=== block 1 ===
--- src/rtl/multicycle_ctrl_pkg.sv ---
// Shared definitions for the multi-cycle controller: state encodings, opcode
// constants, instruction classes, alu_ctrl and wb_sel encodings.
package multicycle_ctrl_pkg;

  typedef enum logic [2:0] {
    ST_IDLE   = 3'd0,
    ST_FETCH  = 3'd1,
    ST_DECODE = 3'd2,
    ST_EXEC   = 3'd3,
    ST_MEM    = 3'd4,
    ST_WB     = 3'd5,
    ST_TRAP   = 3'd6
  } state_t;

  typedef enum logic [2:0] {
    CLS_R,
    CLS_I,
    CLS_LOAD,
    CLS_STORE,
    CLS_BEQ,
    CLS_JAL,
    CLS_ILLEGAL
  } instr_class_t;

  localparam logic [6:0] OP_R     = 7'b0110011;
  localparam logic [6:0] OP_I     = 7'b0010011;
  localparam logic [6:0] OP_LOAD  = 7'b0000011;
  localparam logic [6:0] OP_STORE = 7'b0100011;
  localparam logic [6:0] OP_BEQ   = 7'b1100011;
  localparam logic [6:0] OP_JAL   = 7'b1101111;

  localparam logic [3:0] ALU_ADD = 4'd0;
  localparam logic [3:0] ALU_SUB = 4'd1;
  localparam logic [3:0] ALU_AND = 4'd2;
  localparam logic [3:0] ALU_OR  = 4'd3;
  localparam logic [3:0] ALU_XOR = 4'd4;
  localparam logic [3:0] ALU_SLT = 4'd5;
  localparam logic [3:0] ALU_SLL = 4'd6;
  localparam logic [3:0] ALU_SRL = 4'd7;

  localparam logic [1:0] WB_ALU = 2'd0;
  localparam logic [1:0] WB_MEM = 2'd1;
  localparam logic [1:0] WB_PC4 = 2'd2;

  // Map a 7-bit opcode onto the supported instruction classes.
  function automatic instr_class_t classify(input logic [6:0] op);
    instr_class_t cls;
    case (op)
      OP_R:     cls = CLS_R;
      OP_I:     cls = CLS_I;
      OP_LOAD:  cls = CLS_LOAD;
      OP_STORE: cls = CLS_STORE;
      OP_BEQ:   cls = CLS_BEQ;
      OP_JAL:   cls = CLS_JAL;
      default:  cls = CLS_ILLEGAL;
    endcase
    return cls;
  endfunction

endpackage

--- src/rtl/multicycle_ctrl_if.sv ---
// Memory request handshake between the controller and the shared
// instruction/data memory.
// Handshake: mem_req is held high by the controller for as long as a request
// is outstanding; the request completes in the cycle where mem_ready is high
// while mem_req is high. mem_we qualifies the request as a store and is only
// meaningful while mem_req is high. mem_ready with mem_req low is ignored.
interface multicycle_ctrl_if;
  logic mem_req;
  logic mem_we;
  logic mem_ready;

  modport master (output mem_req, output mem_we, input mem_ready);
  modport slave  (input mem_req, input mem_we, output mem_ready);
endinterface

--- src/rtl/multicycle_ctrl_alu_decoder.sv ---
// Combinational ALU operation decoder: opcode/funct3/funct7 -> alu_ctrl.
// Loads, stores and JAL use ADD; BEQ uses SUB for the zero compare.
module multicycle_ctrl_alu_decoder
  import multicycle_ctrl_pkg::*;
#(
  parameter int ALU_CTRL_W = 4
) (
  input  logic [6:0]            opcode,
  input  logic [2:0]            funct3,
  input  logic [6:0]            funct7,
  output logic [ALU_CTRL_W-1:0] alu_ctrl
);

  instr_class_t cls;
  logic [3:0]   code;

  assign cls = classify(opcode);

  // Select the ALU operation; only R-type looks at funct7 (SUB vs ADD).
  always_comb begin
    code = ALU_ADD;
    case (cls)
      CLS_R, CLS_I: begin
        case (funct3)
          3'b000:  code = (cls == CLS_R && funct7[5]) ? ALU_SUB : ALU_ADD;
          3'b111:  code = ALU_AND;
          3'b110:  code = ALU_OR;
          3'b100:  code = ALU_XOR;
          3'b010:  code = ALU_SLT;
          3'b001:  code = ALU_SLL;
          3'b101:  code = ALU_SRL;
          default: code = ALU_ADD;
        endcase
      end
      CLS_BEQ: code = ALU_SUB;
      default: code = ALU_ADD;
    endcase
  end

  assign alu_ctrl = ALU_CTRL_W'(code);

endmodule

--- src/rtl/multicycle_ctrl.sv ---
// Main control FSM for the multi-cycle RV32I-subset datapath.
// Sequences FETCH/DECODE/EXEC/MEM/WB, drives datapath enables and selects,
// handshakes with memory and counts retired instructions.
// Build option: CTRL_TRAP_EN -- an illegal opcode parks the FSM in TRAP until
// reset and raises illegal_instr; otherwise it is skipped as a NOP.
module multicycle_ctrl
  import multicycle_ctrl_pkg::*;
#(
  parameter int RETIRE_CNT_W = 32,
  parameter int ALU_CTRL_W   = 4
) (
  input  logic                    clk,
  input  logic                    reset,
  multicycle_ctrl_if.master       mem,
  input  logic [6:0]              opcode,
  input  logic [2:0]              funct3,
  input  logic [6:0]              funct7,
  input  logic                    zero,
  output logic                    ir_write,
  output logic                    pc_write,
  output logic                    pc_src,
  output logic                    alu_src,
  output logic [ALU_CTRL_W-1:0]   alu_ctrl,
  output logic [1:0]              wb_sel,
  output logic                    reg_write,
  output logic                    instr_retired,
  output logic [RETIRE_CNT_W-1:0] retire_count,
  output logic                    illegal_instr,
  output logic [2:0]              state
);

  state_t                state_q, state_d;
  instr_class_t          cls;
  logic [ALU_CTRL_W-1:0] dec_alu_ctrl;
  logic                  mem_req_c, mem_we_c;

  assign cls   = classify(opcode);
  assign state = state_q;

  multicycle_ctrl_alu_decoder #(.ALU_CTRL_W(ALU_CTRL_W)) u_alu_decoder (
    .opcode   (opcode),
    .funct3   (funct3),
    .funct7   (funct7),
    .alu_ctrl (dec_alu_ctrl)
  );

  // State register; reset aborts any instruction in flight.
  always_ff @(posedge clk or negedge reset) begin
    if (!reset) state_q <= ST_IDLE;
    else        state_q <= state_d;
  end

  // Next-state and control strobes, decoded from the current state.
  always_comb begin
    state_d       = state_q;
    mem_req_c     = 1'b0;
    mem_we_c      = 1'b0;
    ir_write      = 1'b0;
    pc_write      = 1'b0;
    pc_src        = 1'b0;
    alu_src       = 1'b0;
    alu_ctrl      = '0;
    wb_sel        = WB_ALU;
    reg_write     = 1'b0;
    instr_retired = 1'b0;
    case (state_q)
      ST_IDLE: state_d = ST_FETCH;
      ST_FETCH: begin
        mem_req_c = 1'b1;
        if (mem.mem_ready) begin
          ir_write = 1'b1;
          pc_write = 1'b1;
          state_d  = ST_DECODE;
        end
      end
      ST_DECODE: begin
        if (cls == CLS_ILLEGAL) begin
`ifdef CTRL_TRAP_EN
          state_d = ST_TRAP;
`else
          state_d = ST_FETCH;
`endif
        end else begin
          state_d = ST_EXEC;
        end
      end
      ST_EXEC: begin
        alu_ctrl = dec_alu_ctrl;
        case (cls)
          CLS_R: state_d = ST_WB;
          // The immediate is the second operand for I-ALU ops.
          CLS_I: begin
            alu_src = 1'b1;
            state_d = ST_WB;
          end
          CLS_LOAD, CLS_STORE: begin
            alu_src = 1'b1;
            state_d = ST_MEM;
          end
          CLS_BEQ: begin
            pc_src        = 1'b1;
            pc_write      = zero;
            instr_retired = 1'b1;
            state_d       = ST_FETCH;
          end
          CLS_JAL: begin
            pc_src        = 1'b1;
            pc_write      = 1'b1;
            reg_write     = 1'b1;
            wb_sel        = WB_PC4;
            instr_retired = 1'b1;
            state_d       = ST_FETCH;
          end
          default: state_d = ST_FETCH;
        endcase
      end
      ST_MEM: begin
        mem_req_c = 1'b1;
        mem_we_c  = (cls == CLS_STORE);
        if (mem.mem_ready) begin
          if (cls == CLS_STORE) begin
            instr_retired = 1'b1;
            state_d       = ST_FETCH;
          end else begin
            state_d = ST_WB;
          end
        end
      end
      ST_WB: begin
        reg_write     = 1'b1;
        wb_sel        = (cls == CLS_LOAD) ? WB_MEM : WB_ALU;
        instr_retired = 1'b1;
        state_d       = ST_FETCH;
      end
      ST_TRAP: state_d = ST_TRAP;
      default: state_d = ST_IDLE;
    endcase
  end

  assign mem.mem_req = mem_req_c;
  assign mem.mem_we  = mem_we_c;

  // Retired-instruction counter, wrapping modulo 2^RETIRE_CNT_W.
  always_ff @(posedge clk or negedge reset) begin
    if (!reset)             retire_count <= '0;
    else if (instr_retired) retire_count <= retire_count + RETIRE_CNT_W'(1);
  end

`ifdef CTRL_TRAP_EN
  // TRAP is terminal until reset, so this flag stays set once raised.
  assign illegal_instr = (state_q == ST_TRAP);
`else
  assign illegal_instr = 1'b0;
`endif

endmodule

--- src/flat_wrapper.sv ---
// flat-port wrapper written by rule: the top's interface ports become plain ports
module multicycle_ctrl_flat import multicycle_ctrl_pkg::*;
#(
  parameter int RETIRE_CNT_W = 32,
  parameter int ALU_CTRL_W   = 4
)
  (clk, reset, opcode, funct3, funct7, zero, ir_write, pc_write, pc_src, alu_src, alu_ctrl, wb_sel, reg_write, instr_retired, retire_count, illegal_instr, state, mem_mem_req, mem_mem_we, mem_mem_ready);
  multicycle_ctrl_if mem_i ();
  input  logic clk;
  input  logic reset;
  input  logic [6:0] opcode;
  input  logic [2:0] funct3;
  input  logic [6:0] funct7;
  input  logic zero;
  output logic ir_write;
  output logic pc_write;
  output logic pc_src;
  output logic alu_src;
  output logic [ALU_CTRL_W-1:0] alu_ctrl;
  output logic [1:0] wb_sel;
  output logic reg_write;
  output logic instr_retired;
  output logic [RETIRE_CNT_W-1:0] retire_count;
  output logic illegal_instr;
  output logic [2:0] state;
  output wire logic [$bits(mem_i.mem_req)-1:0] mem_mem_req;
  output wire logic [$bits(mem_i.mem_we)-1:0] mem_mem_we;
  input wire logic [$bits(mem_i.mem_ready)-1:0] mem_mem_ready;
  assign mem_mem_req = mem_i.mem_req;
  assign mem_mem_we = mem_i.mem_we;
  assign mem_i.mem_ready = mem_mem_ready;
  multicycle_ctrl #(.RETIRE_CNT_W(RETIRE_CNT_W), .ALU_CTRL_W(ALU_CTRL_W)) u_core (.clk(clk), .reset(reset), .mem(mem_i), .opcode(opcode), .funct3(funct3), .funct7(funct7), .zero(zero), .ir_write(ir_write), .pc_write(pc_write), .pc_src(pc_src), .alu_src(alu_src), .alu_ctrl(alu_ctrl), .wb_sel(wb_sel), .reg_write(reg_write), .instr_retired(instr_retired), .retire_count(retire_count), .illegal_instr(illegal_instr), .state(state));
endmodule
--- config.mk ---
export PLATFORM = sky130hd
export DESIGN_NAME = multicycle_ctrl_flat
export DESIGN_NICKNAME = d
export VERILOG_FILES = /design/src/rtl/multicycle_ctrl_pkg.sv /design/src/rtl/multicycle_ctrl_if.sv /design/src/rtl/multicycle_ctrl_alu_decoder.sv /design/src/rtl/multicycle_ctrl.sv /design/src/flat_wrapper.sv
export SDC_FILE = /design/constraint.sdc
export NUM_CORES = 1
export LEC_CHECK = 0
export ABC_CLOCK_PERIOD_IN_PS = 2300
export CAP_MARGIN = 20
export CORE_ASPECT_RATIO = 1.5
export CORE_MARGIN = 4
export CORE_UTILIZATION = 45
export DETAILED_ROUTE_END_ITERATION = 8
export PLACE_DENSITY_LB_ADDON = 0.25
export SLEW_MARGIN = 20
export SYNTH_ARGS = -nofsm -noshare
export SYNTH_HDL_FRONTEND = slang
export SYNTH_SLANG_ARGS = --single-unit
--- constraint.sdc ---
create_clock -name clk -period 2.3 [get_ports clk]
set_input_delay 0.23 -clock clk [delete_from_list [all_inputs] [get_ports clk]]
set_output_delay 0.23 -clock clk [all_outputs]
set_load 0.005 [all_outputs]
=== block 2 ===
`src/rtl/rv32i_arb_pkg.sv`:
```
// Shared types and widths for the RV32I data-memory arbiter.
package rv32i_arb_pkg;

    localparam int BE_W   = 4;
    localparam int ADDR_W = 30;
    localparam int DATA_W = 32;

    typedef enum logic {
        RUN  = 1'b0,
        HALT = 1'b1
    } arb_state_t;

    typedef enum logic {
        OWN_CORE = 1'b0,
        OWN_DBG  = 1'b1
    } arb_owner_t;

endpackage

```
`src/rtl/rv32i_starve_cnt.sv`:
```
// Saturating starvation counter with synchronous clear.
// Counts cycles a pending debug request is denied; at_limit tells the
// arbiter to force a debug grant. Clear has priority over increment.
module rv32i_starve_cnt #(
    parameter int STARVE_LIMIT = 8,
    parameter int CNT_W        = 4
) (
    input  logic             clk,
    input  logic             reset,
    input  logic             inc,
    input  logic             clr,
    output logic [CNT_W-1:0] count,
    output logic             at_limit
);

    localparam logic [CNT_W-1:0] LIMIT = CNT_W'(STARVE_LIMIT);

    // Saturating up-count, cleared on request or when debug is served.
    always_ff @(posedge clk or negedge reset) begin
        if (!reset) begin
            count <= '0;
        end else if (clr) begin
            count <= '0;
        end else if (inc && (count < LIMIT)) begin
            count <= count + CNT_W'(1);
        end
    end

    assign at_limit = (count >= LIMIT);

endmodule

```
`src/rtl/rv32i_dmem_arbiter.sv`:
```
// Data-port arbiter between the core MEM stage and a debug/loader port.
//
// Handshake: a requester presents *_req with its fields and holds them
// stable until accepted. The core is accepted on any cycle where
// core_req=1 and core_stall=0; debug is accepted on the cycle dbg_gnt=1.
// Acceptance is combinational in the same cycle. A read accepted in
// cycle N returns exactly one cycle later with *_rvalid=1 for one cycle;
// there is no back-pressure on read data.
//
// fsm_state and starve_level are observability outputs for checkers.
module rv32i_dmem_arbiter
    import rv32i_arb_pkg::*;
#(
    parameter int STARVE_LIMIT = 8,
    parameter int CNT_W        = 4
) (
    input  logic              clk,
    input  logic              reset,
    // core MEM stage
    input  logic              core_req,
    input  logic              core_we,
    input  logic [BE_W-1:0]   core_be,
    input  logic [ADDR_W-1:0] core_addr,
    input  logic [DATA_W-1:0] core_wdata,
    output logic              core_stall,
    output logic [DATA_W-1:0] core_rdata,
    output logic              core_rvalid,
    // debug / loader
    input  logic              dbg_halt,
    output logic              dbg_halted,
    input  logic              dbg_req,
    input  logic              dbg_we,
    input  logic [BE_W-1:0]   dbg_be,
    input  logic [ADDR_W-1:0] dbg_addr,
    input  logic [DATA_W-1:0] dbg_wdata,
    output logic              dbg_gnt,
    output logic [DATA_W-1:0] dbg_rdata,
    output logic              dbg_rvalid,
    // RAM data port
    output logic              mem_we,
    output logic [BE_W-1:0]   mem_be,
    output logic [ADDR_W-1:0] mem_addr,
    output logic [DATA_W-1:0] mem_wdata,
    input  logic [DATA_W-1:0] mem_rdata,
    // observability
    output arb_state_t        fsm_state,
    output logic [CNT_W-1:0]  starve_level
);

    arb_state_t state;
    arb_owner_t rd_owner;
    logic       rd_pending;
    logic       core_sel;
    logic       dbg_sel;
    logic       force_dbg;
    logic       at_limit;
    logic       cnt_inc;
    logic       cnt_clr;

    assign force_dbg = dbg_req && at_limit;

    // Same-cycle grant; nothing is granted while reset is held low.
    always_comb begin
        core_sel = 1'b0;
        dbg_sel  = 1'b0;
        if (reset) begin
            if (state == HALT) begin
                dbg_sel = dbg_req;
            end else if (core_req && !force_dbg) begin
                core_sel = 1'b1;
            end else begin
                dbg_sel = dbg_req;
            end
        end
    end

    assign dbg_gnt    = dbg_sel;
    assign core_stall = reset && ((state == HALT) || (core_req && !core_sel));

    // Route the granted requester onto the RAM port; idle port drives zeros.
    always_comb begin
        mem_we    = 1'b0;
        mem_be    = '0;
        mem_addr  = '0;
        mem_wdata = '0;
        if (core_sel) begin
            mem_we    = core_we;
            mem_be    = core_be;
            mem_addr  = core_addr;
            mem_wdata = core_wdata;
        end else if (dbg_sel) begin
            mem_we    = dbg_we;
            mem_be    = dbg_be;
            mem_addr  = dbg_addr;
            mem_wdata = dbg_wdata;
        end
    end

    // RUN/HALT state and read-return tracking; reset drops any read in flight.
    always_ff @(posedge clk or negedge reset) begin
        if (!reset) begin
            state      <= RUN;
            rd_pending <= 1'b0;
            rd_owner   <= OWN_CORE;
        end else begin
            case (state)
                RUN:     if (dbg_halt)  state <= HALT;
                HALT:    if (!dbg_halt) state <= RUN;
                default: state <= RUN;
            endcase
            rd_pending <= (core_sel && !core_we) || (dbg_sel && !dbg_we);
            if (core_sel || dbg_sel) begin
                rd_owner <= dbg_sel ? OWN_DBG : OWN_CORE;
            end
        end
    end

    assign dbg_halted = (state == HALT);
    assign fsm_state  = state;

    // Read data goes only to the requester that issued the read.
    assign core_rvalid = rd_pending && (rd_owner == OWN_CORE);
    assign dbg_rvalid  = rd_pending && (rd_owner == OWN_DBG);
    assign core_rdata  = core_rvalid ? mem_rdata : '0;
    assign dbg_rdata   = dbg_rvalid  ? mem_rdata : '0;

    // In RUN the counter tracks denied debug cycles; in HALT it holds
    // and is cleared on the edge that leaves HALT.
    assign cnt_inc = (state == RUN) && dbg_req && core_sel;
    assign cnt_clr = (state == RUN) ? (dbg_sel || !dbg_req) : !dbg_halt;

    rv32i_starve_cnt #(
        .STARVE_LIMIT (STARVE_LIMIT),
        .CNT_W        (CNT_W)
    ) u_starve_cnt (
        .clk      (clk),
        .reset    (reset),
        .inc      (cnt_inc),
        .clr      (cnt_clr),
        .count    (starve_level),
        .at_limit (at_limit)
    );

endmodule

```
`config.mk`:
```
export PLATFORM = sky130hd
export DESIGN_NAME = rv32i_dmem_arbiter
export DESIGN_NICKNAME = d
export VERILOG_FILES = /design/src/rtl/rv32i_arb_pkg.sv /design/src/rtl/rv32i_starve_cnt.sv /design/src/rtl/rv32i_dmem_arbiter.sv
export SDC_FILE = /design/constraint.sdc
export NUM_CORES = 1
export LEC_CHECK = 0
export ABC_CLOCK_PERIOD_IN_PS = 3500
export CELL_PAD_IN_SITES_DETAIL_PLACEMENT = 0
export CELL_PAD_IN_SITES_GLOBAL_PLACEMENT = 1
export CORE_MARGIN = 2
export CORE_UTILIZATION = 10
export CTS_CLUSTER_SIZE = 20
export DETAILED_ROUTE_END_ITERATION = 12
export HOLD_SLACK_MARGIN = 0.15
export PLACE_DENSITY = 0.76
export SYNTH_ARGS = -nofsm -noshare
export SYNTH_HDL_FRONTEND = slang
export SYNTH_SLANG_ARGS = --single-unit
export TNS_END_PERCENT = 30
```
`constraint.sdc`:
```
create_clock -name clk -period 3.5 [get_ports clk]
set_clock_uncertainty 0.2 [all_clocks]
set_input_delay 1.05 -clock clk [delete_from_list [all_inputs] [get_ports clk]]
set_output_delay 1.05 -clock clk [all_outputs]
set_load 0.02 [all_outputs]
```
**Block 2: supply network**

The bar under the picture is 50 um long. Pins as bars on the die edge.
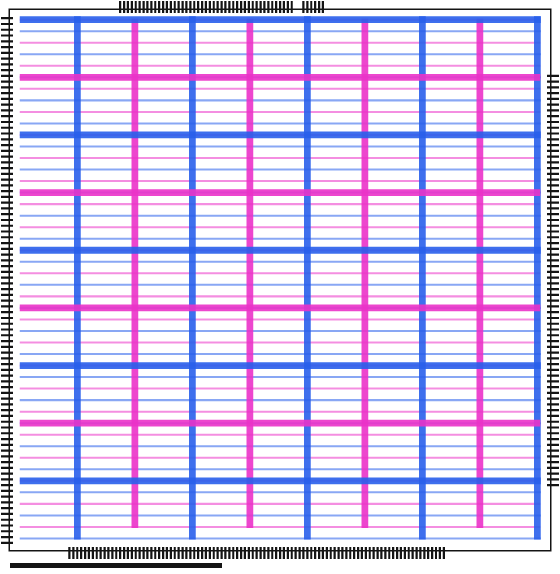
[magenta] VDD
[blue] VSS
met4 straps: 9
rows: 45
met1 rails: 46
signal pins: 312

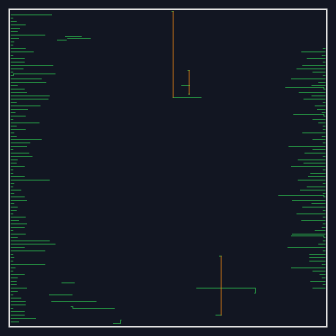
**Above:** block 2 (routed metal, one color a layer).
Only two layers are drawn.
[green] metal 3 | wire length: 1050 um
[orange] metal 4 | wire length: 68.0 um

==> job_summary.md, block 2 <==
### Yosys + OpenROAD results

| Metric | Value |
|---|---|
| Pre-CTS WS | `-0.7942 ns` |
| Post-CTS sizing | `354` |
| # setup viols final | `0` |
| Yosys reg bits | `7` |
| Log Warnings | `28` |
| Post-CTS setup buffers | `19` |
| Mux area share | `0%` |
| DRT met1 WL | `5038 um` |
| Metal2 WL | `7141 um` |
| Hold path endpoint | `u_starve_cnt.count[2]$_DFFE_PN0P_` |
| Register share of the cell area | `around 3.4%` |
| Switching power | `300.6 uW` |
| Overflow after GRT | `0` |
| Post-synth top cells | `a22o_1 (68), and2_1 (33), and3_1 (33), clkbuf_1 (15)` |
| Outcome | `finished clean` |
| Cell taking the most area after synthesis | `a22o_1` |
| Post-cts hold buffer count | `0` |
| Fin. Hold Viols | `0` |
| Clk power | `197 uW` |
| Number of sinks driven by the clock tree | `7` |
| Async SR Flop Fraction | `100.0%` |
| Gate Count Post-Synth | `200` |
| Ant. Diodes | `0` |
| Gr usage total | `between 10 and 15%` |
==> block 2: layout by cell type (no fill, tap or decap), types with 4 or more instances in the layout <==
master,synthesis,layout
buf_16,0,5
and2_1,33,33
buf_6,2,7
buf_12,0,5
clkdlybuf4s50_1,0,175
dlygate4sd2_1,0,50
buf_4,2,46
dfrtp_1,7,7
dlymetal6s2s_1,0,15
clkbuf_16,0,4
buf_2,7,47
a22o_1,68,66
inv_1,5,5
and3_1,33,33
==> block 2: sequential cells by signal, indices dropped and copies added, names as in the netlist <==
signal	count
u_starve_cnt.count	4
dbg_halted	1
rd_owner	1
rd_pending	1
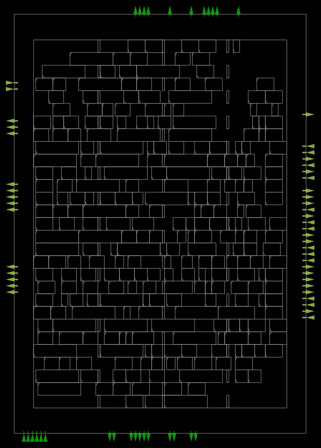
**Above:** block 1 (placed standard cells).
CORE AREA: 4282 um^2
fin cells: 328
tap cells: 46
fill cell count: 361
Flops: 35

==> job_summary.md, block 1 <==
### Yosys + OpenROAD results

| Metric | Value |
|---|---|
| Placed cell count | `321` |
| Logic inverters | `3` |
| Share of cells above drive strength 1 | `between 15 and 20%` |
| Outcome | `finished clean` |
| Area leader share | `43.61%` |
| Clock share of power | `31.6%` |
| GP Congestion | `0.8703` |
| Flop-to-flop setup slack | `0.36 ns` |
| Dominant flop cell | `dfrtp_1` |
| Area delta synth->final | `46.11%` |
| Detailed-route via count | `1815` |
| Met2 Use GR | `33.66%` |
| Fin crit share | `roughly 96%` |
| Top sig layer | `met4` |
| Latency at later pin | `0.28 ns` |
| Setup TNS | `0 ns` |
| DRC violations left | `0` |
| Min-delay worst type | `in -> async` |
| Net Sw Frac | `24.36%` |
| Met1 Usage GRT | `between 20% and 30%` |
| End of the critical path | `wb_sel[0]` |
| Power density over the cells | `426.5 nW/um^2` |
| Clock network area share | `2.473%` |
| Largest net degree at the start of global routing | `36` |
| Clk pin slew, worst setup/hold paths | `around 0.060 ns` |
| Fin nets | `slightly above 300` |
| Final Worst Setup Slack | `0.08454 ns` |
| Register area | `875.8 um^2` |
| Crit. Startpoint | `opcode[3]` |
| Yosys cell count | `197` |
| Cells on worst reg2reg path | `7` |
| Peak supply drop | `0.5013 mV` |
| Layout Utilization | `68.53%` |
| Post-DP Area | `between 2000 and 3000 um^2` |
| CP max FO | `5` |
[block 1: kinds of logic after synthesis]
family	share of synthesized area, %
flip-flops	43.61
XOR/XNOR	14.83
other	0.1867
AND-OR/OR-AND	13.58
multiplexers	0.9969
adder cells (fa/ha/maj)	0.6230
buffers and inverters	4.049
AND/OR/NAND/NOR	22.12
[block 1: power by group through the flow]
stage | registers, uW | logic, uW | clock network (uW)
6_report | 649 | 207 | 395
5_1_grt | 652 | 224 | 437
4_1_cts | 649 | 200 | 405
3_5_place_dp | 660 | 198 | 0
3_3_place_gp | 660 | 195 | 0
2_1_floorplan | 663 | 68.1 | 0

=== block 3 ===
**src/rtl/trg_mon_data.sv**
```systemverilog
// Registered read-back mux for trigger-board monitor/config registers.
// Optional MON_CNT_SNAPSHOT_EN: shadow high words of the 32-bit hit counters on low-word read.
module trg_mon_data #(
   parameter logic [15:0] UNMAPPED_VAL = 16'h0000
) (
   input  logic        clk_in,
   input  logic        rst_in,
   input  logic        rd_in,
   input  logic [7:0]  rd_addr_in,
   input  logic [15:0] ctrl_reg_in,
   input  logic [15:0] cmd_reg_in,
   input  logic [15:0] trig_mode_mip1_in,
   input  logic [15:0] trg_mode_mip2_in,
   input  logic [15:0] trg_mode_gm1_in,
   input  logic [15:0] trg_mode_gm2_in,
   input  logic [15:0] trg_mode_ubs_in,
   input  logic [15:0] trg_mode_brst_in,
   input  logic [15:0] eff_trg_cnt_in,
   input  logic [15:0] coincid_trg_cnt_in,
   input  logic [15:0] hit_monit_fix_sel_in,
   input  logic [15:0] hit_monit_sel_in,
   input  logic [15:0] hit_monit_err_cnt_in,
   input  logic [15:0] hit_start_cnt_in,
   input  logic [31:0] hit_monit_cnt_0_in,
   input  logic [31:0] hit_monit_cnt_1_in,
   input  logic [15:0] busy_monit_fix_sel_in,
   input  logic [15:0] busy_monit_err_cnt_in,
   input  logic [15:0] busy_monit_cnt_in,
   input  logic [15:0] coincid_MIP1_cnt_in,
   input  logic [15:0] coincid_MIP2_cnt_in,
   input  logic [15:0] coincid_GM1_cnt_in,
   input  logic [15:0] coincid_GM2_cnt_in,
   input  logic [15:0] coincid_UBS_cnt_in,
   input  logic [15:0] logic_match_cnt_in,
   input  logic [15:0] ext_trg_cnt_in,
   input  logic [15:0] hit_ab_sel_in,
   input  logic [15:0] busy_ab_sel_in,
   input  logic [15:0] hit_mask_in,
   input  logic [15:0] busy_mask_in,
   input  logic [15:0] trg_match_win_in,
   input  logic [15:0] trg_dead_time_in,
   input  logic [15:0] config_received_in,
   input  logic [15:0] ext_trg_delay_in,
   input  logic [15:0] cycle_trg_period_in,
   output logic [15:0] mon_data_out
);

   localparam int unsigned DW = 16;

   logic [DW-1:0] rd_word_c;
   logic [DW-1:0] hit_hi_0_c;
   logic [DW-1:0] hit_hi_1_c;

`ifdef MON_CNT_SNAPSHOT_EN
   logic [DW-1:0] hit_hi_0_q;
   logic [DW-1:0] hit_hi_1_q;

   // Capture high words when the matching low word is read, for coherent 32-bit reads
   always_ff @(posedge clk_in) begin
      if (rst_in) begin
         hit_hi_0_q <= '0;
         hit_hi_1_q <= '0;
      end else if (rd_in) begin
         if (rd_addr_in == 8'd14) hit_hi_0_q <= hit_monit_cnt_0_in[31:16];
         if (rd_addr_in == 8'd16) hit_hi_1_q <= hit_monit_cnt_1_in[31:16];
      end
   end

   assign hit_hi_0_c = hit_hi_0_q;
   assign hit_hi_1_c = hit_hi_1_q;
`else
   assign hit_hi_0_c = hit_monit_cnt_0_in[31:16];
   assign hit_hi_1_c = hit_monit_cnt_1_in[31:16];
`endif

   // Address decode
   always_comb begin
      rd_word_c = UNMAPPED_VAL;
      case (rd_addr_in)
         8'd0:    rd_word_c = ctrl_reg_in;
         8'd1:    rd_word_c = cmd_reg_in;
         8'd2:    rd_word_c = trig_mode_mip1_in;
         8'd3:    rd_word_c = trg_mode_mip2_in;
         8'd4:    rd_word_c = trg_mode_gm1_in;
         8'd5:    rd_word_c = trg_mode_gm2_in;
         8'd6:    rd_word_c = trg_mode_ubs_in;
         8'd7:    rd_word_c = trg_mode_brst_in;
         8'd8:    rd_word_c = eff_trg_cnt_in;
         8'd9:    rd_word_c = coincid_trg_cnt_in;
         8'd10:   rd_word_c = hit_monit_fix_sel_in;
         8'd11:   rd_word_c = hit_monit_sel_in;
         8'd12:   rd_word_c = hit_monit_err_cnt_in;
         8'd13:   rd_word_c = hit_start_cnt_in;
         8'd14:   rd_word_c = hit_monit_cnt_0_in[15:0];
         8'd15:   rd_word_c = hit_hi_0_c;
         8'd16:   rd_word_c = hit_monit_cnt_1_in[15:0];
         8'd17:   rd_word_c = hit_hi_1_c;
         8'd18:   rd_word_c = busy_monit_fix_sel_in;
         8'd19:   rd_word_c = busy_monit_err_cnt_in;
         8'd20:   rd_word_c = busy_monit_cnt_in;
         8'd21:   rd_word_c = coincid_MIP1_cnt_in;
         8'd22:   rd_word_c = coincid_MIP2_cnt_in;
         8'd23:   rd_word_c = coincid_GM1_cnt_in;
         8'd24:   rd_word_c = coincid_GM2_cnt_in;
         8'd25:   rd_word_c = coincid_UBS_cnt_in;
         8'd26:   rd_word_c = logic_match_cnt_in;
         8'd27:   rd_word_c = ext_trg_cnt_in;
         8'd28:   rd_word_c = hit_ab_sel_in;
         8'd29:   rd_word_c = busy_ab_sel_in;
         8'd30:   rd_word_c = hit_mask_in;
         8'd31:   rd_word_c = busy_mask_in;
         8'd32:   rd_word_c = trg_match_win_in;
         8'd33:   rd_word_c = trg_dead_time_in;
         8'd34:   rd_word_c = config_received_in;
         8'd35:   rd_word_c = ext_trg_delay_in;
         8'd36:   rd_word_c = cycle_trg_period_in;
         default: rd_word_c = UNMAPPED_VAL;
      endcase
   end

   // Output register: holds while rd_in is low
   always_ff @(posedge clk_in) begin
      if (rst_in)     mon_data_out <= '0;
      else if (rd_in) mon_data_out <= rd_word_c;
   end

endmodule

```
**config.mk**
```make
export PLATFORM = sky130hd
export DESIGN_NAME = trg_mon_data
export DESIGN_NICKNAME = d
export VERILOG_FILES = /design/src/rtl/trg_mon_data.sv
export SDC_FILE = /design/constraint.sdc
export NUM_CORES = 1
export LEC_CHECK = 0
export CAP_MARGIN = 20
export CELL_PAD_IN_SITES_DETAIL_PLACEMENT = 0
export CELL_PAD_IN_SITES_GLOBAL_PLACEMENT = 1
export CORE_AREA = 10 10 230 232
export DETAILED_ROUTE_END_ITERATION = 8
export DIE_AREA = 0 0 240 242
export PLACE_DENSITY = 0.73
export SLEW_MARGIN = 20
export SYNTH_ARGS = -nofsm -noshare
export SYNTH_HDL_FRONTEND = slang
export SYNTH_SLANG_ARGS = --single-unit
```
**constraint.sdc**
```tcl
create_clock -name clk_in -period 1.9 [get_ports clk_in]
set_input_delay 0.285 -clock clk_in [delete_from_list [all_inputs] [get_ports clk_in]]
set_output_delay 0.285 -clock clk_in [all_outputs]
set_load 0.005 [all_outputs]
```
=== block 4 ===
## config.mk

```make
export PLATFORM = sky130hd
export DESIGN_NAME = prog_loader
export DESIGN_NICKNAME = d
export VERILOG_FILES = /design/src/rtl/prog_loader.sv
export SDC_FILE = /design/constraint.sdc
export NUM_CORES = 1
export LEC_CHECK = 0
export CORE_AREA = 8 8 82 84
export DETAILED_ROUTE_END_ITERATION = 8
export DIE_AREA = 0 0 90 92
export PLACE_DENSITY = 0.73
export SYNTH_ARGS = -nofsm -noshare
export SYNTH_HDL_FRONTEND = slang
export SYNTH_SLANG_ARGS = --single-unit
```

## constraint.sdc

```tcl
create_clock -name clk -period 3.8 [get_ports clk]
set_input_delay 0.76 -clock clk [delete_from_list [all_inputs] [get_ports clk]]
set_output_delay 0.76 -clock clk [all_outputs]
set_load 0.1 [all_outputs]
```

## src/rtl/prog_loader.sv

```systemverilog
// Byte-stream program loader: frames bytes into 16-bit RAM words and holds the CPU in reset while loading.
// Optional trailing checksum byte enabled by defining LOADER_CHECKSUM_EN.
module prog_loader #(
  parameter int unsigned ADDR_W = 8,
  parameter int unsigned CNT_W  = 9
) (
  input  logic              clk,
  input  logic              rst_n,
  input  logic              load_req,
  input  logic              in_valid,
  output logic              in_ready,
  input  logic [7:0]        in_byte,
  input  logic              in_last,
  output logic              ram_w_en,
  output logic [ADDR_W-1:0] ram_w_addr,
  output logic [15:0]       ram_w_data,
  output logic              cpu_rst_n,
  output logic [ADDR_W-1:0] start_pc,
  output logic              busy,
  output logic              done,
  output logic              error,
  output logic [CNT_W-1:0]  word_count
);

  typedef enum logic [2:0] {StIdle, StHdr, StHi, StLo, StWrite, StDone, StErr} state_e;

  localparam logic [CNT_W-1:0] CntMax = CNT_W'(2 ** ADDR_W);

  state_e              state_q, state_d;
  logic [ADDR_W-1:0]   ptr_q, ptr_d, pc_q, pc_d;
  logic [7:0]          hi_q, hi_d, lo_q, lo_d;
  logic                last_q, last_d;
  logic [CNT_W-1:0]    cnt_q, cnt_d;
  logic                we_q, we_d, cpu_rst_n_q, cpu_rst_n_d;
  logic                busy_q, busy_d, done_q, done_d, error_q, error_d;
  logic                xfer;
`ifdef LOADER_CHECKSUM_EN
  logic [7:0]          sum_q, sum_d;
`endif

  assign in_ready = (state_q == StHdr) || (state_q == StHi) || (state_q == StLo);
  assign xfer     = in_valid && in_ready;

  always_comb begin
    state_d = state_q;
    ptr_d   = ptr_q;
    pc_d    = pc_q;
    hi_d    = hi_q;
    lo_d    = lo_q;
    last_d  = last_q;
    cnt_d   = cnt_q;
`ifdef LOADER_CHECKSUM_EN
    sum_d   = sum_q;
`endif
    unique case (state_q)
      StIdle, StDone, StErr: begin
        if (load_req) begin
          state_d = StHdr;
          cnt_d   = '0;
`ifdef LOADER_CHECKSUM_EN
          sum_d   = '0;
`endif
        end
      end
      StHdr: begin
        if (xfer) begin
          ptr_d = ADDR_W'(in_byte);
          pc_d  = ADDR_W'(in_byte);
`ifdef LOADER_CHECKSUM_EN
          sum_d   = in_byte;
          state_d = in_last ? StErr : StHi;
`else
          state_d = in_last ? StDone : StHi;
`endif
        end
      end
      StHi: begin
        if (xfer) begin
          hi_d = in_byte;
`ifdef LOADER_CHECKSUM_EN
          // A last byte in high position is the checksum, not data.
          if (in_last) state_d = (in_byte == sum_q) ? StDone : StErr;
          else begin
            sum_d   = sum_q + in_byte;
            state_d = StLo;
          end
`else
          state_d = in_last ? StErr : StLo;
`endif
        end
      end
      StLo: begin
        if (xfer) begin
          lo_d   = in_byte;
          last_d = in_last;
`ifdef LOADER_CHECKSUM_EN
          sum_d   = sum_q + in_byte;
          state_d = in_last ? StErr : StWrite;
`else
          state_d = StWrite;
`endif
        end
      end
      StWrite: begin
        ptr_d   = ptr_q + 1'b1;
        cnt_d   = (cnt_q == CntMax) ? cnt_q : cnt_q + 1'b1;
        state_d = last_q ? StDone : StHi;
      end
      default: state_d = StIdle;
    endcase

    // Registered status outputs are decoded from the next state.
    we_d        = (state_d == StWrite);
    busy_d      = (state_d == StHdr) || (state_d == StHi) || (state_d == StLo) ||
                  (state_d == StWrite);
    done_d      = (state_d == StDone);
    error_d     = (state_d == StErr);
    cpu_rst_n_d = (state_d == StDone);
  end

  always_ff @(posedge clk or negedge rst_n) begin
    if (!rst_n) begin
      state_q     <= StIdle;
      ptr_q       <= '0;
      pc_q        <= '0;
      hi_q        <= '0;
      lo_q        <= '0;
      last_q      <= 1'b0;
      cnt_q       <= '0;
      we_q        <= 1'b0;
      cpu_rst_n_q <= 1'b0;
      busy_q      <= 1'b0;
      done_q      <= 1'b0;
      error_q     <= 1'b0;
    end else begin
      state_q     <= state_d;
      ptr_q       <= ptr_d;
      pc_q        <= pc_d;
      hi_q        <= hi_d;
      lo_q        <= lo_d;
      last_q      <= last_d;
      cnt_q       <= cnt_d;
      we_q        <= we_d;
      cpu_rst_n_q <= cpu_rst_n_d;
      busy_q      <= busy_d;
      done_q      <= done_d;
      error_q     <= error_d;
    end
  end

`ifdef LOADER_CHECKSUM_EN
  always_ff @(posedge clk or negedge rst_n) begin
    if (!rst_n) sum_q <= '0;
    else        sum_q <= sum_d;
  end
`endif

  assign ram_w_en   = we_q;
  assign ram_w_addr = ptr_q;
  assign ram_w_data = {hi_q, lo_q};
  assign cpu_rst_n  = cpu_rst_n_q;
  assign start_pc   = pc_q;
  assign busy       = busy_q;
  assign done       = done_q;
  assign error      = error_q;
  assign word_count = cnt_q;

endmodule
```

**Block 3: supply network**

The bar under the picture is 50 um long. Pins as bars on the die edge.
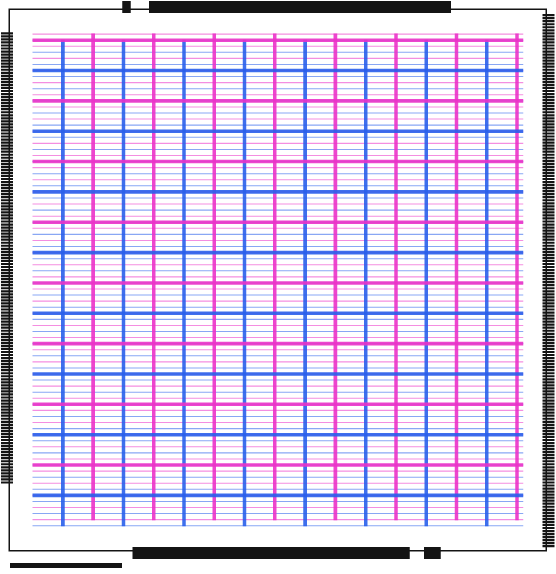
[magenta] VDD
[blue] VSS
signal pins: 619
rows: 81
met1 rails: 82
met5 straps: 16
met4 straps: 16

==> job_summary.md, block 3 <==
### Yosys + OpenROAD results

| Metric | Value |
|---|---|
| Die Y | `242 um` |
| # setup viols final | `15` |
| Root Driver | `clkbuf_16` |
| Dominant logic cell type in the layout | `clkdlybuf4s50_1` |
| DRC violations left | `0` |
| Outcome | `finished with violations` |
| Post-CTS sizing | `between 200 and 250` |
| Number of global-route vias before repair | `between 10k and 15k` |
| WL/cell | `36.62 um` |
| Violated checks | `setup timing` |
| Hold Crit Depth | `3` |
| Worst Min Path Start | `rst_in` |
| CP Class | `in -> reg` |
| Via density | `5.098` |
| Slew Limit Headroom | `49.84%` |
| Placed cell count | `2340` |
| Post-CTS setup buffers | `51` |
| Die area | `58080 um^2` |
| Compound Share, Synth | `44.87%` |
| Met2 Use GR | `50.12%` |
| Slowest stage delay, CP | `0.35 ns` |
| Final Worst Setup Slack | `-0.1738 ns` |
| Num rows | `a little over 80` |
-- block 3: through the flow --
step                TNS [ns]
floorplan           -0.05143
global placement      -15.21
detailed placement    -15.53
CTS                   -1.652
global route          -2.621
finish                -1.874
-- block 3: final cells by class --
class | count | area [um^2]
fillers | 5043 | 30300
repair buffers | 1054 | 10400
multi-input cells | 718 | 6533
well taps | 622 | 778.2
flip-flops and latches | 16 | 320.3
clock buffers | 4 | 88.84
inverters | 4 | 15.01
diodes | 5 | 12.51
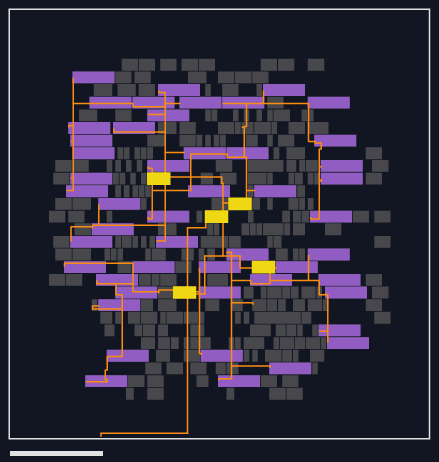
**Above:** block 4 (routed clock nets over the placement).
The bar under the picture is 20 um long.
[purple] flip-flops | count: 49
[yellow] clock drivers | count: 5
[orange] clock wires | length: 582 um
routed clock nets: 6

==> job_summary.md, block 4 <==
### Yosys + OpenROAD results

| Metric | Value |
|---|---|
| Layout Utilization | `56.74%` |
| Pre-CTS WS | `1.239 ns` |
| # setup viols final | `0` |
| Dpl hpwl | `a little over 4000 um` |
| Synth Seq Share | `52.04%` |
| Crit. Startpoint | `word_count[3]$_DFFE_PN0P_` |
| Tap cells | `72` |
| Worst reg2reg endpoint | `ram_w_addr[4]$_DFFE_PN0P_` |
| RSZ-0062 raised after global routing | `false` |
| Max clock buf depth | `2` |
| Ant. Diodes | `0` |
| Die Y | `92 um` |
| Via density | `~5` |
| First-pass GRT wire length | `roughly 9400 um` |
| Clock buffers | `5` |
| Non-clock buffers | `approximately 62` |
| Top cells excl fill/tap | `nand2_1 (63), clkdlybuf4s50_1 (57), dfrtp_1 (49)` |
| Yosys reg bits | `just under 50` |
| Mapped Nets | `roughly 250` |
| Detail Route Antenna Nets | `0` |
| Fin nets | `304` |
| Hold path endpoint | `start_pc[2]$_DFFE_PN0P_` |
| Post-CTS setup buffers | `0` |
| Req. time, crit path | `3.04 ns` |
| Die width | `90 um` |
| Buffers on Ports | `about 59` |
| Dominant flop cell | `dfrtp_1` |
| DR iter-0 viols | `61` |
| CORE AREA | `5405 um^2` |
| Register share of the cell area | `39.98%` |
| Cell taking the most area after synthesis | `dfrtp_1` |
| Synth cell types | `around 48` |
| Outcome | `finished clean` |
| CP Class | `reg -> out` |
| YS warnings | `0` |
| Post-synth EDFFs | `0` |
| Met3 Use GR | `between 3 and 4%` |
==> block 4: cell families after synthesis <==
kind of cell	after synthesis	share of synthesized area [%]
simple gates	111	23.10
flops	49	52.04
compound gates	29	9.932
buf+inv	21	4.726
mux	12	5.576
xor+xnor	7	2.602
fa+ha+maj	4	2.018
==> block 4: sequential cells by signal (all words and copies together) (netlist names) <==
name,cells
done,1
last_q,1
ram_w_addr,8
lo_q,8
state_q,3
start_pc,8
error,1
word_count,9
busy,1
ram_w_en,1
hi_q,8

==> gallery <==
Routed metal, one color a layer.
Only two layers are drawn.
Plate I
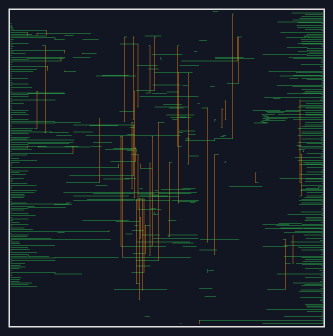
Plate II
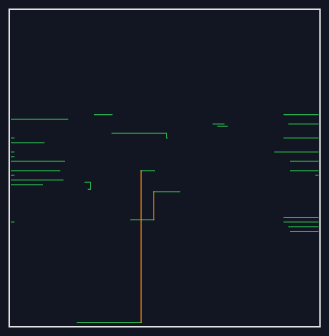
Of these, most wire: Plate I
For block 3, see Plate I.
For block 4, see Plate II.

Key to Plate II:
[green] metal 3 | wire length: 246 um
[orange] metal 4 | wire length: 52.4 um


=== block 5 ===
**Block 5: routed metal, one color a layer**

Only two layers are drawn.
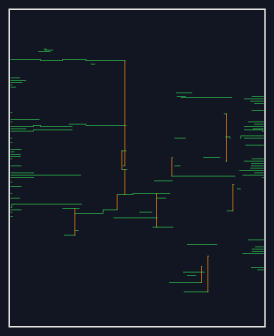

<file path="src/rtl/sdc_data_rx.sv">
// SD card DAT-line receive path: start-bit wait, block capture into 32-bit FIFO words, per-line CRC16 and stop-bit check.
// Build option SDC_DATA_RX_WIDE_BUS_EN adds 4-bit bus support; the default build receives on DAT0 only.
module sdc_data_rx #(
  parameter int unsigned BLKSIZE_W      = 12,
  parameter int unsigned DATA_TIMEOUT_W = 24
) (
  input  logic                      clk,
  input  logic                      rst,
  input  logic                      startRx,
  input  logic                      abort,
  input  logic [BLKSIZE_W-1:0]      blockSize,
  input  logic [15:0]               blockCount,
  input  logic                      bus4bit,
  input  logic [DATA_TIMEOUT_W-1:0] timeoutValue,
  input  logic [3:0]                sdDat_i,
  output logic [31:0]               wrData,
  output logic                      wrEn,
  input  logic                      fifoFull,
  output logic [15:0]               blocksDone,
  output logic                      busy,
  output logic [4:0]                interruptEvents
);

`ifdef SDC_DATA_RX_WIDE_BUS_EN
  localparam int unsigned NLINES = 4;
`else
  localparam int unsigned NLINES = 1;
`endif
  localparam int unsigned BITCNT_W = BLKSIZE_W + 3;
  localparam int unsigned WORDS_W  = BLKSIZE_W - 2;

  typedef enum logic [2:0] {
    IDLE, WAIT_START, RX_DATA, RX_CRC, RX_STOP, BLK_END
  } state_t;

  state_t                    state;
  logic [3:0]                sdDat_i_reg;
  logic                      mode4;
  logic [BITCNT_W-1:0]       bit_cnt;
  logic [DATA_TIMEOUT_W-1:0] to_cnt;
  logic [3:0]                crc_cnt;
  logic [31:0]               shreg;
  logic                      crc_err;
  logic                      ovr_err;
  logic                      to_err;
  logic                      err_ev;

  logic [WORDS_W-1:0]        words;
  logic [BITCNT_W-1:0]       data_last;
  logic                      start_seen;
  logic                      word_done;
  logic [31:0]               shreg_next;
  logic [15:0]               blk_target;
  logic [NLINES-1:0]         line_bits;
  logic [NLINES-1:0]         line_used;
  logic [NLINES-1:0]         crc_msb;
  logic                      crc_mismatch;
  logic                      stop_bad;
  logic                      unused_bits;

`ifdef SDC_DATA_RX_WIDE_BUS_EN
  assign line_used   = mode4 ? 4'hF : 4'h1;
  assign unused_bits = ^blockSize[1:0];
`else
  assign mode4       = 1'b0;
  assign line_used   = 1'b1;
  assign unused_bits = ^{blockSize[1:0], bus4bit};
`endif

  // Block length in sampling cycles, minus one; blockSize[1:0] are treated as zero.
  assign words      = blockSize[BLKSIZE_W-1:2];
  assign data_last  = mode4 ? ({2'b00, words, 3'b000} - BITCNT_W'(1))
                            : ({words, 5'b00000} - BITCNT_W'(1));
  assign start_seen = mode4 ? (sdDat_i_reg == 4'h0) : ~sdDat_i_reg[0];
  assign word_done  = mode4 ? (bit_cnt[2:0] == 3'd7) : (bit_cnt[4:0] == 5'd31);
  assign shreg_next = mode4 ? {shreg[27:0], sdDat_i_reg} : {shreg[30:0], sdDat_i_reg[0]};
  assign blk_target = (blockCount == 16'd0) ? 16'd1 : blockCount;

  assign line_bits    = sdDat_i_reg[NLINES-1:0];
  assign crc_mismatch = |((line_bits ^ crc_msb) & line_used);
  assign stop_bad     = |(~line_bits & line_used);

  assign err_ev          = crc_err | ovr_err | to_err;
  assign busy            = (state != IDLE);
  assign interruptEvents = (state == IDLE) ? {crc_err, ovr_err, to_err, err_ev, ~err_ev} : 5'd0;

  function automatic logic [15:0] crc16_step(input logic [15:0] c, input logic d);
    logic [15:0] r;
    r = {c[14:0], 1'b0};
    if (c[15] ^ d) r = r ^ 16'h1021;
    return r;
  endfunction

  // One CRC16 generator per line: fed with data, then shifted out MSB first for comparison.
  for (genvar g = 0; g < NLINES; g++) begin : g_crc
    logic [15:0] crc;
    always_ff @(posedge clk) begin
      if (rst || state == WAIT_START) begin
        crc <= 16'h0000;
      end else if (state == RX_DATA) begin
        crc <= crc16_step(crc, sdDat_i_reg[g]);
      end else if (state == RX_CRC) begin
        crc <= {crc[14:0], 1'b0};
      end
    end
    assign crc_msb[g] = crc[15];
  end

  always_ff @(posedge clk) begin
    if (rst) begin
      state       <= IDLE;
      sdDat_i_reg <= 4'hF;
      wrEn        <= 1'b0;
      wrData      <= 32'h0;
      blocksDone  <= 16'h0;
      crc_err     <= 1'b0;
      ovr_err     <= 1'b0;
      to_err      <= 1'b0;
      bit_cnt     <= '0;
      to_cnt      <= '0;
      crc_cnt     <= 4'h0;
      shreg       <= 32'h0;
`ifdef SDC_DATA_RX_WIDE_BUS_EN
      mode4       <= 1'b0;
`endif
    end else begin
      sdDat_i_reg <= sdDat_i;
      wrEn        <= 1'b0;
      if (abort && state != IDLE) begin
        state <= IDLE;
      end else begin
        case (state)
          IDLE: begin
            if (startRx && !abort) begin
              state      <= WAIT_START;
              crc_err    <= 1'b0;
              ovr_err    <= 1'b0;
              to_err     <= 1'b0;
              blocksDone <= 16'h0;
              to_cnt     <= '0;
`ifdef SDC_DATA_RX_WIDE_BUS_EN
              mode4      <= bus4bit;
`endif
            end
          end
          WAIT_START: begin
            bit_cnt <= '0;
            // The cycle count reaches timeoutValue exactly on the edge that leaves this state.
            if (start_seen) begin
              state <= RX_DATA;
            end else if (timeoutValue != '0 && to_cnt == timeoutValue - DATA_TIMEOUT_W'(1)) begin
              to_err <= 1'b1;
              state  <= IDLE;
            end else begin
              to_cnt <= to_cnt + DATA_TIMEOUT_W'(1);
            end
          end
          RX_DATA: begin
            shreg   <= shreg_next;
            bit_cnt <= bit_cnt + BITCNT_W'(1);
            if (bit_cnt == data_last) begin
              state   <= RX_CRC;
              crc_cnt <= 4'h0;
            end
            // A full FIFO at word completion aborts the transfer and drops the word.
            if (word_done) begin
              if (fifoFull) begin
                ovr_err <= 1'b1;
                state   <= IDLE;
              end else begin
                wrEn   <= 1'b1;
                wrData <= shreg_next;
              end
            end
          end
          RX_CRC: begin
            if (crc_mismatch) crc_err <= 1'b1;
            crc_cnt <= crc_cnt + 4'd1;
            if (crc_cnt == 4'd15) state <= RX_STOP;
          end
          RX_STOP: begin
            if (stop_bad) crc_err <= 1'b1;
            state <= BLK_END;
          end
          BLK_END: begin
            if (crc_err) begin
              state <= IDLE;
            end else begin
              blocksDone <= blocksDone + 16'd1;
              if (blocksDone + 16'd1 == blk_target) begin
                state <= IDLE;
              end else begin
                state  <= WAIT_START;
                to_cnt <= '0;
              end
            end
          end
          default: state <= IDLE;
        endcase
      end
    end
  end

endmodule

</file>
<file path="config.mk">
export PLATFORM = sky130hd
export DESIGN_NAME = sdc_data_rx
export DESIGN_NICKNAME = d
export VERILOG_FILES = /design/src/rtl/sdc_data_rx.sv
export SDC_FILE = /design/constraint.sdc
export NUM_CORES = 1
export LEC_CHECK = 0
export CAP_MARGIN = 20
export CORE_ASPECT_RATIO = 1.25
export CORE_MARGIN = 2
export CORE_UTILIZATION = 30
export CTS_BUF_LIST = sky130_fd_sc_hd__clkbuf_4
export DETAILED_ROUTE_END_ITERATION = 6
export GPL_TIMING_DRIVEN = 0
export PLACE_DENSITY = 0.52
export REMOVE_ABC_BUFFERS = 1
export SLEW_MARGIN = 0
export SYNTH_ARGS = -nofsm -noshare
export SYNTH_HDL_FRONTEND = slang
export SYNTH_SLANG_ARGS = --single-unit
</file>
<file path="constraint.sdc">
create_clock -name clk -period 4.32 [get_ports clk]
set_clock_uncertainty 0.1 [all_clocks]
set_input_delay 0.864 -clock clk [delete_from_list [all_inputs] [get_ports clk]]
set_output_delay 0.864 -clock clk [all_outputs]
set_load 0.02 [all_outputs]
</file>
=== block 6 ===
`src/rtl/apb_regfile_slave_if.sv`:
```
// ---------------------------------------------------------------------------
// apb_regfile_slave_if
// APB bus bundle between an APB master (interconnect) and the register-file
// slave apb_regfile_slave.
//
// Signals:
//   paddr   [ADDR_WIDTH]   byte address, word index = paddr[ADDR_WIDTH-1:2]
//   psel                   slave select
//   penable                access phase
//   pwrite                 1 = write, 0 = read
//   pwdata  [DATA_WIDTH]   write data
//   pstrb   [DATA_WIDTH/8] byte lane strobes
//   pready                 transfer complete (slave -> master)
//   prdata  [DATA_WIDTH]   read data         (slave -> master)
//   pslverr                error response    (slave -> master)
// ---------------------------------------------------------------------------
interface apb_regfile_slave_if #(
    parameter int ADDR_WIDTH = 12,
    parameter int DATA_WIDTH = 32
);
    logic [ADDR_WIDTH-1:0]   paddr;
    logic                    psel;
    logic                    penable;
    logic                    pwrite;
    logic [DATA_WIDTH-1:0]   pwdata;
    logic [DATA_WIDTH/8-1:0] pstrb;
    logic                    pready;
    logic [DATA_WIDTH-1:0]   prdata;
    logic                    pslverr;

    modport master (
        output paddr, psel, penable, pwrite, pwdata, pstrb,
        input  pready, prdata, pslverr
    );

    modport slave (
        input  paddr, psel, penable, pwrite, pwdata, pstrb,
        output pready, prdata, pslverr
    );
endinterface

```
`src/rtl/apb_regfile_slave.sv`:
```
// ---------------------------------------------------------------------------
// apb_regfile_slave
// Parametrised APB slave holding NUM_REGS registers of DATA_WIDTH bits with
// programmable wait states, byte strobes and an error response. Register
// contents and one-cycle write strobes are exported to core logic; slots
// marked in RO_MASK are read-only and return hardware status from hw_rdata.
//
// Ports:
//   pclk      in   APB clock
//   preset    in   asynchronous active-high reset
//   s_apb     slave modport of apb_regfile_slave_if (APB bus)
//   reg_q     out  flat register contents, reg i at [i*DATA_WIDTH +: DATA_WIDTH]
//   wr_pulse  out  one-cycle strobe, bit i after a committed write to reg i
//   hw_rdata  in   hardware values returned for read-only registers
//
// Configuration macro:
//   APB_REGFILE_STRB_EN  defined: pstrb selects the byte lanes written and
//                        pstrb==0 is a no-op write. Undefined: pstrb is
//                        ignored and every error-free write is full-word.
// ---------------------------------------------------------------------------
module apb_regfile_slave #(
    parameter int                 ADDR_WIDTH  = 12,
    parameter int                 DATA_WIDTH  = 32,
    parameter int                 NUM_REGS    = 16,
    parameter int                 WAIT_CYCLES = 0,
    parameter logic [NUM_REGS-1:0] RO_MASK    = '0
) (
    input  logic                           pclk,
    input  logic                           preset,
    apb_regfile_slave_if.slave             s_apb,
    output logic [NUM_REGS*DATA_WIDTH-1:0] reg_q,
    output logic [NUM_REGS-1:0]            wr_pulse,
    input  logic [NUM_REGS*DATA_WIDTH-1:0] hw_rdata
);

    localparam int IDX_W = ADDR_WIDTH - 2;
    localparam int NB    = DATA_WIDTH / 8;

    // ST_SETUP: a transfer completed last cycle; the bus is now either in a
    // back-to-back setup phase or going idle.
    typedef enum logic [1:0] {
        ST_IDLE   = 2'd0,
        ST_SETUP  = 2'd1,
        ST_ACCESS = 2'd2
    } state_t;

    state_t                r_state;
    logic [3:0]            r_cnt;
    logic [DATA_WIDTH-1:0] r_regs [NUM_REGS];
    logic [NUM_REGS-1:0]   r_wr_pulse;

    logic [IDX_W-1:0]      w_idx;
    logic [NUM_REGS-1:0]   w_sel;
    logic                  w_ro;
    logic [DATA_WIDTH-1:0] w_rdata;
    logic                  w_err;
    logic [NB-1:0]         w_be;
    logic                  w_pready;
    logic                  w_commit;

    assign w_idx = s_apb.paddr[ADDR_WIDTH-1:2];

    // One-hot decode; an index beyond NUM_REGS leaves w_sel all-zero, which
    // doubles as the out-of-range indication.
    always_comb begin
        w_sel   = '0;
        w_ro    = 1'b0;
        w_rdata = '0;
        for (int i = 0; i < NUM_REGS; i++) begin
            if (w_idx == IDX_W'(i)) begin
                w_sel[i] = 1'b1;
                w_ro     = RO_MASK[i];
                w_rdata  = RO_MASK[i] ? hw_rdata[i*DATA_WIDTH +: DATA_WIDTH]
                                      : r_regs[i];
            end
        end
    end

    assign w_err = (s_apb.paddr[1:0] != 2'b00) | ~(|w_sel) | (s_apb.pwrite & w_ro);

`ifdef APB_REGFILE_STRB_EN
    assign w_be = s_apb.pstrb;
`else
    // pstrb stays on the bus but every lane is forced on.
    assign w_be = s_apb.pstrb | {NB{1'b1}};
`endif

    assign w_pready = (r_state == ST_ACCESS) && (r_cnt == 4'(WAIT_CYCLES));

    // Commit only while the master still holds the access phase, so a psel
    // drop in the completing cycle cannot write.
    assign w_commit = w_pready & s_apb.psel & s_apb.penable & s_apb.pwrite
                    & ~w_err & (|w_be);

    assign s_apb.pready  = w_pready;
    assign s_apb.pslverr = w_pready & w_err;
    assign s_apb.prdata  = (w_pready & ~w_err & ~s_apb.pwrite) ? w_rdata : '0;

    // ---- transfer FSM and wait counter ----
    always_ff @(posedge pclk or posedge preset) begin
        if (preset) begin
            r_state <= ST_IDLE;
            r_cnt   <= '0;
        end else if (s_apb.psel && !s_apb.penable) begin
            // A setup phase restarts tracking from any state.
            r_state <= ST_ACCESS;
            r_cnt   <= '0;
        end else begin
            case (r_state)
                ST_ACCESS: begin
                    if (!s_apb.psel) begin
                        r_state <= ST_IDLE;
                        r_cnt   <= '0;
                    end else if (w_pready) begin
                        r_state <= ST_SETUP;
                        r_cnt   <= '0;
                    end else begin
                        r_cnt   <= r_cnt + 4'd1;
                    end
                end
                default: begin
                    r_state <= ST_IDLE;
                    r_cnt   <= '0;
                end
            endcase
        end
    end

    // ---- register storage and write strobes ----
    always_ff @(posedge pclk or posedge preset) begin
        if (preset) begin
            for (int i = 0; i < NUM_REGS; i++) begin
                r_regs[i] <= '0;
            end
            r_wr_pulse <= '0;
        end else begin
            r_wr_pulse <= w_commit ? w_sel : '0;
            for (int i = 0; i < NUM_REGS; i++) begin
                for (int b = 0; b < NB; b++) begin
                    if (w_commit && w_sel[i] && w_be[b]) begin
                        r_regs[i][b*8 +: 8] <= s_apb.pwdata[b*8 +: 8];
                    end
                end
            end
        end
    end

    always_comb begin
        reg_q = '0;
        for (int i = 0; i < NUM_REGS; i++) begin
            reg_q[i*DATA_WIDTH +: DATA_WIDTH] = r_regs[i];
        end
    end

    assign wr_pulse = r_wr_pulse;

endmodule

```
`src/flat_wrapper.sv`:
```
// flat-port wrapper written by rule: the top's interface ports become plain ports
module apb_regfile_slave_flat 
#(
    parameter int                 ADDR_WIDTH  = 12,
    parameter int                 DATA_WIDTH  = 32,
    parameter int                 NUM_REGS    = 16,
    parameter int                 WAIT_CYCLES = 0,
    parameter logic [NUM_REGS-1:0] RO_MASK    = '0
)
  (pclk, preset, reg_q, wr_pulse, hw_rdata, s_apb_paddr, s_apb_psel, s_apb_penable, s_apb_pwrite, s_apb_pwdata, s_apb_pstrb, s_apb_pready, s_apb_prdata, s_apb_pslverr);
  apb_regfile_slave_if #(.ADDR_WIDTH(ADDR_WIDTH), .DATA_WIDTH(DATA_WIDTH)) s_apb_i ();
  input  logic pclk;
  input  logic preset;
  output logic [NUM_REGS*DATA_WIDTH-1:0] reg_q;
  output logic [NUM_REGS-1:0] wr_pulse;
  input  logic [NUM_REGS*DATA_WIDTH-1:0] hw_rdata;
  input wire logic [$bits(s_apb_i.paddr)-1:0] s_apb_paddr;
  input wire logic [$bits(s_apb_i.psel)-1:0] s_apb_psel;
  input wire logic [$bits(s_apb_i.penable)-1:0] s_apb_penable;
  input wire logic [$bits(s_apb_i.pwrite)-1:0] s_apb_pwrite;
  input wire logic [$bits(s_apb_i.pwdata)-1:0] s_apb_pwdata;
  input wire logic [$bits(s_apb_i.pstrb)-1:0] s_apb_pstrb;
  output wire logic [$bits(s_apb_i.pready)-1:0] s_apb_pready;
  output wire logic [$bits(s_apb_i.prdata)-1:0] s_apb_prdata;
  output wire logic [$bits(s_apb_i.pslverr)-1:0] s_apb_pslverr;
  assign s_apb_i.paddr = s_apb_paddr;
  assign s_apb_i.psel = s_apb_psel;
  assign s_apb_i.penable = s_apb_penable;
  assign s_apb_i.pwrite = s_apb_pwrite;
  assign s_apb_i.pwdata = s_apb_pwdata;
  assign s_apb_i.pstrb = s_apb_pstrb;
  assign s_apb_pready = s_apb_i.pready;
  assign s_apb_prdata = s_apb_i.prdata;
  assign s_apb_pslverr = s_apb_i.pslverr;
  apb_regfile_slave #(.ADDR_WIDTH(ADDR_WIDTH), .DATA_WIDTH(DATA_WIDTH), .NUM_REGS(NUM_REGS), .WAIT_CYCLES(WAIT_CYCLES), .RO_MASK(RO_MASK)) u_core (.pclk(pclk), .preset(preset), .s_apb(s_apb_i), .reg_q(reg_q), .wr_pulse(wr_pulse), .hw_rdata(hw_rdata));
endmodule
```
`config.mk`:
```
export PLATFORM = sky130hd
export DESIGN_NAME = apb_regfile_slave_flat
export DESIGN_NICKNAME = d
export VERILOG_FILES = /design/src/rtl/apb_regfile_slave_if.sv /design/src/rtl/apb_regfile_slave.sv /design/src/flat_wrapper.sv
export SDC_FILE = /design/constraint.sdc
export NUM_CORES = 1
export LEC_CHECK = 0
export CAP_MARGIN = 15
export CORE_AREA = 2 2 438 440
export CTS_BUF_LIST = sky130_fd_sc_hd__clkbuf_4 sky130_fd_sc_hd__clkbuf_8 sky130_fd_sc_hd__clkbuf_16
export DETAILED_ROUTE_END_ITERATION = 8
export DIE_AREA = 0 0 440 442
export MAX_ROUTING_LAYER = met4
export PLACE_DENSITY = 0.41
export SETUP_SLACK_MARGIN = 0.4
export SLEW_MARGIN = 20
export SYNTH_ARGS = -nofsm -noshare
export SYNTH_HDL_FRONTEND = slang
export SYNTH_SLANG_ARGS = --single-unit
```
`constraint.sdc`:
```
create_clock -name pclk -period 20.9 [get_ports pclk]
set_clock_uncertainty 0.15 [all_clocks]
set_input_delay 3.135 -clock pclk [delete_from_list [all_inputs] [get_ports pclk]]
set_output_delay 3.135 -clock pclk [all_outputs]
set_load 0.01 [all_outputs]
```
=== block 7 ===
### config.mk
export PLATFORM = sky130hd
export DESIGN_NAME = fht_stage_sequencer
export DESIGN_NICKNAME = d
export VERILOG_FILES = /design/src/rtl/fht_pkg.sv /design/src/rtl/fht_addr_gen.sv /design/src/rtl/fht_stage_sequencer.sv
export SDC_FILE = /design/constraint.sdc
export NUM_CORES = 1
export LEC_CHECK = 0
export CAP_MARGIN = 30
export CORE_AREA = 2 2 74 76
export CTS_CLUSTER_DIAMETER = 100
export DETAILED_ROUTE_END_ITERATION = 8
export DIE_AREA = 0 0 76 78
export DONT_BUFFER_PORTS = 1
export PLACE_DENSITY_LB_ADDON = 0.25
export SLEW_MARGIN = 20
export SYNTH_ARGS = -nofsm -noshare
export SYNTH_HDL_FRONTEND = slang
export SYNTH_SLANG_ARGS = --single-unit
export TNS_END_PERCENT = 20
### constraint.sdc
create_clock -name iCLK -period 3.5 [get_ports iCLK]
set_clock_uncertainty 0.15 [all_clocks]
set_input_delay 0.7 -clock iCLK [delete_from_list [all_inputs] [get_ports iCLK]]
set_output_delay 0.7 -clock iCLK [all_outputs]
set_load 0.005 [all_outputs]
### src/rtl/fht_pkg.sv
// Shared FHT definitions: sequencer state encoding, default transform sizing
// and a constant-foldable clog2 used to size ports and counters.
package fht_pkg;

    localparam int FHT_N_BIT = 8;
    localparam int FHT_A_BIT = FHT_N_BIT - 2;

    typedef enum logic [1:0] {
        ST_IDLE = 2'd0,
        ST_RUN  = 2'd1,
        ST_GAP  = 2'd2,
        ST_DONE = 2'd3
    } fht_state_e;

    function automatic int clog2(input int value);
        int result;
        result = 0;
        while ((32'sd1 << result) < value) begin
            result = result + 1;
        end
        return result;
    endfunction

endpackage

### src/rtl/fht_addr_gen.sv
// Maps (stage, butterfly) to the in-place operand address pair and the
// twiddle index for a radix-2 FHT pass.
module fht_addr_gen
    import fht_pkg::*;
#(
    parameter int N_BIT = FHT_N_BIT,
    localparam int S_W  = clog2(N_BIT)
) (
    input  logic [S_W-1:0]   i_stage,
    input  logic [N_BIT-2:0] i_bf,
    output logic [N_BIT-1:0] o_addr_a,
    output logic [N_BIT-1:0] o_addr_b,
    output logic [N_BIT-2:0] o_tw
);

    logic [N_BIT-1:0] w_b_ext;
    logic [N_BIT-1:0] w_one;
    logic [N_BIT-1:0] w_mask;
    logic [N_BIT-1:0] w_k;
    logic [N_BIT-1:0] w_g;
    logic [N_BIT-1:0] w_a;
    logic [N_BIT-1:0] w_t_full;
    logic [S_W-1:0]   w_tw_shift;

    assign w_b_ext    = {1'b0, i_bf};
    assign w_one      = {{(N_BIT-1){1'b0}}, 1'b1} << i_stage;
    assign w_mask     = w_one - {{(N_BIT-1){1'b0}}, 1'b1};
    assign w_k        = w_b_ext & w_mask;
    assign w_g        = w_b_ext >> i_stage;
    // Shift by s then by one: s+1 would overflow the stage width on the last stage.
    assign w_a        = ((w_g << i_stage) << 1) | w_k;
    assign w_tw_shift = S_W'(N_BIT - 1) - i_stage;
    assign w_t_full   = w_k << w_tw_shift;

    assign o_addr_a = w_a;
    assign o_addr_b = w_a | w_one;
    assign o_tw     = w_t_full[N_BIT-2:0];

endmodule

### src/rtl/fht_stage_sequencer.sv
// Walks every stage and butterfly of an in-place radix-2 FHT, issuing twiddle
// ROM addresses and operand address pairs aligned to the ROM read latency.
module fht_stage_sequencer
    import fht_pkg::*;
#(
    parameter int N_BIT   = FHT_N_BIT,
    parameter int A_BIT   = FHT_A_BIT,
    parameter int ROM_LAT = 1,
    parameter int BF_LAT  = 4,
    localparam int S_W    = clog2(N_BIT)
) (
    input  logic             iCLK,
    input  logic             iRESET,
    input  logic             iSTART,
    input  logic             iSTALL,
    output logic [A_BIT-1:0] oROM_ADDR,
    output logic             oQUAD,
    output logic             oST_ZERO,
    output logic [N_BIT-1:0] oRD_ADDR_A,
    output logic [N_BIT-1:0] oRD_ADDR_B,
    output logic [S_W-1:0]   oSTAGE,
    output logic             oBF_VALID,
    output logic             oBUSY,
    output logic             oDONE
);

    localparam int GAP_LEN = ROM_LAT + BF_LAT;
    localparam int GAP_W   = clog2(GAP_LEN);
    localparam logic [N_BIT-2:0] BF_LAST  = (N_BIT-1)'((1 << (N_BIT - 1)) - 1);
    localparam logic [S_W-1:0]   ST_LAST  = S_W'(N_BIT - 1);
    localparam logic [GAP_W-1:0] GAP_LAST = GAP_W'(GAP_LEN - 1);

    fht_state_e       r_state;
    logic [S_W-1:0]   r_stage;
    logic [N_BIT-2:0] r_bf;
    logic [GAP_W-1:0] r_gap;
    logic             r_busy;
    logic             r_done;
    logic             r_st_zero;
    logic [A_BIT-1:0] r_rom_addr;
    logic             r_vld  [0:ROM_LAT];
    logic             r_quad [0:ROM_LAT];
    logic [N_BIT-1:0] r_a    [0:ROM_LAT];
    logic [N_BIT-1:0] r_b    [0:ROM_LAT];
    logic [S_W-1:0]   r_stg  [0:ROM_LAT];

    logic [N_BIT-1:0] w_addr_a;
    logic [N_BIT-1:0] w_addr_b;
    logic [N_BIT-2:0] w_tw;
    logic             w_issue;

    assign w_issue = (r_state == ST_RUN) && !iSTALL;

    fht_addr_gen #(
        .N_BIT (N_BIT)
    ) u_addr_gen (
        .i_stage  (r_stage),
        .i_bf     (r_bf),
        .o_addr_a (w_addr_a),
        .o_addr_b (w_addr_b),
        .o_tw     (w_tw)
    );

    // Sequencer FSM, issue registers and the ROM-latency alignment shift.
    always_ff @(posedge iCLK or posedge iRESET) begin
        if (iRESET) begin
            r_state    <= ST_IDLE;
            r_stage    <= '0;
            r_bf       <= '0;
            r_gap      <= '0;
            r_busy     <= 1'b0;
            r_done     <= 1'b0;
            r_st_zero  <= 1'b0;
            r_rom_addr <= '0;
            for (int i = 0; i <= ROM_LAT; i++) begin
                r_vld[i]  <= 1'b0;
                r_quad[i] <= 1'b0;
                r_a[i]    <= '0;
                r_b[i]    <= '0;
                r_stg[i]  <= '0;
            end
        end else begin
            r_vld[0] <= w_issue;
            for (int i = 1; i <= ROM_LAT; i++) begin
                r_vld[i]  <= r_vld[i-1];
                r_quad[i] <= r_quad[i-1];
                r_a[i]    <= r_a[i-1];
                r_b[i]    <= r_b[i-1];
                r_stg[i]  <= r_stg[i-1];
            end
            r_done <= 1'b0;
            case (r_state)
                ST_IDLE: begin
                    r_st_zero <= 1'b0;
                    if (iSTART) begin
                        r_state <= ST_RUN;
                        r_busy  <= 1'b1;
                        r_stage <= '0;
                        r_bf    <= '0;
                    end
                end
                ST_RUN: begin
                    r_st_zero <= (r_stage == '0);
                    if (!iSTALL) begin
                        r_rom_addr <= w_tw[A_BIT-1:0];
                        r_quad[0]  <= w_tw[N_BIT-2];
                        r_a[0]     <= w_addr_a;
                        r_b[0]     <= w_addr_b;
                        r_stg[0]   <= r_stage;
                        if (r_bf == BF_LAST) begin
                            r_state <= ST_GAP;
                            r_gap   <= '0;
                        end else begin
                            r_bf <= r_bf + 1'b1;
                        end
                    end
                end
                ST_GAP: begin
                    // Drain window: the next stage must not read results still in flight.
                    r_st_zero <= 1'b0;
                    if (r_gap == GAP_LAST) begin
                        if (r_stage == ST_LAST) begin
                            r_state <= ST_DONE;
                        end else begin
                            r_stage <= r_stage + 1'b1;
                            r_bf    <= '0;
                            r_state <= ST_RUN;
                        end
                    end else begin
                        r_gap <= r_gap + 1'b1;
                    end
                end
                ST_DONE: begin
                    r_st_zero <= 1'b0;
                    r_done    <= 1'b1;
                    r_busy    <= 1'b0;
                    r_state   <= ST_IDLE;
                end
                default: begin
                    r_state <= ST_IDLE;
                    r_busy  <= 1'b0;
                end
            endcase
        end
    end

    assign oROM_ADDR  = r_rom_addr;
    assign oQUAD      = r_quad[ROM_LAT];
    assign oST_ZERO   = r_st_zero;
    assign oRD_ADDR_A = r_a[ROM_LAT];
    assign oRD_ADDR_B = r_b[ROM_LAT];
    assign oSTAGE     = r_stg[ROM_LAT];
    assign oBF_VALID  = r_vld[ROM_LAT];
    assign oBUSY      = r_busy;
    assign oDONE      = r_done;

endmodule

=== block 8 ===
[src/rtl/alu_ctrl_pipe.sv]
// ALU control decoder with valid/ready handshake and multi-cycle M-extension latency modelling.
// Latency: 1 cycle for base/illegal ops, MUL_LAT / DIV_LAT cycles for RV32M ops.
// Backpressure: result holds in VALID until out_ready; in_ready drops while waiting or while stalled.
module alu_ctrl_pipe #(
  parameter int CTRL_W  = 5,
  parameter int EN_M    = 1,
  parameter int MUL_LAT = 3,
  parameter int DIV_LAT = 32
) (
  input  logic              clk,
  input  logic              rst_n,
  input  logic              in_valid,
  output logic              in_ready,
  input  logic [1:0]        alu_op,
  input  logic [2:0]        funct3,
  input  logic              opcode5,
  input  logic              funct7_5,
  input  logic              funct7_0,
  output logic              out_valid,
  input  logic              out_ready,
  output logic [CTRL_W-1:0] alu_control,
  output logic              illegal,
  output logic              busy
);

  // Counter sized so the longest latency minus one always fits without wrapping.
  localparam int MAX_LAT = (MUL_LAT > DIV_LAT) ? MUL_LAT : DIV_LAT;
  localparam int CNT_W   = $clog2(MAX_LAT) + 1;

  localparam logic [CNT_W-1:0] MUL_CNT = CNT_W'(MUL_LAT - 1);
  localparam logic [CNT_W-1:0] DIV_CNT = CNT_W'(DIV_LAT - 1);
  localparam logic             M_ON    = (EN_M != 0);

  // Operation codes, decoded at 5 bits then zero-extended to CTRL_W.
  localparam logic [4:0] OP_ADD  = 5'd0;
  localparam logic [4:0] OP_SUB  = 5'd1;
  localparam logic [4:0] OP_AND  = 5'd2;
  localparam logic [4:0] OP_OR   = 5'd3;
  localparam logic [4:0] OP_XOR  = 5'd4;
  localparam logic [4:0] OP_SLT  = 5'd5;
  localparam logic [4:0] OP_SLTU = 5'd6;
  localparam logic [4:0] OP_SLL  = 5'd7;
  localparam logic [4:0] OP_SRL  = 5'd8;
  localparam logic [4:0] OP_SRA  = 5'd9;

  typedef enum logic [1:0] {
    IDLE  = 2'd0,
    WAIT  = 2'd1,
    VALID = 2'd2
  } state_t;

  state_t            state_q, state_d;
  logic [CNT_W-1:0]  cnt_q, cnt_d;
  logic [CTRL_W-1:0] ctrl_q, ctrl_d;
  logic              ill_q, ill_d;

  logic [4:0]        dec_code5;
  logic [CTRL_W-1:0] dec_code;
  logic              dec_ill;
  logic              dec_m;
  logic              dec_div;
  logic              m_pat;
  logic [CNT_W-1:0]  m_cnt;
  logic              m_multi;
  logic              accept;

  // funct7 = 0000001 on an R-type is the M-extension marker.
  assign m_pat = opcode5 & funct7_0 & ~funct7_5;

  // Combinational decode of the request currently on the inputs.
  always_comb begin
    dec_code5 = OP_ADD;
    dec_ill   = 1'b0;
    dec_m     = 1'b0;
    dec_div   = 1'b0;
    case (alu_op)
      2'b00: dec_code5 = OP_ADD;
      2'b01: dec_code5 = OP_SUB;
      2'b10: begin
        if (m_pat) begin
          if (M_ON) begin
            dec_code5 = {2'b10, funct3};
            dec_m     = 1'b1;
            dec_div   = funct3[2];
          end else begin
            dec_ill   = 1'b1;
          end
        end else begin
          case (funct3)
            3'b000:  dec_code5 = (opcode5 & funct7_5) ? OP_SUB : OP_ADD;
            3'b001:  dec_code5 = OP_SLL;
            3'b010:  dec_code5 = OP_SLT;
            3'b011:  dec_code5 = OP_SLTU;
            3'b100:  dec_code5 = OP_XOR;
            3'b101:  dec_code5 = funct7_5 ? OP_SRA : OP_SRL;
            3'b110:  dec_code5 = OP_OR;
            default: dec_code5 = OP_AND;
          endcase
        end
      end
      default: dec_ill = 1'b1;
    endcase
  end

  assign dec_code = CTRL_W'(dec_code5);

  // A latency of 1 means a zero count, so the op behaves like a single-cycle one.
  assign m_cnt   = dec_div ? DIV_CNT : MUL_CNT;
  assign m_multi = dec_m & (m_cnt != '0);

  assign in_ready  = (state_q == IDLE) | ((state_q == VALID) & out_ready);
  assign accept    = in_valid & in_ready;
  assign out_valid = (state_q == VALID);
  assign busy      = (state_q == WAIT);

  assign alu_control = ctrl_q;
  assign illegal     = ill_q;

  // Next-state logic: countdown in WAIT, drain in VALID, and a new accept overrides both.
  always_comb begin
    state_d = state_q;
    cnt_d   = cnt_q;
    ctrl_d  = ctrl_q;
    ill_d   = ill_q;
    case (state_q)
      IDLE: ;
      WAIT: begin
        if (cnt_q <= CNT_W'(1)) begin
          state_d = VALID;
          cnt_d   = '0;
        end else begin
          cnt_d   = cnt_q - CNT_W'(1);
        end
      end
      VALID: begin
        if (out_ready) state_d = IDLE;
      end
      default: begin
        state_d = IDLE;
        cnt_d   = '0;
      end
    endcase
    if (accept) begin
      ctrl_d = dec_code;
      ill_d  = dec_ill;
      if (m_multi) begin
        state_d = WAIT;
        cnt_d   = m_cnt;
      end else begin
        state_d = VALID;
        cnt_d   = '0;
      end
    end
  end

  // State, counter and registered decode result; reset discards any pending op.
  always_ff @(posedge clk or negedge rst_n) begin
    if (!rst_n) begin
      state_q <= IDLE;
      cnt_q   <= '0;
      ctrl_q  <= '0;
      ill_q   <= 1'b0;
    end else begin
      state_q <= state_d;
      cnt_q   <= cnt_d;
      ctrl_q  <= ctrl_d;
      ill_q   <= ill_d;
    end
  end

endmodule

[config.mk]
export PLATFORM = sky130hd
export DESIGN_NAME = alu_ctrl_pipe
export DESIGN_NICKNAME = d
export VERILOG_FILES = /design/src/rtl/alu_ctrl_pipe.sv
export SDC_FILE = /design/constraint.sdc
export NUM_CORES = 1
export LEC_CHECK = 0
export CAP_MARGIN = 20
export CORE_MARGIN = 5
export CORE_UTILIZATION = 41
export CTS_CLUSTER_DIAMETER = 60
export DETAILED_ROUTE_END_ITERATION = 8
export MAX_ROUTING_LAYER = met4
export PLACE_DENSITY = 0.68
export SLEW_MARGIN = 20
export SYNTH_ARGS = -nofsm -noshare
export SYNTH_HDL_FRONTEND = slang
export SYNTH_SLANG_ARGS = --single-unit
[constraint.sdc]
create_clock -name clk -period 4.5 [get_ports clk]
set_input_delay 0.9 -clock clk [delete_from_list [all_inputs] [get_ports clk]]
set_output_delay 0.9 -clock clk [all_outputs]
set_load 0.1 [all_outputs]
**Block 8: placed standard cells**

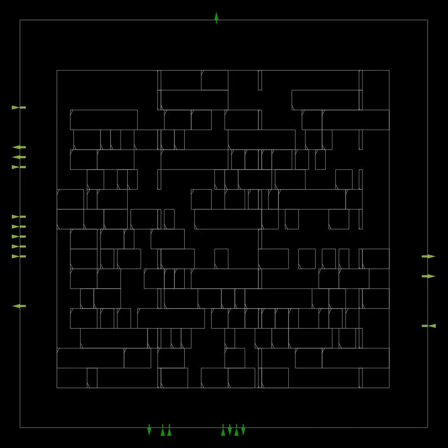
Layout Utilization: 56.76%
num rows: 16
Flops: 14

==> job_summary.md, block 8 <==
### Yosys + OpenROAD results

| Metric | Value |
|---|---|
| Outcome | `finished clean` |
| First-pass GRT wire length | `between 3000 and 4000 um` |
| Post-Route WL | `between 2000 and 2500 um` |
| GP Congestion | `0.8058` |
| Register share of the cell area | `31.15%` |
| Startpoint type of the worst setup path | `register` |
| Max clock buf depth | `2` |
| Ant. Diodes | `0` |
| H-Tree Depth | `1` |
| WHS | `0.4852 ns` |
| CP bufs+invs | `1` |
| Slowest stage delay, CP | `between 1 and 1.5 ns` |
| Leakage | `0.0004933 uW` |
| Crit path capture type | `output port` |
| Clock network area share | `3.226%` |
| Slew Viols, Final | `0` |
| Met1 Usage GRT | `15.89%` |
| Mux area share | `under 10%` |
| Grt peak-use layer | `met2` |
| Fill cell count | `around 170` |
| XORs/XNORs by Area | `1.016%` |
| Log Warnings | `29` |
| Dominant comb cell | `simple AND/OR/NAND/NOR gates` |
| Worst path arrival time | `2.49 ns` |
| YS warnings | `0` |
| # setup viols final | `0` |
| Comb group | `118 uW` |
| Post-DP Area | `about 1100 um^2` |
| Compound Share, Synth | `18.72%` |
| Worst reg2reg endpoint | `cnt_q[2]$_DFFE_PN0P_` |
| I/O Pins | `21` |
| Clock share of power | `26.5%` |
| Fin crit period | `3.389 ns` |
| Metal2 WL | `1001 um` |
| CORE AREA | `1982 um^2` |
## block 8: Yosys cell counts (2+ instances only)
cell type	count	share of area, %
nand2b_1	5	3.6
o221a_2	2	2.6
nor2b_1	3	2.2
nand3_1	3	1.7
o21ai_0	8	4.6
nand4b_1	2	2.0
nor2_1	7	3.0
a21oi_1	6	3.5
dfrtp_1	14	41
or3_1	2	1.5
ha_1	5	7.3
inv_1	4	1.7
nand2_1	14	6.1
a21o_1	2	1.7
## block 8: cells by family after synthesis
family | count (synthesis)
xor+xnor | 1
mux | 1
compound gates | 24
flops | 14
fa+ha+maj | 5
simple gates | 45
buf+inv | 5
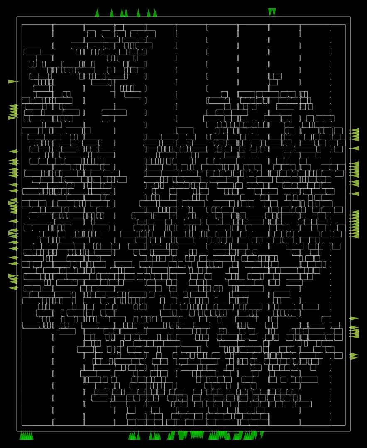
**Above:** block 5 (placed standard cells).
fin cells: 1469
CORE AREA: 26010 um^2
register share of the cell area: 30.03%
tap cells: 340

Notes on 'routed metal, one color a layer' of block 5 above:
[green] metal 3 | wire length: 971 um
[orange] metal 4 | wire length: 217 um

==> job_summary.md, block 5 <==
### Yosys + OpenROAD results

| Metric | Value |
|---|---|
| Outcome | `finished clean` |
| Via density | `~5.1` |
| Fin crit share | `a little over nine tenths` |
| Chip Area, Yosys | `between 7000 and 8000 um^2` |
| Synth cell types | `roughly 70` |
| Die area | `27770 um^2` |
| Number of global-route vias before repair | `slightly above 7k` |
| Top cells excl fill/tap | `nand2_1 (204), dfxtp_1 (146), a21oi_1 (127)` |
| Dominant logic cell type in the layout | `nand2_1` |
| Logic pwr share | `10.8%` |
| Power density over the cells | `267.4 nW/um^2` |
| Register area | `between 2000 and 3000 um^2` |
| Switching power | `~760 uW` |
| Cell family with most CP delay | `simple AND/OR/NAND/NOR gates` |
| Fin. Hold Viols | `0` |
| Detail Route Antenna Nets | `0` |
| Post-Route WL | `20970 um` |
| Dominant comb cell | `simple AND/OR/NAND/NOR gates` |
| CP Class | `in -> reg` |
| Fin crit period | `slightly above 4 ns` |
| Layout Utilization | `37.41%` |
| Die Y | `185.8 um` |
| Cells on worst reg2reg path | `11` |
| Area leader share | `36.84%` |
| Worst Min Path Start | `g_crc[0].crc[9]$_SDFFE_PP0P_` |
| Compound Share, Synth | `19.27%` |
| Placed cell count | `between 1k and 1.5k` |
| Dpl hpwl | `14660 um` |
| GP Congestion | `0.8074` |
| RSZ-0062 raised after global routing | `false` |
| Logic area | `4727 um^2` |
| Buffers on Ports | `between 100 and 150` |
| Comb group | `281 uW` |
| DR iter-0 viols | `between 300 and 400` |
| Hold path endpoint | `g_crc[0].crc[10]$_SDFFE_PP0P_` |
| DRC violations left | `0` |
| Setup TNS | `0 ns` |
| Worst path arrival time | `4.47 ns` |
| Startpoint type of the worst setup path | `primary input` |
| Crit. Startpoint | `timeoutValue[0]` |
| Sequential power share | `between 50 and 60%` |
| Largest Pwr Group | `registers` |
| Peak supply drop | `0.1605 mV` |
| Max reg flops | `32` |
| H-Tree Depth | `4` |
-- block 5: routing by layer --
layer | track usage [%] | vias to the layer above | wire, um
li1 | - | 3847 | -
met1 | 19.18 | 3463 | 9745
met2 | 25.96 | 125 | 10040
met3 | 3.407 | 24 | 970
met4 | 3.733 | 0 | 216
met5 | 0 | - | 0
-- block 5: area by class of cell --
cell class              count  share of cell area [%]
multi-input cells         811                   48.57
flip-flops and latches    146                   30.03
repair buffers            124                   13.22
well taps                 340                   4.371
clock inverters            15                   1.890
clock buffers              17                   1.311
inverters                  15                  0.5786
diodes                      1                 0.02571
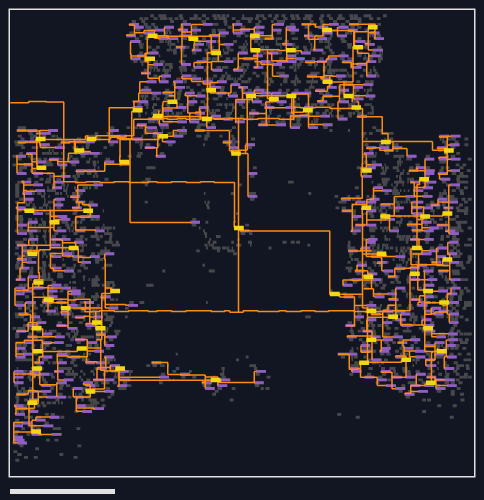
**Above:** block 6 (routed clock nets over the placement).
The bar under the picture is 100 um long.
[orange] clock wires | length: 10200 um
[yellow] clock drivers | count: 74
[purple] flip-flops | count: 534
flops lie: all over the die
routed clock nets: 75

==> job_summary.md, block 6 <==
### Yosys + OpenROAD results

| Metric | Value |
|---|---|
| Max reg flops | `512` |
| Dominant logic cell type in the layout | `clkdlybuf4s50_1` |
| Outcome | `finished clean` |
| Flops | `534` |
| CP max FO | `57` |
| Register area | `13360 um^2` |
| Comb group | `176 uW` |
| DRT Pass-1 Iters | `5` |
| Clk power | `1320 uW` |
| Synth Seq Share | `about 50%` |
| Fin cells | `approximately 5.4k` |
| H-Tree Depth | `3` |
| YS warnings | `0` |
| RSZ-0062 raised after global routing | `false` |
| Die Y | `442 um` |
| Clock buffers | `114` |
| Buffers on Ports | `610` |
| Cell family with most CP delay | `buffers and inverters` |
## block 6: per-layer routing
layer	vias up	track usage, %	wire length (um)
met4	0	3.142	3055
met5	-	-	0
met3	147	4.929	12020
li1	9599	-	-
met2	857	28.19	80390
met1	11970	20.36	68730
## block 6: worst max path at each step
stage	endpoint	slack, ns	cells after the start
2_1_floorplan	u_core.r_cnt[0]$_DFF_PP0_	2.69	1
3_3_place_gp	s_apb_prdata[30]	9.37	10
3_5_place_dp	s_apb_prdata[30]	9.39	10
4_1_cts	s_apb_prdata[30]	9.37	10
5_1_grt	s_apb_prdata[0]	9.29	10
6_report	s_apb_prdata[0]	9.51	10
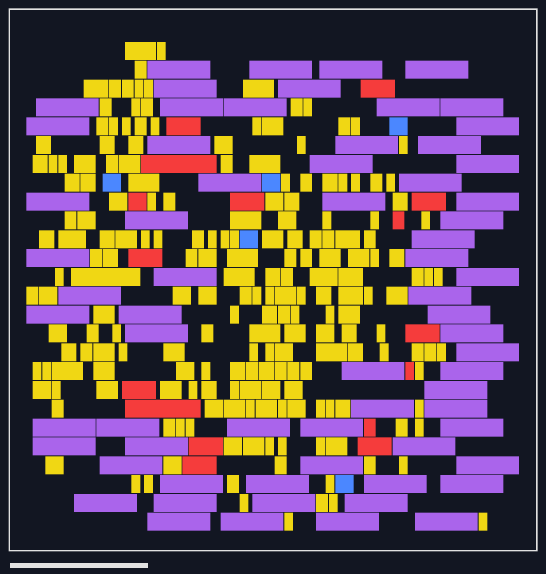
**Above:** block 7 (placement by cell class).
The bar under the picture is 20 um long.
[purple] sequential cells | cells: 66
[red] clock drivers and dummy loads | cells: 16
[blue] remaining buffers and delay cells | cells: 5
[yellow] combinational and other logic | cells: 199

==> job_summary.md, block 7 <==
### Yosys + OpenROAD results

| Metric | Value |
|---|---|
| Logic area | `1165 um^2` |
| Fill cell count | `about 420` |
| Post-DP Area | `2979 um^2` |
| Chip Area, Yosys | `3067 um^2` |
| Outcome | `finished clean` |
| Mux area share | `0%` |
| Fin crit period | `3.207 ns` |
| Dpl hpwl | `3951 um` |
| Area leader share | `53.86%` |
| Die area | `approximately 5900 um^2` |
| Yosys reg bits | `about 66` |
| Clock share of power | `around a third` |
| Fin crit share | `91.64%` |
| Latency at later pin | `0.34 ns` |
| Startpoint type of the worst setup path | `register` |
| Non-clock buffers | `5` |
| Detail Route Antenna Nets | `0` |
| Crit path capture type | `register` |
| WL/cell | `16.31 um` |
| Post-cts hold buffer count | `0` |
| Leakage | `0.001379 uW` |
| Post-synthesis cell area | `3067 um^2` |
| Dominant kind of cell by area | `registers` |
| Post-CTS setup buffers | `0` |
| Async SR Flop Fraction | `100.0%` |
| Cell family with most CP delay | `simple AND/OR/NAND/NOR gates` |
| Worst R2R Start | `r_stage[1]$_DFFE_PP0P_` |
| CP Class | `reg -> reg` |
block 7: synthesized netlist by cell type, drive strengths merged, types with 4 or more instances:
cell    count
buf        22
nand2      37
o21ai      24
dfrtp      66
inv         6
nor2b       7
a31oi       6
clkinv      4
ha         10
clkbuf     14
nand3       7
a311oi      5
a21oi       9
nor2       25
nand2b      5
o31ai       5
nor3        4
block 7: routing by layer:
layer	track usage [%]	wire length (um)
met5	0	0
met4	10.91	136
met3	5.233	347
met2	30.54	2623
met1	28.19	2698

==> gallery <==
Supply network.
panel A
The bar under the picture is 20 um long. Pins as bars on the die edge.
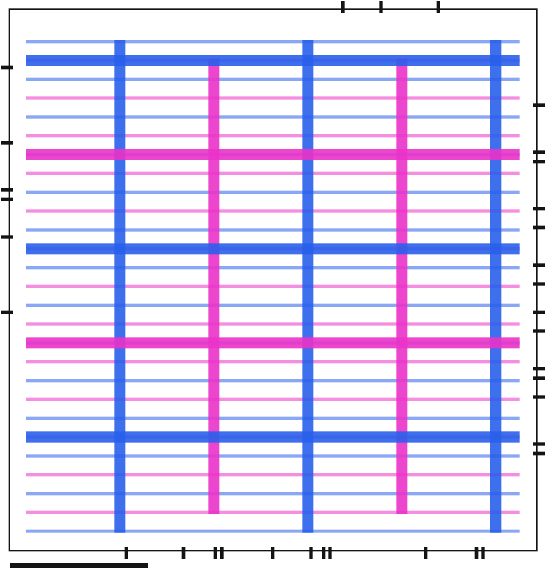
panel B
The bar under the picture is 100 um long. Pins as bars on the die edge.
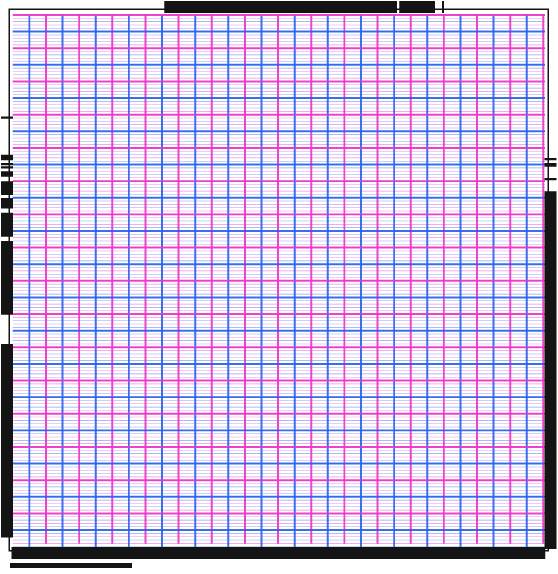
panel C
The bar under the picture is 50 um long. Pins as bars on the die edge.
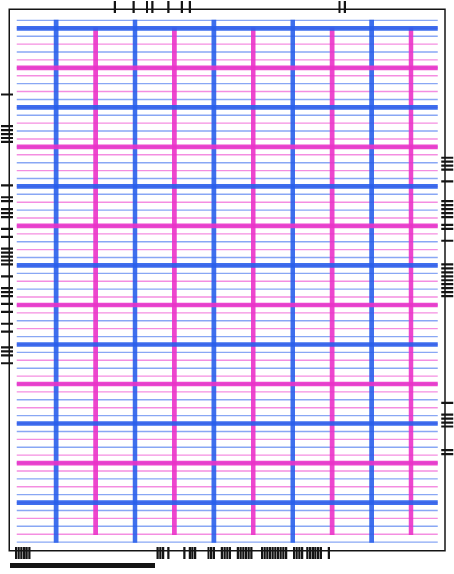
panel D
The bar under the picture is 20 um long. Pins as bars on the die edge.
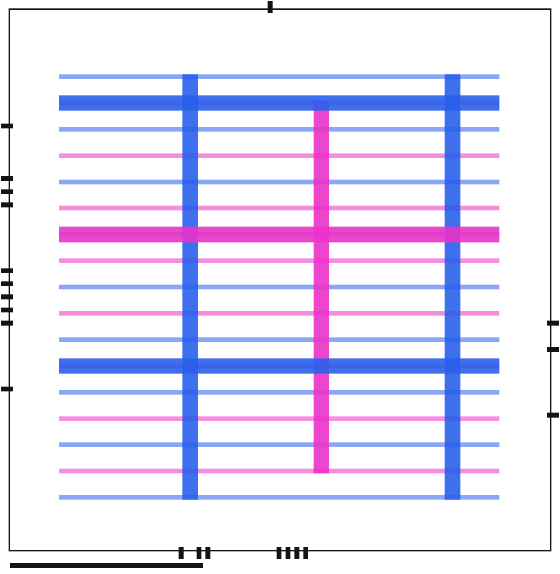
For block 6, see panel B.
For block 8, see panel D.
For block 7, see panel A.
For block 5, see panel C.
Of these, most pins: panel B

Key to panel B:
[blue] VSS
[magenta] VDD
signal pins: 1127
rows: 160



==> layout pictures side by side <==
Placement by cell class.
shot_01.png
The bar under the picture is 20 um long.
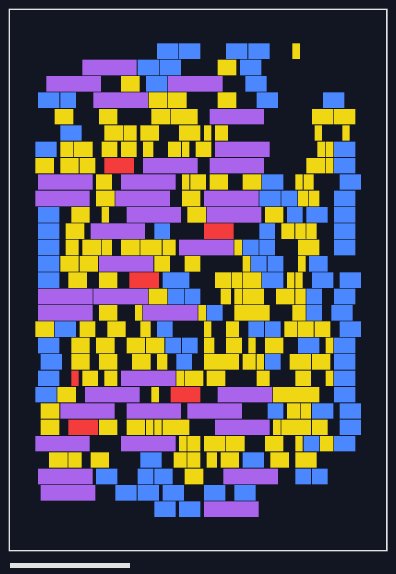
shot_02.png
The bar under the picture is 50 um long.
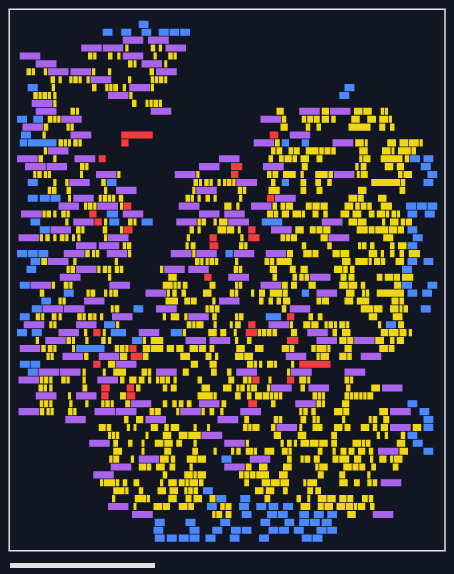
shot_03.png
The bar under the picture is 50 um long.
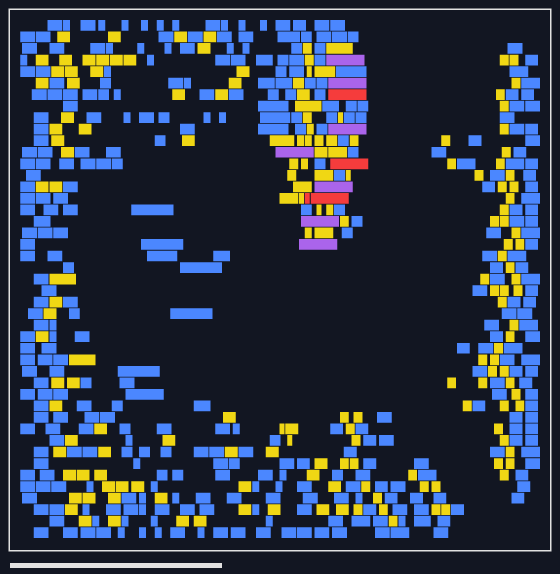
shot_04.png
The bar under the picture is 100 um long.
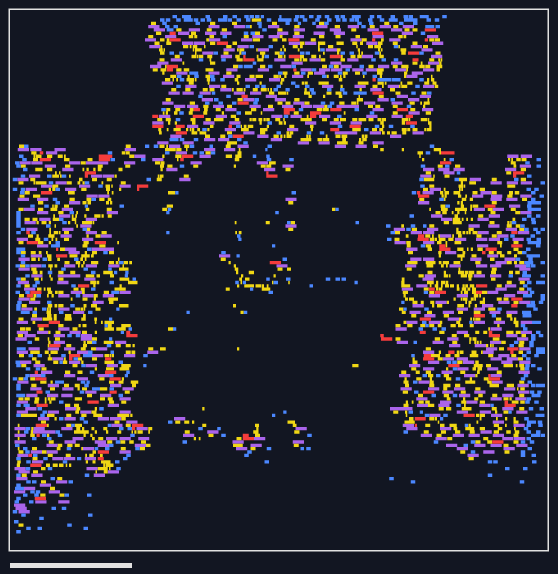
shot_05.png
The bar under the picture is 20 um long.
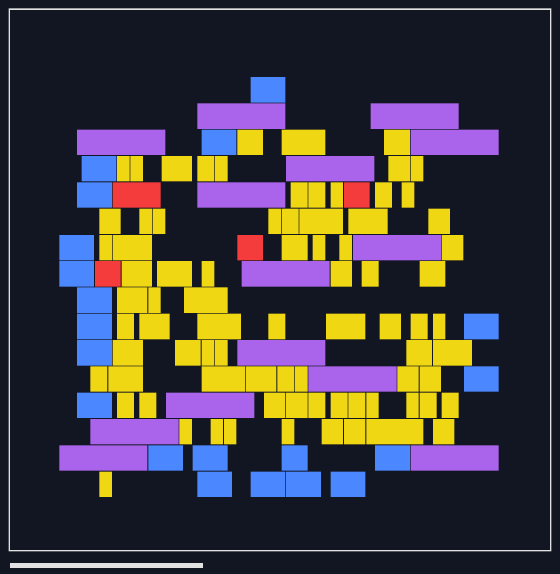
shot_06.png
The bar under the picture is 50 um long.
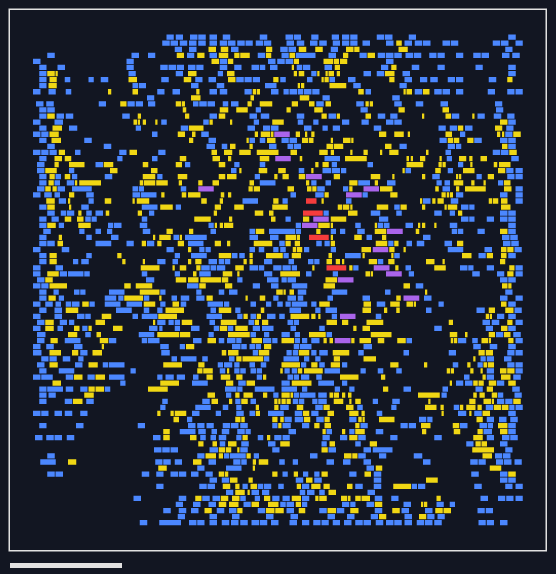
shot_04.png comes from block 6.
shot_01.png comes from block 1.
shot_06.png comes from block 3.
shot_03.png comes from block 2.
shot_05.png comes from block 8.
shot_02.png comes from block 5.
Of these, smallest die: shot_05.png

Key to shot_02.png:
[purple] sequential cells | cells: 146
[red] clock drivers and dummy loads | cells: 32
[blue] remaining buffers and delay cells | cells: 124
[yellow] combinational and other logic | cells: 826


==> notes/layouts.md <==
Pictures saved along the way, in no particular order.

Routed metal, one color a layer.
Only two layers are drawn.
image #1
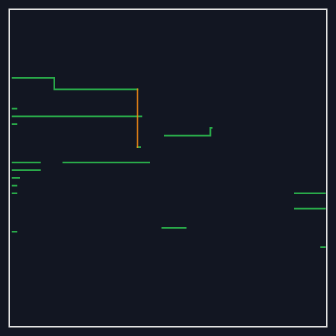
image #2
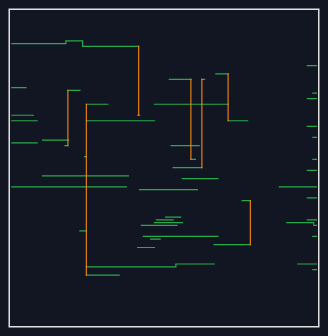
image #3
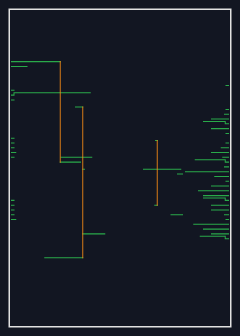
image #4
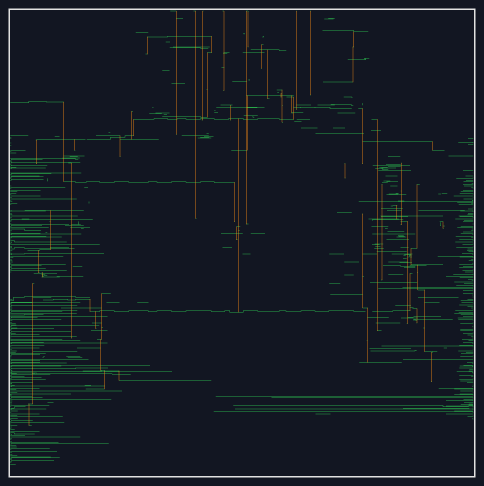
image #1: block 8
image #3: block 1
image #2: block 7
image #4: block 6

Power is estimated from default activity; no workload was simulated.
